=== design 1 ===
===== config.mk =====
export PLATFORM = sky130hd
export DESIGN_NAME = mips_muldiv_unit
export DESIGN_NICKNAME = d
export VERILOG_FILES = /design/src/rtl/mips_muldiv_unit.sv
export SDC_FILE = /design/constraint.sdc
export NUM_CORES = 1
export LEC_CHECK = 0
export CAP_MARGIN = 20
export CORE_MARGIN = 2
export CORE_UTILIZATION = 50
export DETAILED_ROUTE_END_ITERATION = 16
export PLACE_DENSITY = 0.78
export SYNTH_ARGS = -nofsm -noshare
export SYNTH_HDL_FRONTEND = slang
export SYNTH_SLANG_ARGS = --single-unit

===== constraint.sdc =====
create_clock -name clk -period 3.5 [get_ports clk]
set_input_delay 0.35 -clock clk [delete_from_list [all_inputs] [get_ports clk]]
set_output_delay 0.35 -clock clk [all_outputs]
set_load 0.1 [all_outputs]

===== src/rtl/mips_muldiv_unit.sv =====
`default_nettype none
// ============================================================================
//  Module   : mips_muldiv_unit
//  Purpose  : Multi-cycle multiply/divide unit owning the HI/LO pair.
//             MULT/MULTU use an iterative shift-add over WIDTH edges, and
//             DIV/DIVU use restoring division over WIDTH edges. Both are
//             followed by one FIX edge that applies the sign correction and
//             writes {hi, lo}. MTHI/MTLO write hi/lo directly from IDLE.
//  Build    : define MULDIV_FAST_MUL_EN to compute multiplies with one
//             combinational multiplier on the accept edge. The unit then
//             goes straight to FIX, and division is unchanged.
//  Ports    : clk, reset (sync, active-high), start, op[2:0],
//             src_a/src_b[WIDTH-1:0] -> busy, done (pulse),
//             dropped (pulse), hi/lo[WIDTH-1:0]
//  Revision : 1.0  initial release
// ============================================================================
module mips_muldiv_unit #(
  parameter int WIDTH = 32,
  parameter int CNT_W = $clog2(WIDTH)
) (
  input  logic             clk,
  input  logic             reset,
  input  logic             start,
  input  logic [2:0]       op,
  input  logic [WIDTH-1:0] src_a,
  input  logic [WIDTH-1:0] src_b,
  output logic             busy,
  output logic             done,
  output logic             dropped,
  output logic [WIDTH-1:0] hi,
  output logic [WIDTH-1:0] lo
);

  localparam logic [1:0] S_IDLE = 2'd0;
  localparam logic [1:0] S_MUL  = 2'd1;
  localparam logic [1:0] S_DIV  = 2'd2;
  localparam logic [1:0] S_FIX  = 2'd3;

  localparam logic [2:0] OP_MULT  = 3'b000;
  localparam logic [2:0] OP_MULTU = 3'b001;
  localparam logic [2:0] OP_DIV   = 3'b010;
  localparam logic [2:0] OP_DIVU  = 3'b011;
  localparam logic [2:0] OP_MTHI  = 3'b100;
  localparam logic [2:0] OP_MTLO  = 3'b101;

  localparam logic [CNT_W-1:0] C_LAST = CNT_W'(WIDTH - 1);

  logic [1:0]         state_q,   state_d;
  logic [CNT_W-1:0]   cnt_q,     cnt_d;
  logic [2*WIDTH-1:0] acc_q,     acc_d;
  logic [WIDTH-1:0]   a_q,       a_d;
  logic [WIDTH-1:0]   b_q,       b_d;
  logic               neg_q,     neg_d;     // product / quotient negative
  logic               rneg_q,    rneg_d;    // dividend was negative
  logic               is_div_q,  is_div_d;
  logic               divz_q,    divz_d;
  logic               done_q,    done_d;
  logic               dropped_q, dropped_d;
  logic [WIDTH-1:0]   hi_q,      hi_d;
  logic [WIDTH-1:0]   lo_q,      lo_d;

  // Operand magnitudes and signs. The signed ops are the even opcodes.
  logic             w_signed_op;
  logic             w_a_neg, w_b_neg;
  logic [WIDTH-1:0] w_a_abs, w_b_abs;

  assign w_signed_op = ~op[0];
  assign w_a_neg     = w_signed_op & src_a[WIDTH-1];
  assign w_b_neg     = w_signed_op & src_b[WIDTH-1];
  assign w_a_abs     = w_a_neg ? (~src_a + 1'b1) : src_a;
  assign w_b_abs     = w_b_neg ? (~src_b + 1'b1) : src_b;

  // Shift-add step. The low half of acc holds the remaining multiplier bits,
  // and the high half accumulates. The carry re-enters at the top on the shift.
  logic [WIDTH:0]     w_mul_sum;
  logic [2*WIDTH-1:0] w_mul_next;

  assign w_mul_sum  = {1'b0, acc_q[2*WIDTH-1:WIDTH]} + (acc_q[0] ? {1'b0, a_q} : '0);
  assign w_mul_next = {w_mul_sum, acc_q[WIDTH-1:1]};

  // Restoring division step. The high half of acc is the partial remainder.
  // The low half shifts the dividend out and the quotient bits in. Because
  // remainder < divisor, the shifted value is < 2*divisor, so bit WIDTH of
  // the difference flags only a borrow.
  logic [WIDTH:0]     w_div_sh;
  logic [WIDTH:0]     w_div_diff;
  logic [2*WIDTH-1:0] w_div_next;

  assign w_div_sh   = {acc_q[2*WIDTH-1:WIDTH], acc_q[WIDTH-1]};
  assign w_div_diff = w_div_sh - {1'b0, b_q};
  assign w_div_next = w_div_diff[WIDTH]
                    ? {w_div_sh[WIDTH-1:0],   acc_q[WIDTH-2:0], 1'b0}
                    : {w_div_diff[WIDTH-1:0], acc_q[WIDTH-2:0], 1'b1};

  // Sign fixups that are applied on the FIX edge.
  logic [2*WIDTH-1:0] w_prod_fix;
  logic [WIDTH-1:0]   w_quo_fix, w_rem_fix, w_a_orig;

  assign w_prod_fix = neg_q  ? (~acc_q + 1'b1) : acc_q;
  assign w_quo_fix  = neg_q  ? (~acc_q[WIDTH-1:0] + 1'b1) : acc_q[WIDTH-1:0];
  assign w_rem_fix  = rneg_q ? (~acc_q[2*WIDTH-1:WIDTH] + 1'b1) : acc_q[2*WIDTH-1:WIDTH];
  // Restores the original dividend for the divide-by-zero result.
  assign w_a_orig   = rneg_q ? (~a_q + 1'b1) : a_q;

  always_comb begin
    state_d   = state_q;
    cnt_d     = cnt_q;
    acc_d     = acc_q;
    a_d       = a_q;
    b_d       = b_q;
    neg_d     = neg_q;
    rneg_d    = rneg_q;
    is_div_d  = is_div_q;
    divz_d    = divz_q;
    hi_d      = hi_q;
    lo_d      = lo_q;
    done_d    = 1'b0;
    dropped_d = 1'b0;

    case (state_q)
      S_IDLE: begin
        if (start) begin
          case (op)
            OP_MULT, OP_MULTU, OP_DIV, OP_DIVU: begin
              a_d      = w_a_abs;
              b_d      = w_b_abs;
              neg_d    = w_a_neg ^ w_b_neg;
              rneg_d   = w_a_neg;
              cnt_d    = '0;
              is_div_d = op[1];
              divz_d   = op[1] & (src_b == '0);
              if (op[1]) begin
                acc_d   = {{WIDTH{1'b0}}, w_a_abs};
                state_d = S_DIV;
              end else begin
`ifdef MULDIV_FAST_MUL_EN
                acc_d   = {{WIDTH{1'b0}}, w_a_abs} * {{WIDTH{1'b0}}, w_b_abs};
                state_d = S_FIX;
`else
                acc_d   = {{WIDTH{1'b0}}, w_b_abs};
                state_d = S_MUL;
`endif
              end
            end
            OP_MTHI: hi_d      = src_a;
            OP_MTLO: lo_d      = src_a;
            default: dropped_d = 1'b1;
          endcase
        end
      end

      S_MUL, S_DIV: begin
        acc_d = (state_q == S_DIV) ? w_div_next : w_mul_next;
        if (cnt_q == C_LAST) begin
          cnt_d   = '0;
          state_d = S_FIX;
        end else begin
          cnt_d   = cnt_q + 1'b1;
        end
      end

      default: begin  // S_FIX
        if (!is_div_q) begin
          {hi_d, lo_d} = w_prod_fix;
        end else if (divz_q) begin
          lo_d = '1;
          hi_d = w_a_orig;
        end else begin
          lo_d = w_quo_fix;
          hi_d = w_rem_fix;
        end
        done_d  = 1'b1;
        state_d = S_IDLE;
      end
    endcase

    // A start that arrives while busy is ignored but reported.
    if (start && (state_q != S_IDLE)) begin
      dropped_d = 1'b1;
    end
  end

  always_ff @(posedge clk) begin
    if (reset) begin
      state_q   <= S_IDLE;
      cnt_q     <= '0;
      acc_q     <= '0;
      a_q       <= '0;
      b_q       <= '0;
      neg_q     <= 1'b0;
      rneg_q    <= 1'b0;
      is_div_q  <= 1'b0;
      divz_q    <= 1'b0;
      done_q    <= 1'b0;
      dropped_q <= 1'b0;
      hi_q      <= '0;
      lo_q      <= '0;
    end else begin
      state_q   <= state_d;
      cnt_q     <= cnt_d;
      acc_q     <= acc_d;
      a_q       <= a_d;
      b_q       <= b_d;
      neg_q     <= neg_d;
      rneg_q    <= rneg_d;
      is_div_q  <= is_div_d;
      divz_q    <= divz_d;
      done_q    <= done_d;
      dropped_q <= dropped_d;
      hi_q      <= hi_d;
      lo_q      <= lo_d;
    end
  end

  assign busy    = (state_q != S_IDLE);
  assign done    = done_q;
  assign dropped = dropped_q;
  assign hi      = hi_q;
  assign lo      = lo_q;

endmodule
`default_nettype wire


=== design 2 ===
### src/rtl/packet_sink_multi_ch.sv
// Multi-channel packet sink collecting per-channel latency, count and misrouting statistics
// over an IDLE/WARMUP/MEASURE/DONE run. Define SINK_MAXLAT_EN to add per-channel max latency.
module packet_sink_multi_ch #(
  parameter int N_CH      = 4,
  parameter int DEST_W    = 4,
  parameter int TS_W      = 16,
  parameter int LAT_W     = 24,
  parameter int CNT_W     = 16,
  parameter int BASE_PORT = 0,
  parameter int WARMUP    = 64
) (
  input  logic                     clk,
  input  logic                     rst,
  input  logic [N_CH-1:0]          pkt_valid,
  input  logic [N_CH*DEST_W-1:0]   pkt_dest,
  input  logic [N_CH*TS_W-1:0]     pkt_ts,
  input  logic [TS_W-1:0]          timestamp,
  input  logic                     start,
  input  logic                     stop,
  output logic [N_CH*LAT_W-1:0]    latency,
  output logic [N_CH*CNT_W-1:0]    pkt_count,
  output logic [N_CH-1:0]          pkt_error,
  output logic [N_CH*DEST_W-1:0]   err_dest,
`ifdef SINK_MAXLAT_EN
  output logic [N_CH*TS_W-1:0]     max_lat,
`endif
  output logic [1:0]               state
);

  typedef enum logic [1:0] {
    ST_IDLE    = 2'd0,
    ST_WARMUP  = 2'd1,
    ST_MEASURE = 2'd2,
    ST_DONE    = 2'd3
  } state_e;

  localparam logic [CNT_W-1:0] CNT_MAX   = {CNT_W{1'b1}};
  localparam logic [LAT_W-1:0] LAT_MAX   = {LAT_W{1'b1}};
  localparam logic [15:0]      WARM_LOAD = 16'(WARMUP - 1);

  state_e                   state_q, state_d;
  logic [15:0]              warm_q, warm_d;
  logic [1:0]               rst_sync_q, rst_sync_d;
  logic [N_CH*LAT_W-1:0]    latency_q, latency_d;
  logic [N_CH*CNT_W-1:0]    pkt_count_q, pkt_count_d;
  logic [N_CH-1:0]          pkt_error_q, pkt_error_d;
  logic [N_CH*DEST_W-1:0]   err_dest_q, err_dest_d;
`ifdef SINK_MAXLAT_EN
  logic [N_CH*TS_W-1:0]     max_lat_q, max_lat_d;
`endif

  logic [TS_W-1:0]          one_lat_s  [N_CH];
  logic [LAT_W:0]           lat_sum_s  [N_CH];
  logic [DEST_W-1:0]        exp_dest_s [N_CH];
  logic                     any_sat_s;

  // Per-channel packet latency (modulo wrap), widened accumulator sum and expected destination.
  always_comb begin
    any_sat_s = 1'b0;
    for (int i = 0; i < N_CH; i++) begin
      one_lat_s[i]  = timestamp - pkt_ts[i*TS_W +: TS_W];
      lat_sum_s[i]  = {1'b0, latency_q[i*LAT_W +: LAT_W]} + (LAT_W+1)'(one_lat_s[i]);
      exp_dest_s[i] = DEST_W'(BASE_PORT + i);
      if (pkt_count_q[i*CNT_W +: CNT_W] == CNT_MAX) begin
        any_sat_s = 1'b1;
      end else begin
        any_sat_s = any_sat_s;
      end
    end
  end

  // Reset-release synchroniser: logic runs only once the second stage has seen rst high.
  always_comb begin
    rst_sync_d = {rst_sync_q[0], 1'b1};
  end

  // Run FSM and statistics next-state.
  always_comb begin
    state_d     = state_q;
    warm_d      = warm_q;
    latency_d   = latency_q;
    pkt_count_d = pkt_count_q;
    pkt_error_d = pkt_error_q;
    err_dest_d  = err_dest_q;
`ifdef SINK_MAXLAT_EN
    max_lat_d   = max_lat_q;
`endif
    if (!rst_sync_q[1]) begin
      state_d = state_q;
    end else if (start) begin
      // start always wins over stop and over packets in the same cycle
      state_d     = ST_WARMUP;
      warm_d      = WARM_LOAD;
      latency_d   = {(N_CH*LAT_W){1'b0}};
      pkt_count_d = {(N_CH*CNT_W){1'b0}};
      pkt_error_d = {N_CH{1'b0}};
      err_dest_d  = {(N_CH*DEST_W){1'b0}};
`ifdef SINK_MAXLAT_EN
      max_lat_d   = {(N_CH*TS_W){1'b0}};
`endif
    end else begin
      case (state_q)
        ST_IDLE:    state_d = ST_IDLE;
        ST_WARMUP: begin
          if (warm_q == 16'd0) begin
            state_d = ST_MEASURE;
          end else begin
            warm_d = warm_q - 16'd1;
          end
        end
        ST_MEASURE: begin
          if (stop || any_sat_s) begin
            state_d = ST_DONE;
          end else begin
            state_d = ST_MEASURE;
          end
        end
        ST_DONE:    state_d = ST_DONE;
        default:    state_d = ST_IDLE;
      endcase

      for (int i = 0; i < N_CH; i++) begin
        if ((state_q != ST_IDLE) && pkt_valid[i] &&
            (pkt_dest[i*DEST_W +: DEST_W] != exp_dest_s[i])) begin
          pkt_error_d[i] = 1'b1;
          if (!pkt_error_q[i]) begin
            err_dest_d[i*DEST_W +: DEST_W] = pkt_dest[i*DEST_W +: DEST_W];
          end else begin
            err_dest_d[i*DEST_W +: DEST_W] = err_dest_q[i*DEST_W +: DEST_W];
          end
        end else begin
          pkt_error_d[i] = pkt_error_q[i];
        end

        if ((state_q == ST_MEASURE) && pkt_valid[i]) begin
          if (pkt_count_q[i*CNT_W +: CNT_W] != CNT_MAX) begin
            pkt_count_d[i*CNT_W +: CNT_W] = pkt_count_q[i*CNT_W +: CNT_W] + {{(CNT_W-1){1'b0}}, 1'b1};
          end else begin
            pkt_count_d[i*CNT_W +: CNT_W] = CNT_MAX;
          end
          if (lat_sum_s[i][LAT_W]) begin
            latency_d[i*LAT_W +: LAT_W] = LAT_MAX;
          end else begin
            latency_d[i*LAT_W +: LAT_W] = lat_sum_s[i][LAT_W-1:0];
          end
`ifdef SINK_MAXLAT_EN
          if (one_lat_s[i] > max_lat_q[i*TS_W +: TS_W]) begin
            max_lat_d[i*TS_W +: TS_W] = one_lat_s[i];
          end else begin
            max_lat_d[i*TS_W +: TS_W] = max_lat_q[i*TS_W +: TS_W];
          end
`endif
        end else begin
          pkt_count_d[i*CNT_W +: CNT_W] = pkt_count_q[i*CNT_W +: CNT_W];
        end
      end
    end
  end

  // State and statistics registers; rst low clears everything immediately.
  always_ff @(posedge clk or negedge rst) begin
    if (!rst) begin
      rst_sync_q  <= 2'b00;
      state_q     <= ST_IDLE;
      warm_q      <= 16'd0;
      latency_q   <= {(N_CH*LAT_W){1'b0}};
      pkt_count_q <= {(N_CH*CNT_W){1'b0}};
      pkt_error_q <= {N_CH{1'b0}};
      err_dest_q  <= {(N_CH*DEST_W){1'b0}};
`ifdef SINK_MAXLAT_EN
      max_lat_q   <= {(N_CH*TS_W){1'b0}};
`endif
    end else begin
      rst_sync_q  <= rst_sync_d;
      state_q     <= state_d;
      warm_q      <= warm_d;
      latency_q   <= latency_d;
      pkt_count_q <= pkt_count_d;
      pkt_error_q <= pkt_error_d;
      err_dest_q  <= err_dest_d;
`ifdef SINK_MAXLAT_EN
      max_lat_q   <= max_lat_d;
`endif
    end
  end

  assign latency   = latency_q;
  assign pkt_count = pkt_count_q;
  assign pkt_error = pkt_error_q;
  assign err_dest  = err_dest_q;
  assign state     = state_q;
`ifdef SINK_MAXLAT_EN
  assign max_lat   = max_lat_q;
`endif

endmodule
### config.mk
export PLATFORM = sky130hd
export DESIGN_NAME = packet_sink_multi_ch
export DESIGN_NICKNAME = d
export VERILOG_FILES = /design/src/rtl/packet_sink_multi_ch.sv
export SDC_FILE = /design/constraint.sdc
export NUM_CORES = 1
export LEC_CHECK = 0
export CAP_MARGIN = 0
export CELL_PAD_IN_SITES_DETAIL_PLACEMENT = 0
export CELL_PAD_IN_SITES_GLOBAL_PLACEMENT = 1
export CORE_UTILIZATION = 54
export CTS_BUF_LIST = sky130_fd_sc_hd__clkbuf_4 sky130_fd_sc_hd__clkbuf_8
export DETAILED_ROUTE_END_ITERATION = 8
export DONT_BUFFER_PORTS = 1
export GPL_ROUTABILITY_DRIVEN = 0
export PLACE_DENSITY = 0.95
export SLEW_MARGIN = 15
export SYNTH_ARGS = -nofsm -noshare
export SYNTH_HDL_FRONTEND = slang
export SYNTH_SLANG_ARGS = --single-unit
### constraint.sdc
create_clock -name clk -period 3.9 [get_ports clk]
set_input_delay 0.78 -clock clk [delete_from_list [all_inputs] [get_ports clk]]
set_output_delay 0.78 -clock clk [all_outputs]
set_load 0.1 [all_outputs]
=== design 3 ===
[src/rtl/spi_arb_pkg.sv]
// Shared types, default timing constants and width helpers for the SPI storage arbiter.
package spi_arb_pkg;

  typedef enum logic [2:0] {
    ST_IDLE,
    ST_SETUP,
    ST_ACTIVE,
    ST_HOLD,
    ST_GAP
  } state_t;

  localparam int unsigned DEF_NUM_CH    = 3;
  localparam int unsigned DEF_SEL_W     = 2;
  localparam int unsigned DEF_DIV_W     = 8;
  localparam int unsigned DEF_SETUP_CYC = 1;
  localparam int unsigned DEF_HOLD_CYC  = 1;
  localparam int unsigned DEF_GAP_CYC   = 1;

  // Smallest owner_sel width able to address n channels (at least 1 bit).
  function automatic int unsigned min_sel_w(input int unsigned n);
    int unsigned w;
    w = 1;
    while ((32'd1 << w) < n) w++;
    return w;
  endfunction

  // Counter width able to hold values 0 .. max_cnt-1 (at least 1 bit).
  function automatic int unsigned cnt_width(input int unsigned max_cnt);
    int unsigned w;
    w = 1;
    while ((32'd1 << w) < max_cnt) w++;
    return w;
  endfunction

endpackage

[src/rtl/spi_storage_arbiter_sck_gen.sv]
// Mode-0 SCK generator: divided clock as a registered level plus edge strobes.
module spi_sck_gen #(
  parameter int unsigned DIV_W = 8
) (
  input  logic             clk,
  input  logic             rstn,
  input  logic             run,
  input  logic [DIV_W-1:0] div,
  input  logic             stop_req,
  output logic             sck,
  output logic             rise,
  output logic             fall,
  output logic             at_low
);

  logic [DIV_W-1:0] r_cnt;
  logic             r_sck;
  logic             r_rise;
  logic             r_fall;
  logic             w_toggle;

  assign w_toggle = (r_cnt == div);
  // Safe to stop: SCK is low now, or the scheduled fall happens at this edge.
  assign at_low   = !r_sck || w_toggle;

  assign sck  = r_sck;
  assign rise = r_rise;
  assign fall = r_fall;

  // Half-period counter; a pending rise is suppressed once a stop is requested.
  always_ff @(posedge clk) begin
    if (!rstn || !run) begin
      r_cnt  <= '0;
      r_sck  <= 1'b0;
      r_rise <= 1'b0;
      r_fall <= 1'b0;
    end else begin
      r_rise <= 1'b0;
      r_fall <= 1'b0;
      if (w_toggle) begin
        r_cnt <= '0;
        if (r_sck) begin
          r_sck  <= 1'b0;
          r_fall <= 1'b1;
        end else if (!stop_req) begin
          r_sck  <= 1'b1;
          r_rise <= 1'b1;
        end
      end else begin
        r_cnt <= r_cnt + 1'b1;
      end
    end
  end

endmodule

[src/rtl/spi_storage_arbiter.sv]
// Owner-selected arbiter sharing one SPI storage link; FSM sequences SCS setup/hold/gap.
module spi_storage_arbiter
  import spi_arb_pkg::*;
#(
  parameter int unsigned NUM_CH    = DEF_NUM_CH,
  parameter int unsigned SEL_W     = DEF_SEL_W,
  parameter int unsigned DIV_W     = DEF_DIV_W,
  parameter int unsigned SETUP_CYC = DEF_SETUP_CYC,
  parameter int unsigned HOLD_CYC  = DEF_HOLD_CYC,
  parameter int unsigned GAP_CYC   = DEF_GAP_CYC
) (
  input  logic              clk,
  input  logic              rstn,
  input  logic [SEL_W-1:0]  owner_sel,
  input  logic [NUM_CH-1:0] ch_en,
  input  logic [DIV_W-1:0]  clk_div,
  output logic              spi_sck,
  output logic              spi_scs,
  output logic [NUM_CH-1:0] grant,
  output logic              busy,
  output logic              sck_rise,
  output logic              sck_fall
);

  localparam int unsigned MAX_CYC_SH = (SETUP_CYC > HOLD_CYC) ? SETUP_CYC : HOLD_CYC;
  localparam int unsigned MAX_CYC    = (MAX_CYC_SH > GAP_CYC) ? MAX_CYC_SH : GAP_CYC;
  localparam int unsigned CNT_W      = cnt_width(MAX_CYC);

  localparam logic [CNT_W-1:0] SETUP_LAST = CNT_W'(SETUP_CYC - 1);
  localparam logic [CNT_W-1:0] HOLD_LAST  = CNT_W'(HOLD_CYC - 1);
  localparam logic [CNT_W-1:0] GAP_LAST   = CNT_W'(GAP_CYC - 1);

  state_t            r_state;
  logic [CNT_W-1:0]  r_cnt;
  logic [DIV_W-1:0]  r_div;
  logic [NUM_CH-1:0] r_grant;
  logic              r_busy;
  logic              r_scs;

  logic [NUM_CH-1:0] w_sel_oh;
  logic              w_req;
  logic              w_own_en;
  logic              w_run;
  logic              w_at_low;
  logic              w_sck;
  logic              w_rise;
  logic              w_fall;

  // Decode owner_sel to one-hot; out-of-range selects decode to no owner.
  always_comb begin
    w_sel_oh = '0;
    for (int unsigned i = 0; i < NUM_CH; i++) begin
      if (owner_sel == SEL_W'(i)) w_sel_oh[i] = 1'b1;
    end
  end

  assign w_req    = |(w_sel_oh & ch_en);
  // The latched grant doubles as the owner index, so only its enable is watched.
  assign w_own_en = |(r_grant & ch_en);
  assign w_run    = (r_state == ST_ACTIVE);

  spi_sck_gen #(
    .DIV_W(DIV_W)
  ) u_sck_gen (
    .clk      (clk),
    .rstn     (rstn),
    .run      (w_run),
    .div      (r_div),
    .stop_req (!w_own_en),
    .sck      (w_sck),
    .rise     (w_rise),
    .fall     (w_fall),
    .at_low   (w_at_low)
  );

  assign spi_sck  = w_sck;
  assign sck_rise = w_rise;
  assign sck_fall = w_fall;
  assign spi_scs  = r_scs;
  assign grant    = r_grant;
  assign busy     = r_busy;

  // Transfer sequencing with registered SCS, grant and busy.
  always_ff @(posedge clk) begin
    if (!rstn) begin
      r_state <= ST_IDLE;
      r_cnt   <= '0;
      r_div   <= '0;
      r_grant <= '0;
      r_busy  <= 1'b0;
      r_scs   <= 1'b1;
    end else begin
      case (r_state)
        ST_IDLE: begin
          if (w_req) begin
            r_state <= ST_SETUP;
            r_cnt   <= '0;
            r_div   <= clk_div;
            r_grant <= w_sel_oh;
            r_busy  <= 1'b1;
            r_scs   <= 1'b0;
          end
        end
        ST_SETUP: begin
          if (r_cnt == SETUP_LAST) begin
            r_state <= ST_ACTIVE;
            r_cnt   <= '0;
          end else begin
            r_cnt <= r_cnt + 1'b1;
          end
        end
        ST_ACTIVE: begin
          if (!w_own_en && w_at_low) begin
            r_state <= ST_HOLD;
            r_cnt   <= '0;
          end
        end
        ST_HOLD: begin
          if (r_cnt == HOLD_LAST) begin
            r_state <= ST_GAP;
            r_cnt   <= '0;
            r_grant <= '0;
            r_scs   <= 1'b1;
          end else begin
            r_cnt <= r_cnt + 1'b1;
          end
        end
        ST_GAP: begin
          if (r_cnt == GAP_LAST) begin
            r_state <= ST_IDLE;
            r_cnt   <= '0;
            r_busy  <= 1'b0;
          end else begin
            r_cnt <= r_cnt + 1'b1;
          end
        end
        default: begin
          r_state <= ST_IDLE;
          r_cnt   <= '0;
          r_grant <= '0;
          r_busy  <= 1'b0;
          r_scs   <= 1'b1;
        end
      endcase
    end
  end

endmodule

[config.mk]
export PLATFORM = sky130hd
export DESIGN_NAME = spi_storage_arbiter
export DESIGN_NICKNAME = d
export VERILOG_FILES = /design/src/rtl/spi_arb_pkg.sv /design/src/rtl/spi_storage_arbiter_sck_gen.sv /design/src/rtl/spi_storage_arbiter.sv
export SDC_FILE = /design/constraint.sdc
export NUM_CORES = 1
export LEC_CHECK = 0
export CAP_MARGIN = 20
export CORE_ASPECT_RATIO = 1.1
export CORE_UTILIZATION = 54
export CTS_CLUSTER_SIZE = 12
export DETAILED_ROUTE_END_ITERATION = 8
export GPL_ROUTABILITY_DRIVEN = 0
export PLACE_DENSITY = 0.92
export SLEW_MARGIN = 5
export SYNTH_ARGS = -nofsm -noshare
export SYNTH_HDL_FRONTEND = slang
export SYNTH_SLANG_ARGS = --single-unit
[constraint.sdc]
create_clock -name clk -period 4.2 [get_ports clk]
set_clock_uncertainty 0.05 [all_clocks]
set_input_delay 1.26 -clock clk [delete_from_list [all_inputs] [get_ports clk]]
set_output_delay 1.26 -clock clk [all_outputs]
set_load 0.02 [all_outputs]
=== design 4 ===
[src/rtl/dram_ctrl_pkg.sv]
// Shared types and default geometry for the DRAM request scheduler and its arbiter.
package dram_ctrl_pkg;

    typedef enum logic [2:0] {
        IDLE,
        ISSUE,
        WAIT,
        REF_ISSUE,
        REF_WAIT
    } state_t;

    localparam int DEF_BANKS            = 8;
    localparam int DEF_ROWS             = 128;
    localparam int DEF_COLS             = 8;
    localparam int DEF_NUM_REQ          = 4;
    localparam int DEF_REFRESH_INTERVAL = 780;
    localparam int DEF_MAX_POSTPONE     = 8;
    localparam int OFFSET_W             = 10;

endpackage

[src/rtl/dram_rr_arbiter.sv]
// Round-robin pick among NUM_REQ requesters; the pointer moves past the winner on each accepted grant.
module dram_rr_arbiter #(
    parameter  int NUM_REQ = 4,
    localparam int IW      = $clog2(NUM_REQ)
) (
    input  logic               i_clk,
    input  logic               i_rst,
    input  logic [NUM_REQ-1:0] i_req,
    input  logic               i_advance,
    output logic [NUM_REQ-1:0] o_grant,
    output logic [IW-1:0]      o_grant_idx,
    output logic               o_any
);

    localparam int SW = IW + 1;

    logic [IW-1:0] r_ptr;
    logic [SW-1:0] w_sum;
    logic [IW-1:0] w_idx;

    // Scan from the pointer upward, wrapping modulo NUM_REQ; the first hit wins.
    always_comb begin
        o_grant     = '0;
        o_grant_idx = '0;
        o_any       = 1'b0;
        w_sum       = '0;
        w_idx       = '0;
        for (int k = 0; k < NUM_REQ; k++) begin
            w_sum = {1'b0, r_ptr} + SW'(k);
            if (w_sum >= SW'(NUM_REQ)) begin
                w_sum = w_sum - SW'(NUM_REQ);
            end
            w_idx = w_sum[IW-1:0];
            if (!o_any && i_req[w_idx]) begin
                o_any       = 1'b1;
                o_grant_idx = w_idx;
            end
        end
        if (o_any) begin
            o_grant[o_grant_idx] = 1'b1;
        end
    end

    always_ff @(posedge i_clk or posedge i_rst) begin
        if (i_rst) begin
            r_ptr <= '0;
        end else if (i_advance) begin
            r_ptr <= (o_grant_idx == IW'(NUM_REQ - 1)) ? '0 : o_grant_idx + 1'b1;
        end
    end

endmodule

[src/rtl/dram_req_scheduler.sv]
// Front-end scheduler for dram_ctrl_fsm: arbitrates host requests against a periodic refresh
// timer and hands exactly one operation at a time to the controller.
module dram_req_scheduler
    import dram_ctrl_pkg::*;
#(
    parameter  int NUMBER_OF_BANKS  = DEF_BANKS,
    parameter  int NUMBER_OF_ROWS   = DEF_ROWS,
    parameter  int NUMBER_OF_COLS   = DEF_COLS,
    parameter  int NUM_REQ          = DEF_NUM_REQ,
    parameter  int REFRESH_INTERVAL = DEF_REFRESH_INTERVAL,
    parameter  int MAX_POSTPONE     = DEF_MAX_POSTPONE,
    localparam int BW = $clog2(NUMBER_OF_BANKS),
    localparam int RW = $clog2(NUMBER_OF_ROWS),
    localparam int CW = $clog2(NUMBER_OF_COLS),
    localparam int IW = $clog2(NUM_REQ),
    localparam int PW = $clog2(MAX_POSTPONE + 1),
    localparam int TW = (REFRESH_INTERVAL > 1) ? $clog2(REFRESH_INTERVAL) : 1
) (
    input  logic                        clk,
    input  logic                        rst,
    input  logic [NUM_REQ-1:0]          req_valid,
    output logic [NUM_REQ-1:0]          req_ready,
    input  logic [NUM_REQ*BW-1:0]       req_bank,
    input  logic [NUM_REQ*RW-1:0]       req_row,
    input  logic [NUM_REQ*CW-1:0]       req_col,
    input  logic [NUM_REQ*OFFSET_W-1:0] req_offset,
    input  logic                        ctrl_idle,
    output logic                        addr_val,
    output logic                        refresh_flag,
    output logic [BW-1:0]               bank_id,
    output logic [RW-1:0]               row_id,
    output logic [CW-1:0]               col_id,
    output logic [OFFSET_W-1:0]         offset,
    output logic [IW-1:0]               grant_id,
    output logic [PW-1:0]               refresh_pending,
    output logic                        refresh_overflow
);

    state_t              r_state;
    state_t              w_next;
    logic [TW-1:0]       r_ref_cnt;
    logic [PW-1:0]       r_pending;
    logic                r_overflow;
    logic                r_addr_val;
    logic                r_refresh_flag;
    logic [BW-1:0]       r_bank;
    logic [RW-1:0]       r_row;
    logic [CW-1:0]       r_col;
    logic [OFFSET_W-1:0] r_offset;
    logic [IW-1:0]       r_grant_id;

    logic [NUM_REQ-1:0]  w_grant;
    logic [IW-1:0]       w_win;
    logic                w_any;
    logic                w_tick;
    logic                w_ref_done;
    logic                w_pend_max;
    logic                w_transfer;

    logic [BW-1:0]       w_bank_arr [NUM_REQ];
    logic [RW-1:0]       w_row_arr  [NUM_REQ];
    logic [CW-1:0]       w_col_arr  [NUM_REQ];
    logic [OFFSET_W-1:0] w_off_arr  [NUM_REQ];

    for (genvar g = 0; g < NUM_REQ; g++) begin : g_unpack
        assign w_bank_arr[g] = req_bank[g*BW +: BW];
        assign w_row_arr[g]  = req_row[g*RW +: RW];
        assign w_col_arr[g]  = req_col[g*CW +: CW];
        assign w_off_arr[g]  = req_offset[g*OFFSET_W +: OFFSET_W];
    end

    dram_rr_arbiter #(
        .NUM_REQ (NUM_REQ)
    ) u_arb (
        .i_clk       (clk),
        .i_rst       (rst),
        .i_req       (req_valid),
        .i_advance   (w_transfer),
        .o_grant     (w_grant),
        .o_grant_idx (w_win),
        .o_any       (w_any)
    );

    assign w_tick     = (r_ref_cnt == TW'(REFRESH_INTERVAL - 1));
    assign w_ref_done = (r_state == REF_WAIT) && ctrl_idle;
    assign w_pend_max = (r_pending == PW'(MAX_POSTPONE));
    // A saturated refresh backlog takes precedence over any requester.
    assign w_transfer = (r_state == IDLE) && ctrl_idle && !w_pend_max && w_any;
    assign req_ready  = (w_transfer && !rst) ? w_grant : '0;

    always_comb begin
        w_next = r_state;
        unique case (r_state)
            IDLE: begin
                if (ctrl_idle) begin
                    if (w_pend_max) begin
                        w_next = REF_ISSUE;
                    end else if (w_any) begin
                        w_next = ISSUE;
                    end else if (r_pending != '0) begin
                        w_next = REF_ISSUE;
                    end
                end
            end
            ISSUE:     if (!ctrl_idle) w_next = WAIT;
            WAIT:      if (ctrl_idle)  w_next = IDLE;
            REF_ISSUE: if (!ctrl_idle) w_next = REF_WAIT;
            REF_WAIT:  if (ctrl_idle)  w_next = IDLE;
            default:   w_next = IDLE;
        endcase
    end

    always_ff @(posedge clk or posedge rst) begin
        if (rst) begin
            r_state        <= IDLE;
            r_addr_val     <= 1'b0;
            r_refresh_flag <= 1'b0;
        end else begin
            r_state        <= w_next;
            r_addr_val     <= (w_next == ISSUE);
            r_refresh_flag <= (w_next == REF_ISSUE);
        end
    end

    always_ff @(posedge clk or posedge rst) begin
        if (rst) begin
            r_bank     <= '0;
            r_row      <= '0;
            r_col      <= '0;
            r_offset   <= '0;
            r_grant_id <= '0;
        end else if (w_transfer) begin
            r_bank     <= w_bank_arr[w_win];
            r_row      <= w_row_arr[w_win];
            r_col      <= w_col_arr[w_win];
            r_offset   <= w_off_arr[w_win];
            r_grant_id <= w_win;
        end
    end

    // A tick and a completed refresh in the same cycle cancel out.
    always_ff @(posedge clk or posedge rst) begin
        if (rst) begin
            r_ref_cnt  <= '0;
            r_pending  <= '0;
            r_overflow <= 1'b0;
        end else begin
            r_ref_cnt <= w_tick ? '0 : r_ref_cnt + 1'b1;
            if (w_tick && !w_ref_done) begin
                if (w_pend_max) begin
                    r_overflow <= 1'b1;
                end else begin
                    r_pending <= r_pending + 1'b1;
                end
            end else if (w_ref_done && !w_tick) begin
                r_pending <= r_pending - 1'b1;
            end
        end
    end

    assign addr_val         = r_addr_val;
    assign refresh_flag     = r_refresh_flag;
    assign bank_id          = r_bank;
    assign row_id           = r_row;
    assign col_id           = r_col;
    assign offset           = r_offset;
    assign grant_id         = r_grant_id;
    assign refresh_pending  = r_pending;
    assign refresh_overflow = r_overflow;

endmodule
[config.mk]
export PLATFORM = sky130hd
export DESIGN_NAME = dram_req_scheduler
export DESIGN_NICKNAME = d
export VERILOG_FILES = /design/src/rtl/dram_ctrl_pkg.sv /design/src/rtl/dram_rr_arbiter.sv /design/src/rtl/dram_req_scheduler.sv
export SDC_FILE = /design/constraint.sdc
export NUM_CORES = 1
export LEC_CHECK = 0
export CORE_UTILIZATION = 35
export CTS_CLUSTER_SIZE = 40
export DETAILED_ROUTE_END_ITERATION = 8
export GPL_TIMING_DRIVEN = 0
export PLACE_DENSITY_LB_ADDON = 0.15
export SYNTH_ARGS = -nofsm -noshare
export SYNTH_HDL_FRONTEND = slang
export SYNTH_SLANG_ARGS = --single-unit
[constraint.sdc]
create_clock -name clk -period 8.2 [get_ports clk]
set_clock_uncertainty 0.2 [all_clocks]
set_input_delay 1.64 -clock clk [delete_from_list [all_inputs] [get_ports clk]]
set_output_delay 1.64 -clock clk [all_outputs]
set_load 0.01 [all_outputs]
Fig. 1: design 3, gate-type map
Scale bar: 10 um.
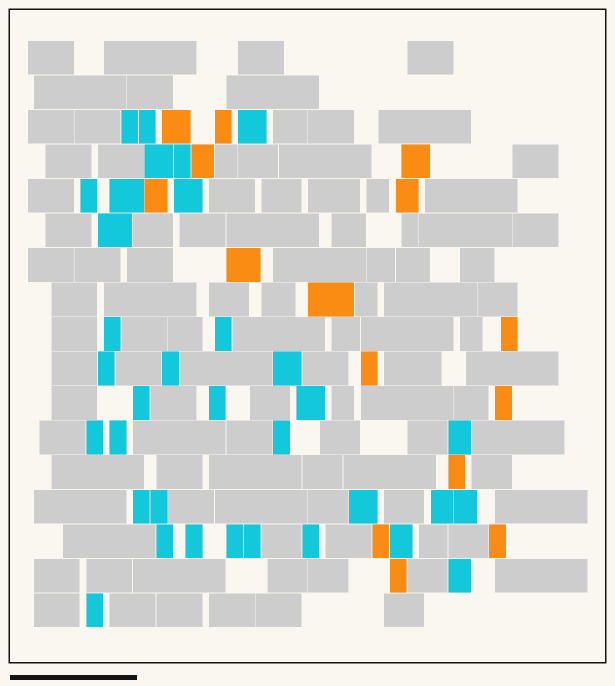
[cyan] NAND gates | cells: 34
[orange] NOR gates | cells: 15

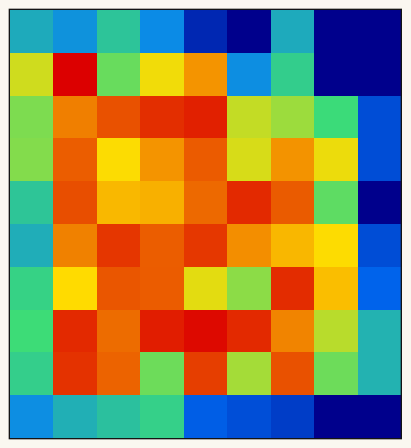
Fig. 2. Placement density heat map (design 3).
The die is cut into 9 by 10 equal tiles; dark blue is low, red is high, 0 to 100% covered.
densest ninth of the die: center
fullest tile: 100%
tiles over 75% full: 41%
final core utilization: 71.94%
starting utilization of the core area: 58.58%

==> notes.md, design 3 <==
The run has ended; figures from its reports follow.

The tally of unique sky130hd cells used after synthesis came out at 34. The tally of non-filler cells in the final layout came out at 178. OpenSTA, run right after detailed placement, puts the worst setup slack at 1191 ps.

The first global-routing pass estimated 3.815 mm of wire. The final antenna-violating net count came out at 0. The total CTS buffers is 3. Looking at the setup timing report, the critical path kind is register to output pin.

For this floorplan the total number of well-tap instances is 28. The final tally of hold violations came out at 0. The cell leakage power came out at 0.5712 nW. The core box area came out at 2042 um^2.

The post-CTS setup buffer count came out at 0. The biggest area consumer among cell classes is multi-input combinational cells. The final-stage net count came out at 167. The number of global-route vias before repair is 885. The length of routed wiring on met1 came out at 1.093 mm. The run finished with clean final reports.

TritonCTS built the clock tree. The clock tree buffer count of the final layout is 3. The latest clock arrival within the worst-skew pair is 320 ps. The number of max-cap violations is 0. The total track usage is 22.35%. The main logic family after synthesis is simple AND/OR/NAND/NOR gates. The mux share of post-synthesis cell area came out at 10.88%. The tally of OpenROAD warnings is 27. STA lists the startpoint of the worst register-to-register path as u_sck_gen.r_cnt[0]$_SDFF_PP0_. Setup repair after global routing left no endpoint under its margin. The count of port buffers added during placement came out at 22.

The filler cell count came out at 171. Measured along the x axis, the die boundary spans 46.88 um. The adder-cell area share of the yosys netlist is 1.883%. The signed area change from the synthesized netlist to the final layout is 22.80%. The least setup slack across all paths after layout is 1486 ps.

Note, the detailed placer reported a final HPWL of 1.677 mm. The post-route DRC violation count came out at 0. The global routing met2 resource utilization is 33.80%.

The routed length on met3 came out at 117 um. The library cell used most frequently in the layout, excluding fill and tap cells, is sky130_fd_sc_hd__dfxtp_1. The clock-pin slew of the registers on the worst-case setup and hold paths is 140 ps. The max-slew violation count came out at 0.

The startpoint of the lowest-slack hold path is r_div[4]$_SDFFE_PN0P_.
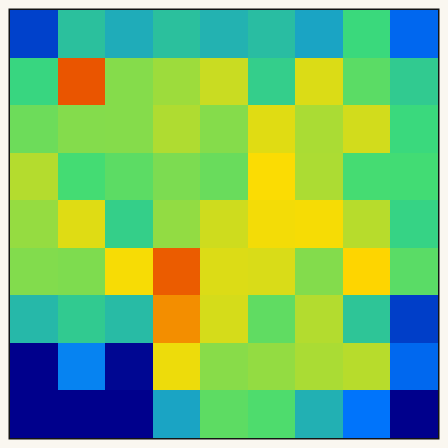
Fig. 3. Placement density heat map (design 4).
The die is cut into 9 by 9 equal tiles; dark blue is low, red is high, 0 to 100% covered.
fullest tile: 90%
nearly empty tiles: 7.4%
emptiest ninth of the die: lower left
mean over tiles: 52%
tiles over 75% full: 4.9%

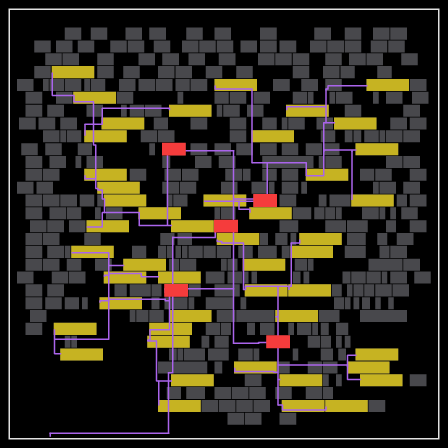
Fig. 4. Clock distribution (design 4).
[red] cells driving clock nets | count: 5
[yellow] flip-flops | count: 47
[purple] clock wires | length: 626 um
flops lie: spread over the die
routed clock nets: 6
Clock group: 179 uW
Clk Latency, worst-skew pair: 300 ps
Clock power frac: 15.3%

==> notes.md, design 4 <==
The run has ended; figures from its reports follow.

The flow ran to the end, and the final reports show no timing, DRC or antenna violations. The cell leakage power came out at 1.888 nW. The number of placed cells counting well taps came out at 487. Looking at the reg2reg group, the worst path starts from r_ref_cnt[0]$_DFF_PP0_. The simple-gate share of the synthesized area came out at 14.59%.

The total power came out at 1.170 mW. The kind of cell adding the most delay to the critical path is buffers and inverters. The largest net degree at the start of global routing is 27.

The cell at the root of the clock tree is sky130_fd_sc_hd__clkbuf_8. The top cell type in the final layout, fill and taps aside, is sky130_fd_sc_hd__clkdlybuf4s50_1. The total track usage came out at 19.19%. The depth of the critical timing path with buffers and inverters included came out at 10. The final timing report lists a hold violation count of 0. The core box area is 7408 um^2. The detailed-route wire length is 7.805 mm. The highest metal layer used by the detailed router is met4. For the worst setup path, the data required time is 6360 ps. The number of antenna repair diodes is 0. The register share of the cell area came out at 27.00%. The slew check shows that the tightest pin keeps a relative margin of 63.61%. The routed wire length on met2 is 4.029 mm. The global routing met2 resource utilization is 33.08%. In the final layout, multi-input gates take up 33.61% of the cell area. The number of warning messages in the yosys log is 0. The register bit count reported by yosys came out at 47.

The number of iterations in the first detailed-routing pass came out at 4. The buffering overhead came out at 33.15%. The deepest level of the CTS H-tree came out at 2. The most common cell in the synthesized netlist is sky130_fd_sc_hd__dfrtp_1.

The synthesized netlist contains 47 unique library cells. The average cell area after synthesis came out at 10.88 um^2.
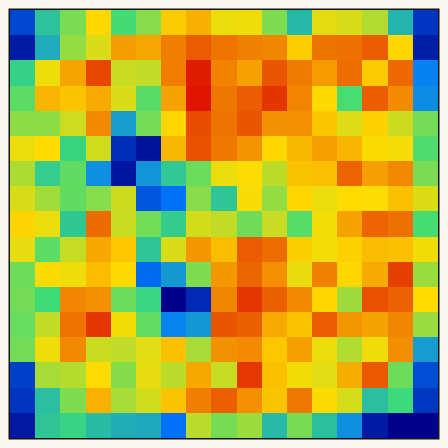
Fig. 5. Placement density heat map (design 2).
The die is cut into 17 by 17 equal tiles; dark blue is low, red is high, 0 to 100% covered.
nearly empty tiles: 1.0%
tiles over 75% full: 44%
mean over tiles: 66%
fullest tile: 98%
Floorplan Core Area: 28630 um^2
starting utilization of the core area: 54.85%
final core utilization: 70.58%

==> notes.md, design 2 <==
The run has ended; figures from its reports follow.

The total track usage is 31.37%. The endpoint type of the worst setup path is a register. The total CTS buffers came out at 17. The flow ran to the end, but the final reports show violations. STA classifies the critical path startpoint as an input port.

By area, the class that comes first in the final layout consists of multi-input combinational cells. The highest achievable clock rate came out at 247.3 MHz. The number of antenna violations at the first check in global routing was 1.

The worst-margin pin slew is 1086 ps. From bottom edge to top edge, the die measures 172.5 um. Endpoints with negative setup slack in the final report add up to 30. Setup repair after global routing could not meet its margin everywhere.

The latest clock arrival within the worst-skew pair is 500 ps. The number of global-route vias before repair is 15410. Of all power groups, the one with the highest power is combinational cells. The final tally of hold violations came out at 39. The least setup slack across all paths after layout came out at -143.7 ps. The minimum period implied by the final worst setup slack came out at 4044 ps. The final reports fail on negative hold slack, negative setup slack. The cell total in the yosys stat output came out at 1885. The slowest stage of the critical path is the sky130_fd_sc_hd__o41ai_4 cell. The buffers plus inverters on the worst setup path is 2.

The site row count came out at 62. The number of sequential storage elements is 200. The routed length on met3 came out at 3.656 mm.

Once placement completed, the tool counted placed cells totaling 2540. The hold slack is -39.88 ps. The cell area that synthesis handed to floorplanning was 15700 um^2. Once detail routing completed, the nets flagged for antenna violations numbered 0. The number of warning messages in the yosys log came out at 0.

The buffering overhead is 14.73%.
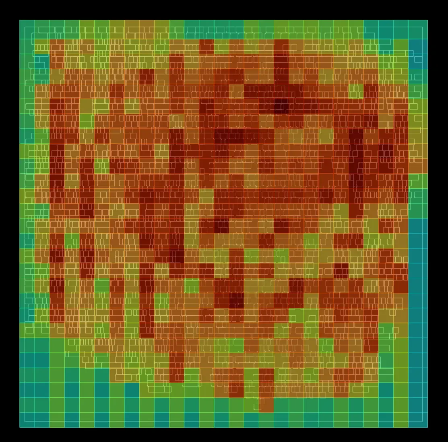
Fig. 6. Routing congestion map (design 1).
final core utilization: 60.49%
routing usage on met2: 58.12%

==> notes.md, design 1 <==
The run has ended; figures from its reports follow.

STA on the placed design reports a worst setup slack of 73.45 ps. The highest-delay cell along the critical path is sky130_fd_sc_hd__or4_4. The number of violations reported at the end of detailed-routing iteration 0 came out at 2876. The run finished with clean final reports. The main flop type is sky130_fd_sc_hd__dfxtp_1.

The power density over cell area came out at 705.2 nW/um^2. The endpoint type of the worst setup path is a register. Ranked by flip-flop count, first place goes to acc_q.

The synthesized cell area came out at 16970 um^2. Counting flops with a built-in enable in the synthesized netlist gives 0. The number of warning messages in the yosys log came out at 0. Setup repair after global routing left no endpoint under its margin.

The number of antenna violations at the first check in global routing came to 4. The summed standard-cell area reported by yosys is 16970 um^2. The share of power burned in registers is 24.6%.

The final standard cell area without fillers is 20230 um^2. The and-or/or-and share of the synthesized area came out at 28.62%. Per the detailed-route log, wirelength across all metal layers totals 69.05 mm. The worst path needs 3367 ps of the cycle, external delays included.

The met1 usage came out at 49.69%. The completed layout was analyzed and its total power is 14.27 mW. The destination of the critical timing path is hi[7]$_SDFFE_PP0P_. The depth of the critical timing path with buffers and inverters included is 8. The highest achievable clock rate is 297.0 MHz.

==> screenshots <==
Metal layers overlaid.
Plate I
Scale bar: 20 um.
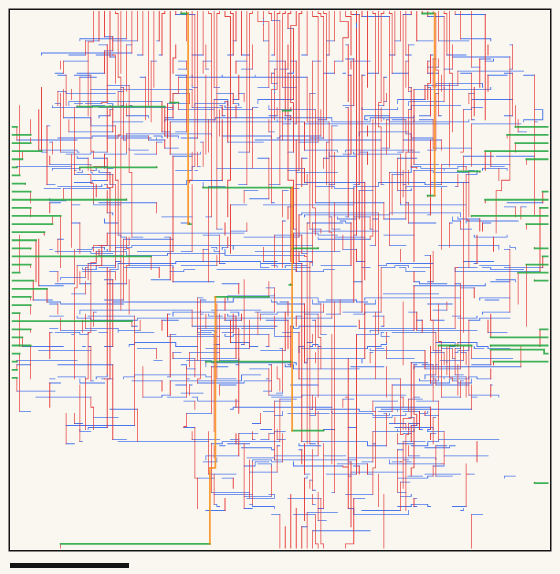
Plate II
Scale bar: 10 um.
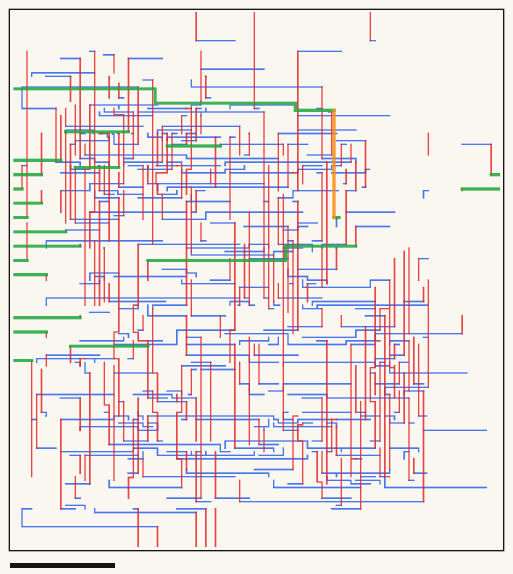
Plate III
Scale bar: 50 um.
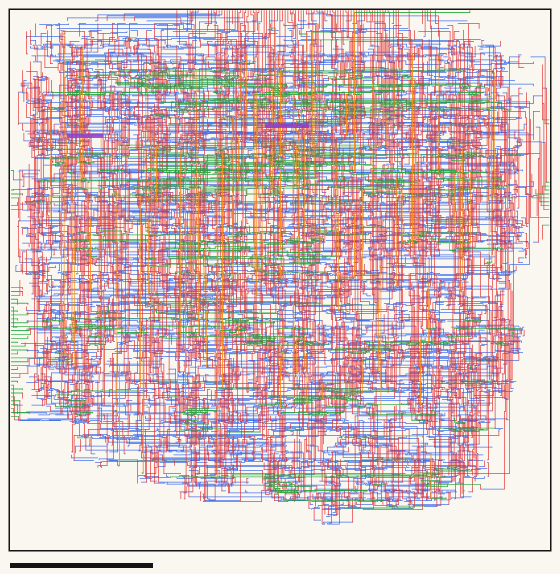
Plate IV
Scale bar: 50 um.
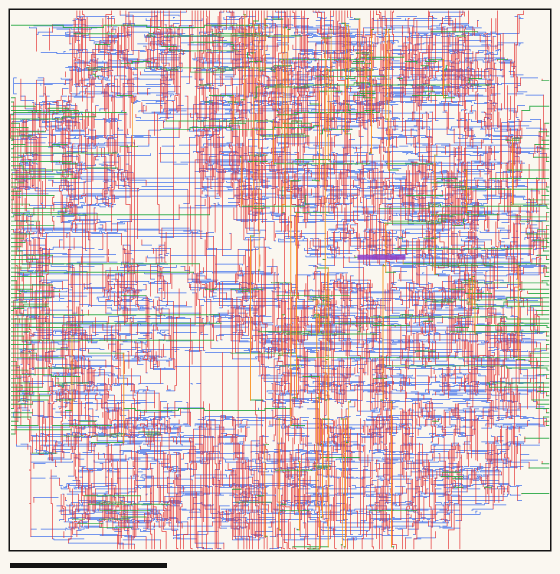
design 2 -> Plate IV
design 1 -> Plate III
design 4 -> Plate I
design 3 -> Plate II
- most wire: Plate III

Key to Plate III:
[orange] met4 | wire length: 4050 um
[green] met3 | wire length: 7430 um
[blue] met1 | wire length: 27.7 mm
[purple] met5 | wire length: 24.8 um
[red] met2 | wire length: 29.8 mm


=== design 5 ===
Fig. 7: design 5, clock distribution
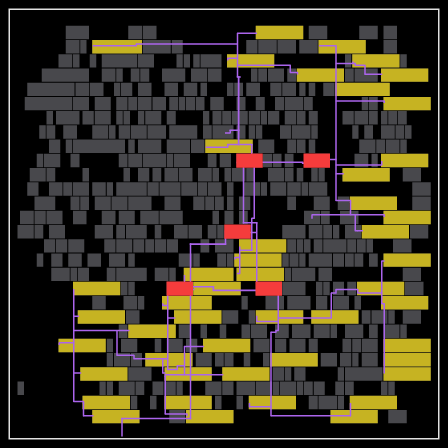

### config.mk
export PLATFORM = sky130hd
export DESIGN_NAME = irig_frame_sequencer
export DESIGN_NICKNAME = d
export VERILOG_FILES = /design/src/rtl/irig_frame_sequencer.sv
export SDC_FILE = /design/constraint.sdc
export NUM_CORES = 1
export LEC_CHECK = 0
export CAP_MARGIN = 15
export CORE_UTILIZATION = 55
export CTS_CLUSTER_SIZE = 10
export DETAILED_ROUTE_END_ITERATION = 6
export GPL_TIMING_DRIVEN = 0
export HOLD_SLACK_MARGIN = 0.08
export PLACE_DENSITY = 0.77
export REMOVE_ABC_BUFFERS = 1
export SETUP_SLACK_MARGIN = 0.2
export SLEW_MARGIN = 25
export SYNTH_ARGS = -nofsm -noshare
export SYNTH_HDL_FRONTEND = slang
export SYNTH_SLANG_ARGS = --single-unit
### constraint.sdc
create_clock -name clk -period 3.3 [get_ports clk]
set_input_delay 0.495 -clock clk [delete_from_list [all_inputs] [get_ports clk]]
set_output_delay 0.495 -clock clk [all_outputs]
set_load 0.01 [all_outputs]
### src/rtl/irig_frame_sequencer.sv
// rtl/irig_frame_sequencer.sv - IRIG-B frame sync, position tracking and per-bit field strobes
// Define IRIG_CTRL_BITS_EN to capture the 18 control-function bits into ctrl_bits.
module irig_frame_sequencer #(
  parameter int TIMEOUT_CYCLES = 2_000_000,
  parameter int FRAME_LEN      = 100
) (
  input  logic        clk,
  input  logic        rst,
  input  logic        sym_valid,
  input  logic [1:0]  sym_type,
  output logic [4:0]  ts_select,
  output logic        ts_reset,
  output logic [2:0]  bit_idx,
  output logic [1:0]  digit_idx,
  output logic        bit_value,
  output logic        frame_done,
  output logic        locked,
  output logic        sync_err
`ifdef IRIG_CTRL_BITS_EN
  ,
  output logic [17:0] ctrl_bits
`endif
);

  localparam int CW = (TIMEOUT_CYCLES > 2) ? $clog2(TIMEOUT_CYCLES) : 1;
  localparam logic [CW-1:0] CNT_LAST = CW'(TIMEOUT_CYCLES - 1);
  localparam logic [6:0]    POS_LAST = 7'(FRAME_LEN - 1);

  typedef enum logic [1:0] {
    HUNT     = 2'd0,
    ONE_MARK = 2'd1,
    LOCKED   = 2'd2
  } state_t;

  state_t          state_q, state_d;
  logic [6:0]      pos_q, pos_d;
  logic [3:0]      ones_q, ones_d;
  logic [CW-1:0]   cnt_q, cnt_d;
  logic            locked_q, locked_d;
  logic            ts_reset_q, ts_reset_d;
  logic            frame_done_q, frame_done_d;
  logic            sync_err_q, sync_err_d;
  logic [4:0]      sel_q, sel_d;
  logic [1:0]      digit_q, digit_d;
  logic [2:0]      bitn_q, bitn_d;
  logic            value_q, value_d;
`ifdef IRIG_CTRL_BITS_EN
  logic [17:0]     ctrl_sh_q, ctrl_sh_d;
  logic [17:0]     ctrl_q, ctrl_d;
`endif

  logic [6:0]      cur_pos;
  logic [3:0]      cur_ones;
  logic [9:0]      fmap;
  logic            is_marker;
  logic            is_data;
  logic            slot_ok;

  // Returns {ts_select, digit_idx, bit_idx} for a data position.
  function automatic logic [9:0] field_map(input logic [6:0] p);
    logic [9:0] r;
    r = '0;
    if      (p >= 7'd1  && p <= 7'd4 ) r = {5'd1, 2'd0, 3'(p - 7'd1)};
    else if (p >= 7'd6  && p <= 7'd8 ) r = {5'd1, 2'd1, 3'(p - 7'd6)};
    else if (p >= 7'd10 && p <= 7'd13) r = {5'd2, 2'd0, 3'(p - 7'd10)};
    else if (p >= 7'd15 && p <= 7'd17) r = {5'd2, 2'd1, 3'(p - 7'd15)};
    else if (p >= 7'd20 && p <= 7'd23) r = {5'd3, 2'd0, 3'(p - 7'd20)};
    else if (p >= 7'd25 && p <= 7'd26) r = {5'd3, 2'd1, 3'(p - 7'd25)};
    else if (p >= 7'd30 && p <= 7'd33) r = {5'd4, 2'd0, 3'(p - 7'd30)};
    else if (p >= 7'd35 && p <= 7'd38) r = {5'd4, 2'd1, 3'(p - 7'd35)};
    else if (p >= 7'd40 && p <= 7'd41) r = {5'd4, 2'd2, 3'(p - 7'd40)};
    else if (p >= 7'd50 && p <= 7'd53) r = {5'd5, 2'd0, 3'(p - 7'd50)};
    else if (p >= 7'd55 && p <= 7'd58) r = {5'd5, 2'd1, 3'(p - 7'd55)};
    else if (p >= 7'd80 && p <= 7'd88) r = {5'd6, 5'(p - 7'd80)};
    else if (p >= 7'd90 && p <= 7'd97) r = {5'd6, 5'(p - 7'd81)};
    return r;
  endfunction

  // ones_q tracks pos mod 10 so marker slots need no divider.
  assign cur_pos   = pos_q + 7'd1;
  assign cur_ones  = (ones_q == 4'd9) ? 4'd0 : ones_q + 4'd1;
  assign fmap      = field_map(cur_pos);
  assign is_marker = (sym_type == 2'b10);
  assign is_data   = ~sym_type[1];
  assign slot_ok   = (cur_ones == 4'd9) ? is_marker : is_data;

  always_comb begin
    state_d      = state_q;
    pos_d        = pos_q;
    ones_d       = ones_q;
    cnt_d        = cnt_q;
    locked_d     = locked_q;
    ts_reset_d   = 1'b0;
    frame_done_d = 1'b0;
    sync_err_d   = 1'b0;
    sel_d        = '0;
    digit_d      = '0;
    bitn_d       = '0;
    value_d      = 1'b0;
`ifdef IRIG_CTRL_BITS_EN
    ctrl_sh_d    = ctrl_sh_q;
    ctrl_d       = ctrl_q;
`endif

    if (state_q == HUNT || sym_valid || cnt_q == CNT_LAST) begin
      cnt_d = '0;
    end else begin
      cnt_d = cnt_q + 1'b1;
    end

    if (sym_valid) begin
      case (state_q)
        HUNT: begin
          if (is_marker) state_d = ONE_MARK;
        end
        ONE_MARK: begin
          if (is_marker) begin
            state_d    = LOCKED;
            pos_d      = '0;
            ones_d     = '0;
            ts_reset_d = 1'b1;
            locked_d   = 1'b1;
          end else begin
            state_d    = HUNT;
            sync_err_d = locked_q;
            locked_d   = 1'b0;
          end
        end
        LOCKED: begin
          if (!slot_ok) begin
            state_d    = HUNT;
            sync_err_d = 1'b1;
            locked_d   = 1'b0;
          end else if (cur_pos == POS_LAST) begin
            state_d      = ONE_MARK;
            frame_done_d = 1'b1;
`ifdef IRIG_CTRL_BITS_EN
            ctrl_d       = ctrl_sh_q;
`endif
          end else begin
            pos_d                    = cur_pos;
            ones_d                   = cur_ones;
            {sel_d, digit_d, bitn_d} = fmap;
            value_d                  = (fmap[9:5] != 5'd0) & sym_type[0];
`ifdef IRIG_CTRL_BITS_EN
            if ((cur_pos >= 7'd60 && cur_pos <= 7'd68) ||
                (cur_pos >= 7'd70 && cur_pos <= 7'd78)) begin
              ctrl_sh_d = {sym_type[0], ctrl_sh_q[17:1]};
            end
`endif
          end
        end
        default: state_d = HUNT;
      endcase
    end else if (state_q != HUNT && cnt_q == CNT_LAST) begin
      state_d    = HUNT;
      sync_err_d = 1'b1;
      locked_d   = 1'b0;
    end
  end

  always_ff @(posedge clk or posedge rst) begin
    if (rst) begin
      state_q      <= HUNT;
      pos_q        <= '0;
      ones_q       <= '0;
      cnt_q        <= '0;
      locked_q     <= 1'b0;
      ts_reset_q   <= 1'b0;
      frame_done_q <= 1'b0;
      sync_err_q   <= 1'b0;
      sel_q        <= '0;
      digit_q      <= '0;
      bitn_q       <= '0;
      value_q      <= 1'b0;
`ifdef IRIG_CTRL_BITS_EN
      ctrl_sh_q    <= '0;
      ctrl_q       <= '0;
`endif
    end else begin
      state_q      <= state_d;
      pos_q        <= pos_d;
      ones_q       <= ones_d;
      cnt_q        <= cnt_d;
      locked_q     <= locked_d;
      ts_reset_q   <= ts_reset_d;
      frame_done_q <= frame_done_d;
      sync_err_q   <= sync_err_d;
      sel_q        <= sel_d;
      digit_q      <= digit_d;
      bitn_q       <= bitn_d;
      value_q      <= value_d;
`ifdef IRIG_CTRL_BITS_EN
      ctrl_sh_q    <= ctrl_sh_d;
      ctrl_q       <= ctrl_d;
`endif
    end
  end

  assign ts_select  = sel_q;
  assign ts_reset   = ts_reset_q;
  assign bit_idx    = bitn_q;
  assign digit_idx  = digit_q;
  assign bit_value  = value_q;
  assign frame_done = frame_done_q;
  assign locked     = locked_q;
  assign sync_err   = sync_err_q;
`ifdef IRIG_CTRL_BITS_EN
  assign ctrl_bits  = ctrl_q;
`endif

endmodule

=== design 6 ===
[src/rtl/dm9000a_bus_sequencer_pkg.sv]
// dm9000a_bus_sequencer_pkg: FSM states, DM9000A register indices and default bus timing
package dm9000a_bus_sequencer_pkg;

   typedef enum logic [2:0] {
      IDLE, IDX_SETUP, IDX_STROBE, IDX_RECOV, DAT_SETUP, DAT_STROBE, DAT_RECOV, DONE
   } state_t;

   localparam logic [7:0] REG_NCR   = 8'h00;
   localparam logic [7:0] REG_NSR   = 8'h01;
   localparam logic [7:0] REG_VID   = 8'h28;
   localparam logic [7:0] REG_MRCMD = 8'hF2;
   localparam logic [7:0] REG_MWCMD = 8'hF8;
   localparam logic [7:0] REG_ISR   = 8'hFE;

   localparam int DEF_SETUP_CYC  = 1;
   localparam int DEF_STROBE_CYC = 2;
   localparam int DEF_RECOV_CYC  = 2;
   localparam int DEF_CNT_W      = 11;

   // Timer must hold the largest phase length minus one
   function automatic int timer_w(input int s, input int t, input int r);
      int m;
      m = (s > t) ? s : t;
      m = (m > r) ? m : r;
      return (m < 1) ? 1 : $clog2(m + 1);
   endfunction

endpackage

[src/rtl/dm9000a_phase_timer.sv]
// dm9000a_phase_timer: loadable down-counter timing every bus phase
module dm9000a_phase_timer #(
   parameter int W = 2
) (
   input  logic         clk,
   input  logic         rst_n,
   input  logic         load,
   input  logic         en,
   input  logic [W-1:0] load_val,
   output logic         expired
);

   logic [W-1:0] cnt;

   assign expired = (cnt == '0);

   // Load wins over counting; the counter parks at zero once expired
   always_ff @(posedge clk or negedge rst_n)
      if (!rst_n) cnt <= '0;
      else if (load) cnt <= load_val;
      else if (en && cnt != '0) cnt <= cnt - 1'b1;

endmodule

[src/rtl/dm9000a_bus_sequencer.sv]
// dm9000a_bus_sequencer: turns register/FIFO requests into timed index-then-data DM9000A bus cycles
module dm9000a_bus_sequencer
   import dm9000a_bus_sequencer_pkg::*;
#(
   parameter int SETUP_CYC  = DEF_SETUP_CYC,
   parameter int STROBE_CYC = DEF_STROBE_CYC,
   parameter int RECOV_CYC  = DEF_RECOV_CYC,
   parameter int CNT_W      = DEF_CNT_W
) (
   input  logic             iCLK,
   input  logic             iRST_N,
   input  logic             req_valid,
   output logic             req_ready,
   input  logic             req_write,
   input  logic [7:0]       req_index,
   input  logic [CNT_W-1:0] req_count,
   input  logic             wr_valid,
   output logic             wr_ready,
   input  logic [15:0]      wr_data,
   output logic             rd_valid,
   output logic [15:0]      rd_data,
   output logic             done,
   output logic             oCMD,
   output logic             oCS_N,
   output logic             oRD_N,
   output logic             oWR_N,
   output logic [15:0]      oDATA,
   input  logic [15:0]      iDATA
);

   localparam int TW = timer_w(SETUP_CYC, STROBE_CYC, RECOV_CYC);

   state_t           state;
   logic             write;
   logic [CNT_W-1:0] remaining;
   logic             accept;
   logic             t_load;
   logic             t_exp;
   logic [TW-1:0]    t_val;

   assign accept = req_valid && req_ready;

   // Reload the timer on every phase change; freeze it while a write word is awaited
   always_comb begin
      t_load = (state == IDLE) ? accept : (state != DONE) && !wr_ready && t_exp;
      t_val  = (state == IDX_SETUP  || state == DAT_SETUP)  ? TW'(STROBE_CYC - 1) :
               (state == IDX_STROBE || state == DAT_STROBE) ? TW'(RECOV_CYC - 1) :
                                                              TW'(SETUP_CYC - 1);
   end

   dm9000a_phase_timer #(.W(TW)) u_timer (
      .clk      (iCLK),
      .rst_n    (iRST_N),
      .load     (t_load),
      .en       (!wr_ready),
      .load_val (t_val),
      .expired  (t_exp)
   );

   // Bus sequencer: state and every output registered together
   always_ff @(posedge iCLK or negedge iRST_N)
      if (!iRST_N) begin
         state     <= IDLE;
         write     <= 1'b0;
         remaining <= '0;
         req_ready <= 1'b0;
         wr_ready  <= 1'b0;
         rd_valid  <= 1'b0;
         rd_data   <= '0;
         done      <= 1'b0;
         oCMD      <= 1'b0;
         oCS_N     <= 1'b1;
         oRD_N     <= 1'b1;
         oWR_N     <= 1'b1;
         oDATA     <= '0;
      end else begin
         rd_valid <= 1'b0;
         done     <= 1'b0;
         case (state)
            IDLE: begin
               req_ready <= 1'b1;
               if (accept) begin
                  req_ready <= 1'b0;
                  write     <= req_write;
                  remaining <= (req_count == '0) ? CNT_W'(1) : req_count;
                  oDATA     <= {8'h00, req_index};
                  oCMD      <= 1'b0;
                  oCS_N     <= 1'b0;
                  state     <= IDX_SETUP;
               end
            end
            IDX_SETUP: if (t_exp) begin
               oWR_N <= 1'b0;
               state <= IDX_STROBE;
            end
            IDX_STROBE: if (t_exp) begin
               oWR_N <= 1'b1;
               state <= IDX_RECOV;
            end
            IDX_RECOV: if (t_exp) begin
               oCMD     <= 1'b1;
               wr_ready <= write;
               state    <= DAT_SETUP;
            end
            DAT_SETUP:
               if (wr_ready) begin
                  if (wr_valid) begin
                     oDATA    <= wr_data;
                     wr_ready <= 1'b0;
                  end
               end else if (t_exp) begin
                  oWR_N <= !write;
                  oRD_N <= write;
                  state <= DAT_STROBE;
               end
            DAT_STROBE: if (t_exp) begin
               oWR_N    <= 1'b1;
               oRD_N    <= 1'b1;
               rd_valid <= !write;
               if (!write) rd_data <= iDATA;
               state    <= DAT_RECOV;
            end
            DAT_RECOV: if (t_exp) begin
               if (remaining > CNT_W'(1)) begin
                  remaining <= remaining - 1'b1;
                  wr_ready  <= write;
                  state     <= DAT_SETUP;
               end else begin
                  oCS_N <= 1'b1;
                  oCMD  <= 1'b0;
                  state <= DONE;
               end
            end
            DONE: begin
               done      <= 1'b1;
               req_ready <= 1'b1;
               state     <= IDLE;
            end
            default: state <= IDLE;
         endcase
      end

endmodule

[config.mk]
export PLATFORM = sky130hd
export DESIGN_NAME = dm9000a_bus_sequencer
export DESIGN_NICKNAME = d
export VERILOG_FILES = /design/src/rtl/dm9000a_bus_sequencer_pkg.sv /design/src/rtl/dm9000a_phase_timer.sv /design/src/rtl/dm9000a_bus_sequencer.sv
export SDC_FILE = /design/constraint.sdc
export NUM_CORES = 1
export LEC_CHECK = 0
export CAP_MARGIN = 20
export CORE_MARGIN = 2
export CORE_UTILIZATION = 50
export CTS_CLUSTER_DIAMETER = 60
export CTS_CLUSTER_SIZE = 25
export DETAILED_ROUTE_END_ITERATION = 8
export GPL_TIMING_DRIVEN = 0
export MAX_ROUTING_LAYER = met4
export PLACE_DENSITY_LB_ADDON = 0.08
export SYNTH_ARGS = -nofsm -noshare
export SYNTH_HDL_FRONTEND = slang
export SYNTH_SLANG_ARGS = --single-unit
[constraint.sdc]
create_clock -name iCLK -period 4.05 [get_ports iCLK]
set_input_delay 0.81 -clock iCLK [delete_from_list [all_inputs] [get_ports iCLK]]
set_output_delay 0.81 -clock iCLK [all_outputs]
set_load 0.01 [all_outputs]
=== design 7 ===
===== src/rtl/toysram_cmd_arb.sv =====
// Round-robin arbiter/sequencer granting the Wishbone command bus (A) or the test engine (B)
// one command at a time onto a single toysram array port with fixed read latency.
module toysram_cmd_arb #(
    parameter int          RD_LAT  = 2,
    parameter int          ARR_AW  = 6,
    parameter logic [31:0] ERR_DAT = 32'hDEADBEEF
) (
    input  logic              clk,
    input  logic              rst,
    input  logic [1:0]        cfg_en,
    input  logic              a_val,
    input  logic [31:0]       a_adr,
    input  logic              a_we,
    input  logic [3:0]        a_sel,
    input  logic [31:0]       a_dat,
    output logic              a_ack,
    output logic [31:0]       a_rd_dat,
    input  logic              b_val,
    input  logic [31:0]       b_adr,
    input  logic              b_we,
    input  logic [3:0]        b_sel,
    input  logic [31:0]       b_dat,
    output logic              b_ack,
    output logic [31:0]       b_rd_dat,
    output logic              arr_en,
    output logic              arr_we,
    output logic [ARR_AW-1:0] arr_adr,
    output logic [3:0]        arr_sel,
    output logic [31:0]       arr_dat,
    input  logic [31:0]       arr_rd_dat,
    output logic              busy
);

    localparam logic [1:0] S_IDLE  = 2'd0;
    localparam logic [1:0] S_ISSUE = 2'd1;
    localparam logic [1:0] S_WAIT  = 2'd2;
    localparam logic [1:0] S_RESP  = 2'd3;

    localparam int             CW       = (RD_LAT > 1) ? $clog2(RD_LAT) : 1;
    localparam logic [CW-1:0]  CNT_INIT = CW'(RD_LAT - 1);

    logic [1:0]    state_q, state_d;
    logic          prio_q, prio_d;      // 0 = A has priority, 1 = B
    logic [1:0]    mask_q, mask_d;
    logic          gnt_q, gnt_d;        // 0 = A, 1 = B
    logic [27:2]   adr_q, adr_d;
    logic          we_q, we_d;
    logic [3:0]    sel_q, sel_d;
    logic [31:0]   dat_q, dat_d;
    logic [CW-1:0] cnt_q, cnt_d;
    logic [31:0]   a_rd_q, a_rd_d;
    logic [31:0]   b_rd_q, b_rd_d;

    logic [1:0] elig;
    logic       pick_b;
    logic       oor;
    logic       issue;
    logic       unused_adr;

    // Byte-lane and top-nibble address bits carry no meaning for the array.
    assign unused_adr = ^{a_adr[31:28], a_adr[1:0], b_adr[31:28], b_adr[1:0]};

    assign elig   = {b_val, a_val} & cfg_en & ~mask_q;
    assign pick_b = elig[1] & (~elig[0] | prio_q);
    assign oor    = |adr_q[27:ARR_AW+2];

    always_comb begin
        state_d = state_q;
        prio_d  = prio_q;
        mask_d  = mask_q;
        gnt_d   = gnt_q;
        adr_d   = adr_q;
        we_d    = we_q;
        sel_d   = sel_q;
        dat_d   = dat_q;
        cnt_d   = cnt_q;
        a_rd_d  = a_rd_q;
        b_rd_d  = b_rd_q;
        case (state_q)
            S_IDLE: begin
                mask_d = 2'b00;
                if (|elig) begin
                    gnt_d   = pick_b;
                    adr_d   = pick_b ? b_adr[27:2] : a_adr[27:2];
                    we_d    = pick_b ? b_we  : a_we;
                    sel_d   = pick_b ? b_sel : a_sel;
                    dat_d   = pick_b ? b_dat : a_dat;
                    state_d = S_ISSUE;
                end
            end
            S_ISSUE: begin
                if (we_q) begin
                    state_d = S_RESP;
                end else if (oor) begin
                    if (gnt_q) b_rd_d = ERR_DAT;
                    else       a_rd_d = ERR_DAT;
                    state_d = S_RESP;
                end else begin
                    cnt_d   = CNT_INIT;
                    state_d = S_WAIT;
                end
            end
            S_WAIT: begin
                // Read data lands directly in the requester's register so it is valid with ack.
                if (cnt_q == '0) begin
                    if (gnt_q) b_rd_d = arr_rd_dat;
                    else       a_rd_d = arr_rd_dat;
                    state_d = S_RESP;
                end else begin
                    cnt_d = cnt_q - CW'(1);
                end
            end
            S_RESP: begin
                prio_d  = ~gnt_q;
                mask_d  = gnt_q ? 2'b10 : 2'b01;
                state_d = S_IDLE;
            end
            default: state_d = S_IDLE;
        endcase
    end

    always_ff @(posedge clk) begin
        if (rst) begin
            state_q <= S_IDLE;
            prio_q  <= 1'b0;
            mask_q  <= 2'b00;
            gnt_q   <= 1'b0;
            adr_q   <= '0;
            we_q    <= 1'b0;
            sel_q   <= '0;
            dat_q   <= '0;
            cnt_q   <= '0;
            a_rd_q  <= '0;
            b_rd_q  <= '0;
        end else begin
            state_q <= state_d;
            prio_q  <= prio_d;
            mask_q  <= mask_d;
            gnt_q   <= gnt_d;
            adr_q   <= adr_d;
            we_q    <= we_d;
            sel_q   <= sel_d;
            dat_q   <= dat_d;
            cnt_q   <= cnt_d;
            a_rd_q  <= a_rd_d;
            b_rd_q  <= b_rd_d;
        end
    end

    // Array port is fully zeroed outside the single issue cycle.
    assign issue    = (state_q == S_ISSUE) && !oor;
    assign arr_en   = issue;
    assign arr_we   = issue & we_q;
    assign arr_adr  = issue ? adr_q[ARR_AW+1:2] : '0;
    assign arr_sel  = issue ? sel_q : 4'h0;
    assign arr_dat  = issue ? dat_q : 32'h0;

    assign a_ack    = (state_q == S_RESP) & ~gnt_q;
    assign b_ack    = (state_q == S_RESP) &  gnt_q;
    assign a_rd_dat = a_rd_q;
    assign b_rd_dat = b_rd_q;
    assign busy     = (state_q != S_IDLE);

endmodule


===== config.mk =====
export PLATFORM = sky130hd
export DESIGN_NAME = toysram_cmd_arb
export DESIGN_NICKNAME = d
export VERILOG_FILES = /design/src/rtl/toysram_cmd_arb.sv
export SDC_FILE = /design/constraint.sdc
export NUM_CORES = 1
export LEC_CHECK = 0
export ABC_AREA = 1
export ABC_CLOCK_PERIOD_IN_PS = 2750
export CAP_MARGIN = 10
export CORE_ASPECT_RATIO = 2
export CORE_MARGIN = 4
export CORE_UTILIZATION = 42
export CTS_CLUSTER_SIZE = 14
export DETAILED_ROUTE_END_ITERATION = 7
export PLACE_DENSITY = 0.82
export SYNTH_ARGS = -nofsm -noshare
export SYNTH_HDL_FRONTEND = slang
export SYNTH_SLANG_ARGS = --single-unit
export TNS_END_PERCENT = 100

===== constraint.sdc =====
create_clock -name clk -period 2.75 [get_ports clk]
set_clock_uncertainty 0.05 [all_clocks]
set_input_delay 0.825 -clock clk [delete_from_list [all_inputs] [get_ports clk]]
set_output_delay 0.825 -clock clk [all_outputs]
set_load 0.01 [all_outputs]

=== design 8 ===
### config.mk
export PLATFORM = sky130hd
export DESIGN_NAME = layer27_argmax_target
export DESIGN_NICKNAME = d
export VERILOG_FILES = /design/src/rtl/layer27_argmax_target_pkg.sv /design/src/rtl/layer27_argmax_target_sat_counter.sv /design/src/rtl/layer27_argmax_target.sv
export SDC_FILE = /design/constraint.sdc
export NUM_CORES = 1
export LEC_CHECK = 0
export CAP_MARGIN = 20
export CORE_AREA = 2 2 188 190
export DETAILED_ROUTE_END_ITERATION = 10
export DIE_AREA = 0 0 190 192
export GPL_ROUTABILITY_DRIVEN = 0
export GPL_TIMING_DRIVEN = 0
export PLACE_DENSITY_LB_ADDON = 0.15
export SLEW_MARGIN = 20
export SYNTH_ARGS = -nofsm -noshare
export SYNTH_HDL_FRONTEND = slang
export SYNTH_SLANG_ARGS = --single-unit
### constraint.sdc
create_clock -name clock -period 19.2 [get_ports clock]
set_input_delay 2.88 -clock clock [delete_from_list [all_inputs] [get_ports clock]]
set_output_delay 2.88 -clock clock [all_outputs]
set_load 0.01 [all_outputs]
### src/rtl/layer27_argmax_target_pkg.sv
// Shared definitions for the layer-27 scoring stage: the layer output type and its extreme values.
package layer27_argmax_target_pkg;

    typedef logic [7:0] zero2one_t;

    localparam zero2one_t ZERO2ONE_MAX = 8'hFF;
    localparam zero2one_t ZERO2ONE_MIN = 8'h00;

endpackage

### src/rtl/layer27_argmax_target_sat_counter.sv
// Saturating up-counter with synchronous reset and clear; clear takes priority over increment.
module sat_counter #(
    parameter int WIDTH = 16
) (
    input  logic             clock,
    input  logic             reset,
    input  logic             clear,
    input  logic             inc,
    output logic [WIDTH-1:0] value
);

    always_ff @(posedge clock) begin
        if (reset || clear) begin
            value <= '0;
        end else if (inc && (value != {WIDTH{1'b1}})) begin
            value <= value + WIDTH'(1);
        end
    end

endmodule

### src/rtl/layer27_argmax_target.sv
// Serial argmax over a snapshot of the layer outputs, producing the one-hot learn target and accuracy stats.
//
// state    | meaning
// S_IDLE   | waiting for start; snapshot taken on start
// S_SCAN   | compare one snapshot element per cycle, indices 1..N-1
// S_DECIDE | results registered on the edge leaving this state
module layer27_argmax_target
    import layer27_argmax_target_pkg::*;
#(
    parameter int N            = 27,
    parameter int IDX_W        = $clog2(N),
    parameter int CNT_W        = 16,
    parameter bit ALWAYS_LEARN = 1'b0
) (
    input  logic             clock,
    input  logic             reset,
    input  logic             start,
    input  logic [IDX_W-1:0] label,
    input  zero2one_t        in [N],
    input  logic             clear_stats,
    output logic             busy,
    output logic             done,
    output logic             learn,
    output logic [IDX_W-1:0] predicted,
    output logic             correct,
    output logic             label_err,
    output zero2one_t        expected_out [N],
    output logic [CNT_W-1:0] sample_count,
    output logic [CNT_W-1:0] hit_count
);

    typedef enum logic [1:0] {S_IDLE, S_SCAN, S_DECIDE} state_t;

    localparam logic [IDX_W-1:0] LAST_IDX = IDX_W'(N - 1);
    localparam logic [IDX_W:0]   N_EXT    = (IDX_W + 1)'(N);

    state_t           state, state_nxt;
    zero2one_t        snap [N];
    logic [IDX_W-1:0] lbl;
    zero2one_t        best_val;
    logic [IDX_W-1:0] best_idx;
    logic [IDX_W-1:0] scan_idx;
    logic             decide_c;
    logic             lbl_err_c;
    logic             correct_c;

    always_ff @(posedge clock) begin
        if (reset) state <= S_IDLE;
        else       state <= state_nxt;
    end

    always_comb begin
        state_nxt = state;
        case (state)
            S_IDLE:   if (start) state_nxt = S_SCAN;
            S_SCAN:   if (scan_idx == LAST_IDX) state_nxt = S_DECIDE;
            S_DECIDE: state_nxt = S_IDLE;
            default:  state_nxt = S_IDLE;
        endcase
    end

    always_comb begin
        decide_c  = (state == S_DECIDE);
        lbl_err_c = ({1'b0, lbl} >= N_EXT);
        correct_c = !lbl_err_c && (best_idx == lbl);
    end

    assign busy = (state != S_IDLE);

    // Scan datapath needs no reset: it is always reloaded from the snapshot on start.
    always_ff @(posedge clock) begin
        if (state == S_IDLE && start) begin
            snap     <= in;
            lbl      <= label;
            best_val <= in[0];
            best_idx <= '0;
            scan_idx <= IDX_W'(1);
        end else if (state == S_SCAN) begin
            if (snap[scan_idx] > best_val) begin
                best_val <= snap[scan_idx];
                best_idx <= scan_idx;
            end
            scan_idx <= scan_idx + IDX_W'(1);
        end
    end

    always_ff @(posedge clock) begin
        if (reset) begin
            done      <= 1'b0;
            learn     <= 1'b0;
            predicted <= '0;
            correct   <= 1'b0;
            label_err <= 1'b0;
            for (int i = 0; i < N; i++) expected_out[i] <= ZERO2ONE_MIN;
        end else begin
            done  <= 1'b0;
            learn <= 1'b0;
            if (decide_c) begin
                done      <= 1'b1;
                learn     <= !lbl_err_c && (ALWAYS_LEARN || !correct_c);
                predicted <= best_idx;
                correct   <= correct_c;
                label_err <= lbl_err_c;
                for (int i = 0; i < N; i++)
                    expected_out[i] <= (!lbl_err_c && IDX_W'(i) == lbl) ? ZERO2ONE_MAX : ZERO2ONE_MIN;
            end
        end
    end

    sat_counter #(.WIDTH(CNT_W)) u_sample_cnt (
        .clock (clock),
        .reset (reset),
        .clear (clear_stats),
        .inc   (decide_c),
        .value (sample_count)
    );

    sat_counter #(.WIDTH(CNT_W)) u_hit_cnt (
        .clock (clock),
        .reset (reset),
        .clear (clear_stats),
        .inc   (decide_c && correct_c),
        .value (hit_count)
    );

endmodule
Fig. 8: design 5, placement density heat map
The die is cut into 8 by 8 equal tiles; dark blue is low, red is high, 0 to 100% covered.
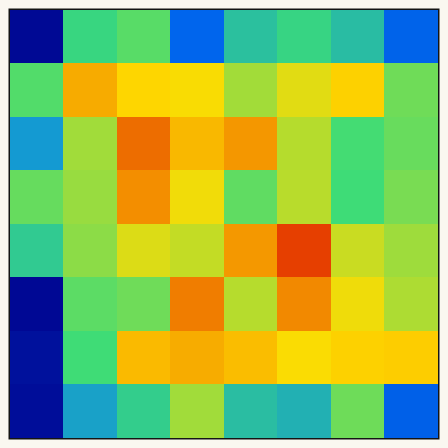
emptiest ninth of the die: lower left
fullest tile: 93%
nearly empty tiles: 3.1%
densest ninth of the die: center
tiles over 75% full: 25%
mean over tiles: 58%

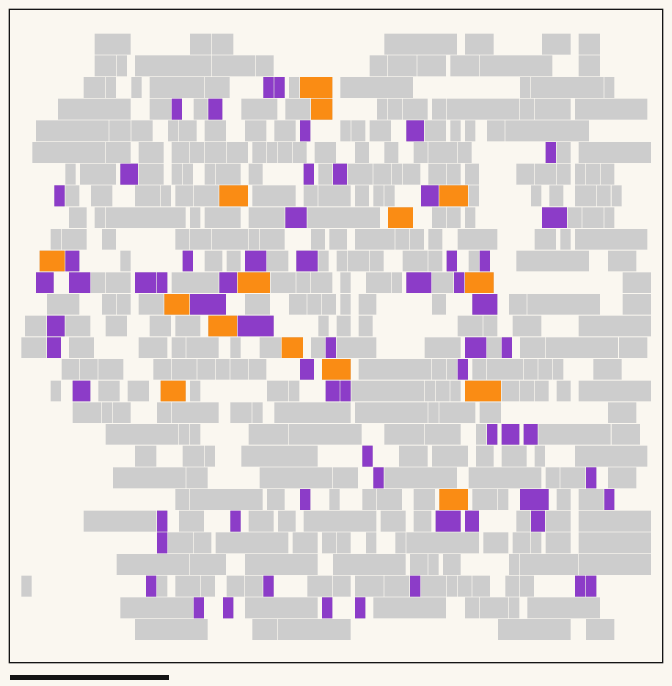
Fig. 9. Gate-type map (design 5).
Scale bar: 20 um.
[orange] AND-OR and OR-AND gates | cells: 15
[purple] NOR gates | cells: 64 | where: spread over the die

## Picture notes: Fig. 7
[yellow] flip-flops | count: 47
[purple] clock wires | length: 548 um
[red] cells driving clock nets | count: 5
routed clock nets: 6

==> notes.md, design 5 <==
The run has ended; figures from its reports follow.

The global routing report lists met3 layer usage as 3.333%. Per the run report, area growth between synthesis and finish was 13.39%. Synthesis instantiated 74 different standard cells from the library. The post-detailed-route wirelength per cell came out at 17.69 um. The number of placed cells counting well taps is 490.

The proportion of synthesized flip-flops having asynchronous set or reset is 100.0%. The buffers plus inverters on the worst setup path came out at 2. For this run, global-route usage on met1 was measured as 40.28%. Counting I/O delays and the setup requirement, the final critical path takes 3074 ps. Per the timing report, the most critical flop-to-flop path originates at pos_q[0]$_DFFE_PP0P_. The power density over cell area is 434.9 nW/um^2. met2 is the most crowded layer. RePlAce ended its routability-driven mode at a weighted congestion of 0.9666. The flow ran to the end, and the final reports show no timing, DRC or antenna violations.

The number of max-cap violations came out at 0. Detailed placement reports a standard cell area of 3660 um^2. The clock-pin slew of the registers on the worst-case setup and hold paths is 90 ps. For the worst-skew pair, the clock arrives at the later sink with an insertion delay of 300 ps.

The destination of the critical timing path is bit_value$_DFF_PP0_. The wire length of the first global-routing pass is 14.31 mm. The switching component of the power was reported as 696.8 uW. The aggregate global routing overflow is 0.

The count of hold buffers inserted by post-cts repair came out at 0. The final-stage net count came out at 455. The startpoint type of the worst setup path is a register. The portion of total power attributed to the clock network is 21.5%. The vertical extent of the die came out at 81.81 um.

The max-slew violation count is 0. The via density per instance came out at 6.485. The synthesized cell area is 3503 um^2. The largest net degree at the start of global routing came out at 33.
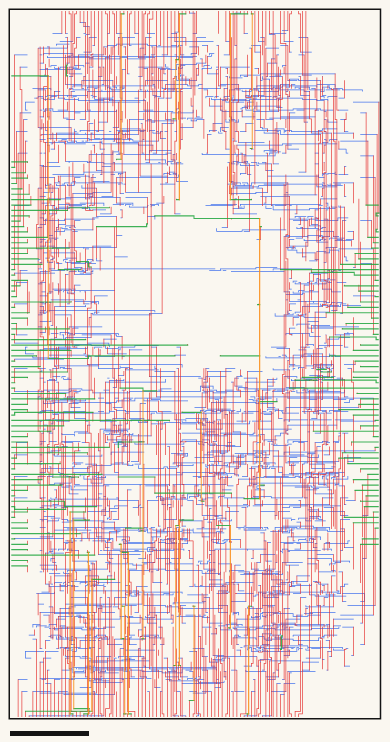
Fig. 10. Metal layers overlaid (design 7).
Scale bar: 20 um.
[red] met2 | wire length: 10600 um
[green] met3 | wire length: 1270 um
[blue] met1 | wire length: 6660 um
[orange] met4 | wire length: 819 um

==> notes.md, design 7 <==
The run has ended; figures from its reports follow.

The via density per instance is 4.896. The flow ran to the end, and the final reports show no timing, DRC or antenna violations. The post-synth tally of flip-flops with integrated enable is 0. The report puts the hold buffer count at CTS at 0. The detailed-placement wirelength estimate came out at 13.93 mm. The proportion of synthesized flip-flops having asynchronous set or reset came out at 0%. The average cell area after synthesis is 7.215 um^2.

The length of routed wiring on met1 is 6.656 mm. The net switching power is 3.119 mW. TritonCTS built the clock tree. The reg-to-reg endpoint is b_rd_dat[18]$_SDFFE_PP0P_. In this run the tightest slew margin relative to its limit is 54.37%. The power in combinational cells is 3.49 mW. The number of iterations in the first detailed-routing pass is 4. The number of warning messages in the yosys log came out at 0. The wire length of the first global-routing pass came out at 29.92 mm. Logged for this run, the post-placement worst setup slack is 57.14 ps. The sequential power is 2.76 mW. The total CTS buffers is 17. Summing the areas of all compound-gate instances in the mapped netlist gives 18.83% of the synthesized area. The adder-cell area share of the yosys netlist is 0.8170%. The number of well taps came out at 192. The final layout report lists a filler cell count of 1192. The capture point of the critical path was reported as arr_adr[0]. After floorplanning, the die was sized to cover 16700 um^2. In the final layout, the clock buffer count is 17. The count of port buffers added during placement came out at 274.

The number of violations reported at the end of detailed-routing iteration 0 is 170. The share of the Yosys chip area taken by registers is 43.79%. The top logic cell by instance count in the layout is sky130_fd_sc_hd__clkdlybuf4s50_1. The register bit count reported by yosys came out at 134. For reference, the top cells by count after synthesis are 183 x sky130_fd_sc_hd__nor2_1, 134 x sky130_fd_sc_hd__dfxtp_1, 95 x sky130_fd_sc_hd__nand2_1. The global routing met2 resource utilization came out at 43.62%.

The power report lists cell-internal power as 5.544 mW. The met1 usage came out at 21.58%. Summing over every cut layer, the via total after detailed routing is 6389. The number of multi-input combinational cells in the layout is 584. The total track usage came out at 22.72%.
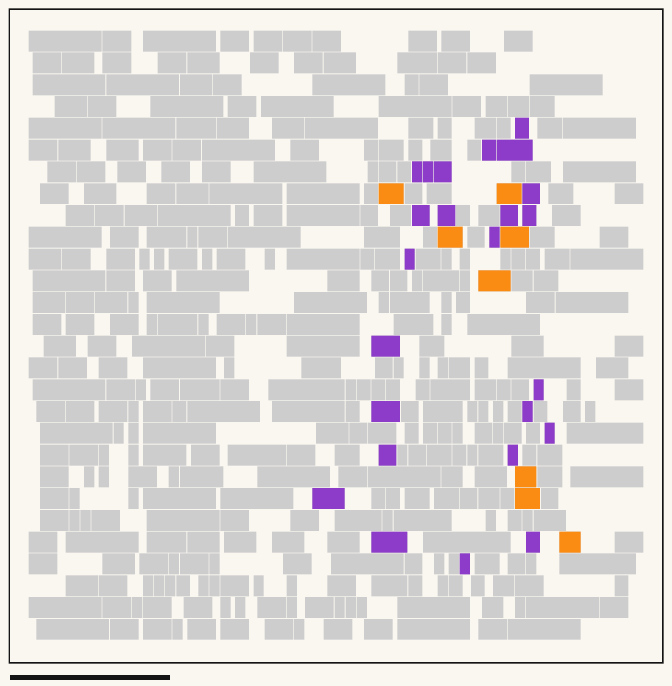
Fig. 11. Gate-type map (design 6).
Scale bar: 20 um.
[orange] AND-OR and OR-AND gates | cells: 8
[purple] NOR gates | cells: 24

==> notes.md, design 6 <==
The run has ended; figures from its reports follow.

The total track usage is 24.67%. The synthesis run shows multiplexers occupying 13.07% of the cell area. After global routing, the most crowded layer is met2. The latest clock arrival within the worst-skew pair is 340 ps.

The xor and xnor area share after synthesis came out at 0%. The minimum setup slack among reg-to-reg paths came out at 1680 ps. The design draws 1.219 mW. The register bit count reported by yosys is 57. In the post-synthesis netlist, the cell with the most instances is sky130_fd_sc_hd__dfrtp_1.

The power in combinational cells is 90.9 uW. The largest stage delay on the critical path is 600 ps. By area the synthesized netlist is led by sky130_fd_sc_hd__dfrtp_1 45%, sky130_fd_sc_hd__mux2_2 9.4%, sky130_fd_sc_hd__nand2_1 5.3%, sky130_fd_sc_hd__a21oi_1 2.7%, sky130_fd_sc_hd__mux2i_1 2.7%. The clock tree buffer count of the final layout came out at 11.

The synthesis log from Yosys contains 0 warnings. The run finished with clean final reports. The number of sequential storage elements came out at 57. The final RePlAce weighted congestion came out at 0.9402. The highest metal layer used by the detailed router is met4.

The area used by sequential logic in the layout came out at 1430 um^2. Data arrives at the worst endpoint at 2590 ps. The synthesized cell area came out at 2997 um^2. The final tally of hold violations is 0. The depth of the critical timing path with buffers and inverters included came out at 6.

TritonCTS built the clock tree. The largest net degree at the start of global routing is 41. The length of routed wiring on met1 is 3.322 mm. The count of hold buffers inserted by post-cts repair came out at 0. The finished layout reports a core utilization of 72.84%. The registers of the reported paths see a clock transition of 70 ps. The cell total in the yosys stat output came out at 292. The signed area change from the synthesized netlist to the final layout came out at 42.21%. In the power breakdown, the internal column shows 949.3 uW. The area share of the largest cell type after synthesis came out at 45.09%. The number of antenna diodes in the final layout is 0. Following the worst setup path forward leads to its endpoint at rd_data[2]$_DFFE_PN0P_. The clock tree buffer depth is 2. The fraction of standard cell area in multi-input logic is 32.91%.
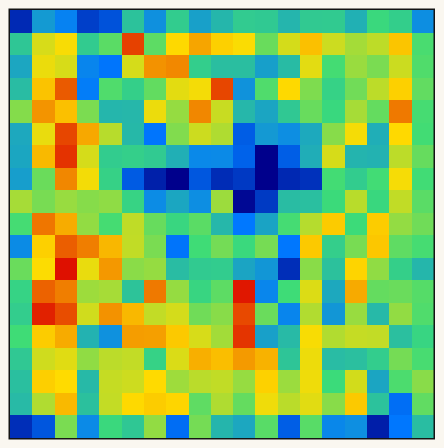
Fig. 12. Placement density heat map (design 8).
The die is cut into 19 by 19 equal tiles; dark blue is low, red is high, 0 to 100% covered.
nearly empty tiles: 1.1%
emptiest ninth of the die: center
fullest tile: 98%
mean over tiles: 55%
starting utilization of the core area: 40.61%
Floorplan Core Area: 34290 um^2

==> notes.md, design 8 <==
The run has ended; figures from its reports follow.

After detailed routing, no signal wire sits above met4. Among the non-sequential cells, buffers and inverters take the most area. The proportion of synthesized flip-flops having asynchronous set or reset is 0%. The worst pin sits at a relative slew slack of 50.04%. The run finished with clean final reports. For the clock group, total power comes out at 638 uW. The number of antenna repair diodes is 1. The biggest area consumer among cell classes is sequential cells.

The register share of the cell area is 41.33%. The setup violation total in the final timing report is 0. The largest fanout of any net on the critical path came out at 59. The routed length on met3 came out at 2.710 mm. For the pin with the worst max-slew slack, the measured transition is 746.7 ps. The routed wire length on met2 came out at 20.09 mm. The clock tree buffer depth came out at 3. By area the synthesized netlist is led by sky130_fd_sc_hd__edfxtp_1 49%, sky130_fd_sc_hd__dfxtp_1 12%, sky130_fd_sc_hd__buf_4 10%, sky130_fd_sc_hd__mux4_2 6.5%, sky130_fd_sc_hd__nor2_1 1.9%. The minimum period implied by the final worst setup slack is 4690 ps. The number of flip-flops in the largest register is 216. The sequential power is 773 uW.

The share of post-route cells with drive strength above 1 is 21.47%. The sink count of the clock tree is 309. The synthesized instance count came out at 1030. The setup TNS after final layout is 0 ps. The number of well taps came out at 455. The most instantiated library cell after synthesis is sky130_fd_sc_hd__edfxtp_1.

==> screenshots <==
Routing congestion map.
picture 1
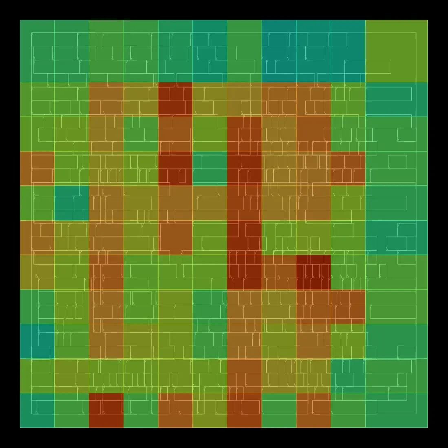
picture 2
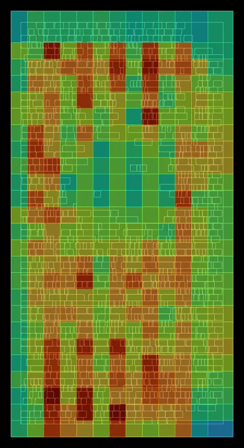
picture 3
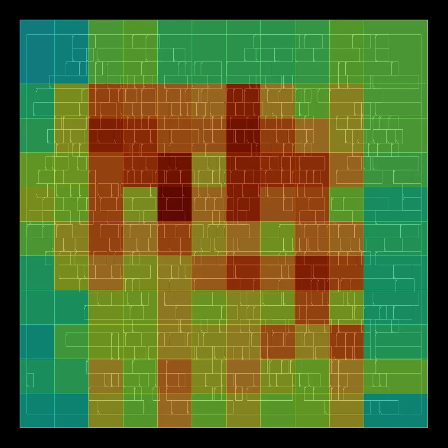
picture 4
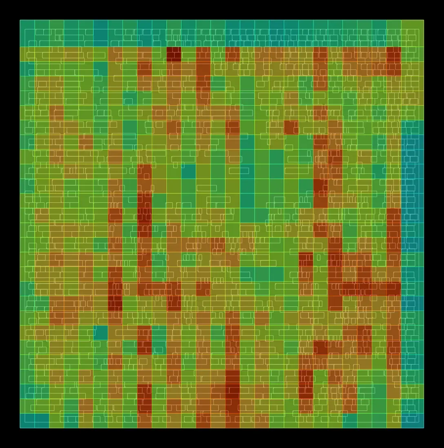
For design 6, see picture 1.
For design 7, see picture 2.
For design 5, see picture 3.
For design 8, see picture 4.



==> notes/layouts.md <==
Pictures saved along the way, in no particular order.

Routing congestion map.
panel A
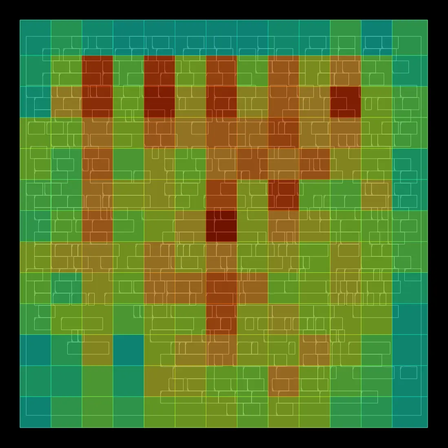
panel B
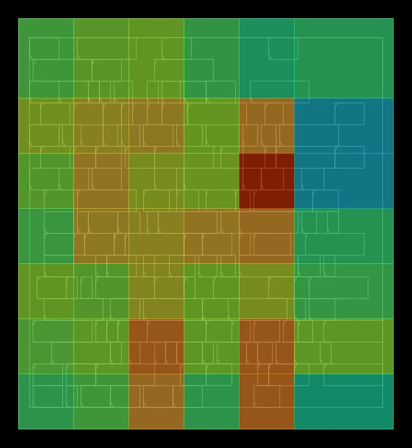
panel C
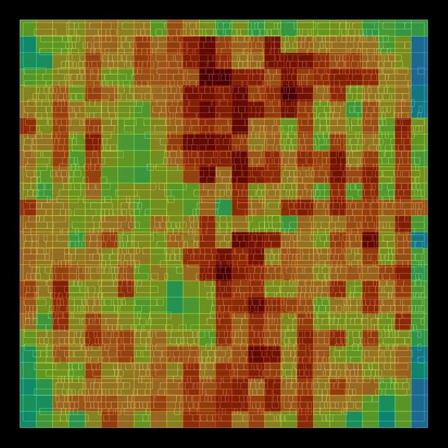
design 4: panel A
design 3: panel B
design 2: panel C


==> screenshots <==
Gate-type map.
image #1
Scale bar: 50 um.
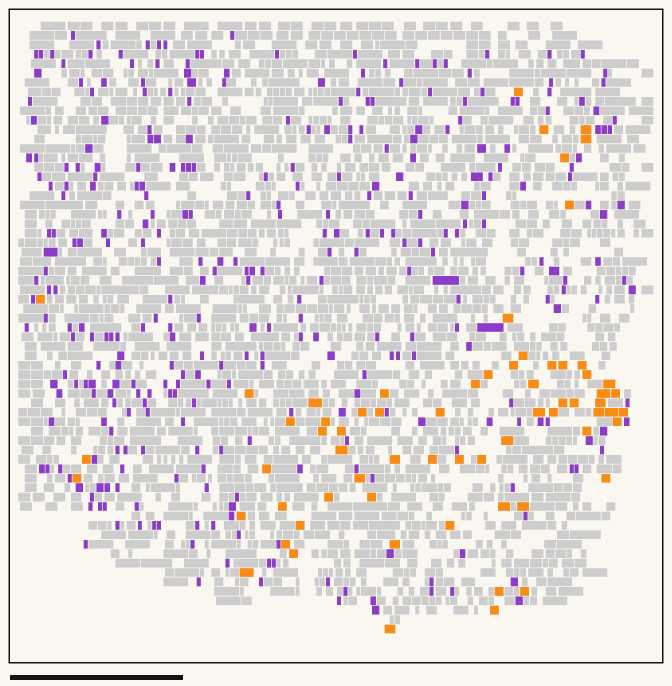
image #2
Scale bar: 20 um.
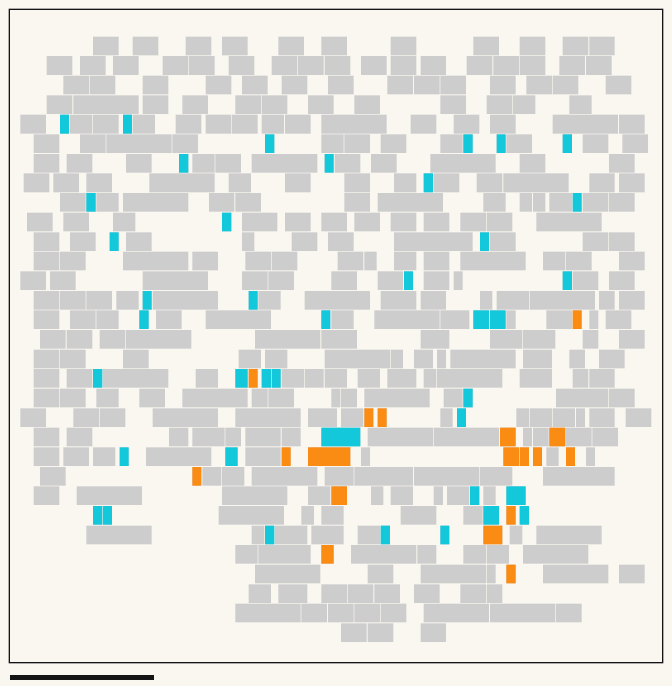
image #3
Scale bar: 50 um.
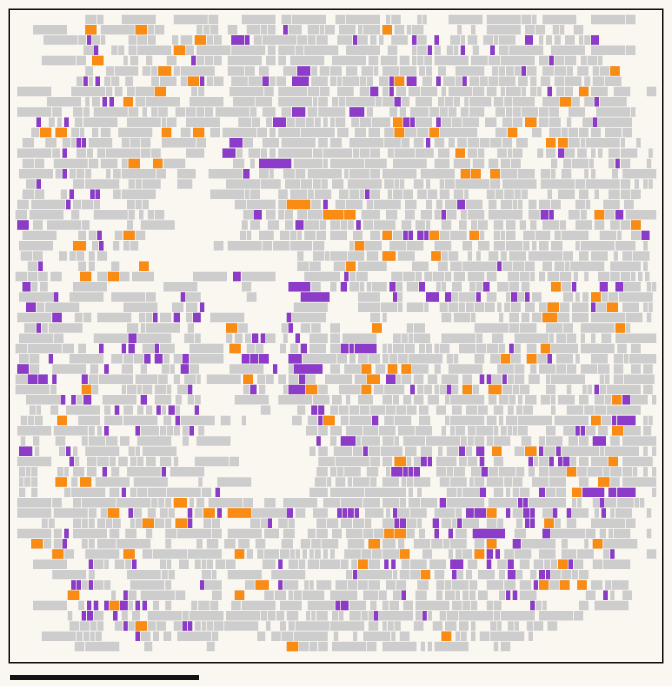
image #4
Scale bar: 20 um.
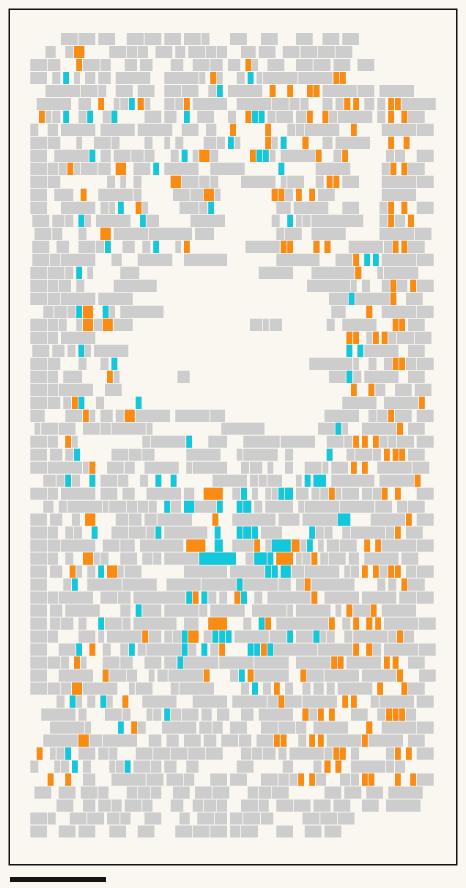
image #5
Scale bar: 50 um.
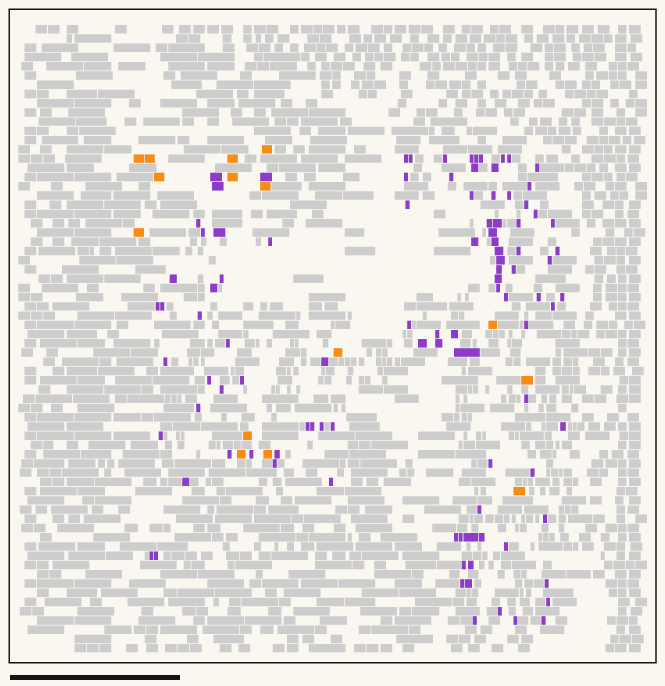
design 2: image #3
design 4: image #2
design 1: image #1
design 7: image #4
design 8: image #5
- smallest die: image #2
- fewest cells: image #2

Key to image #2:
[orange] NOR gates | cells: 18
[cyan] NAND gates | cells: 40

Power and IR drop assume default switching activity.
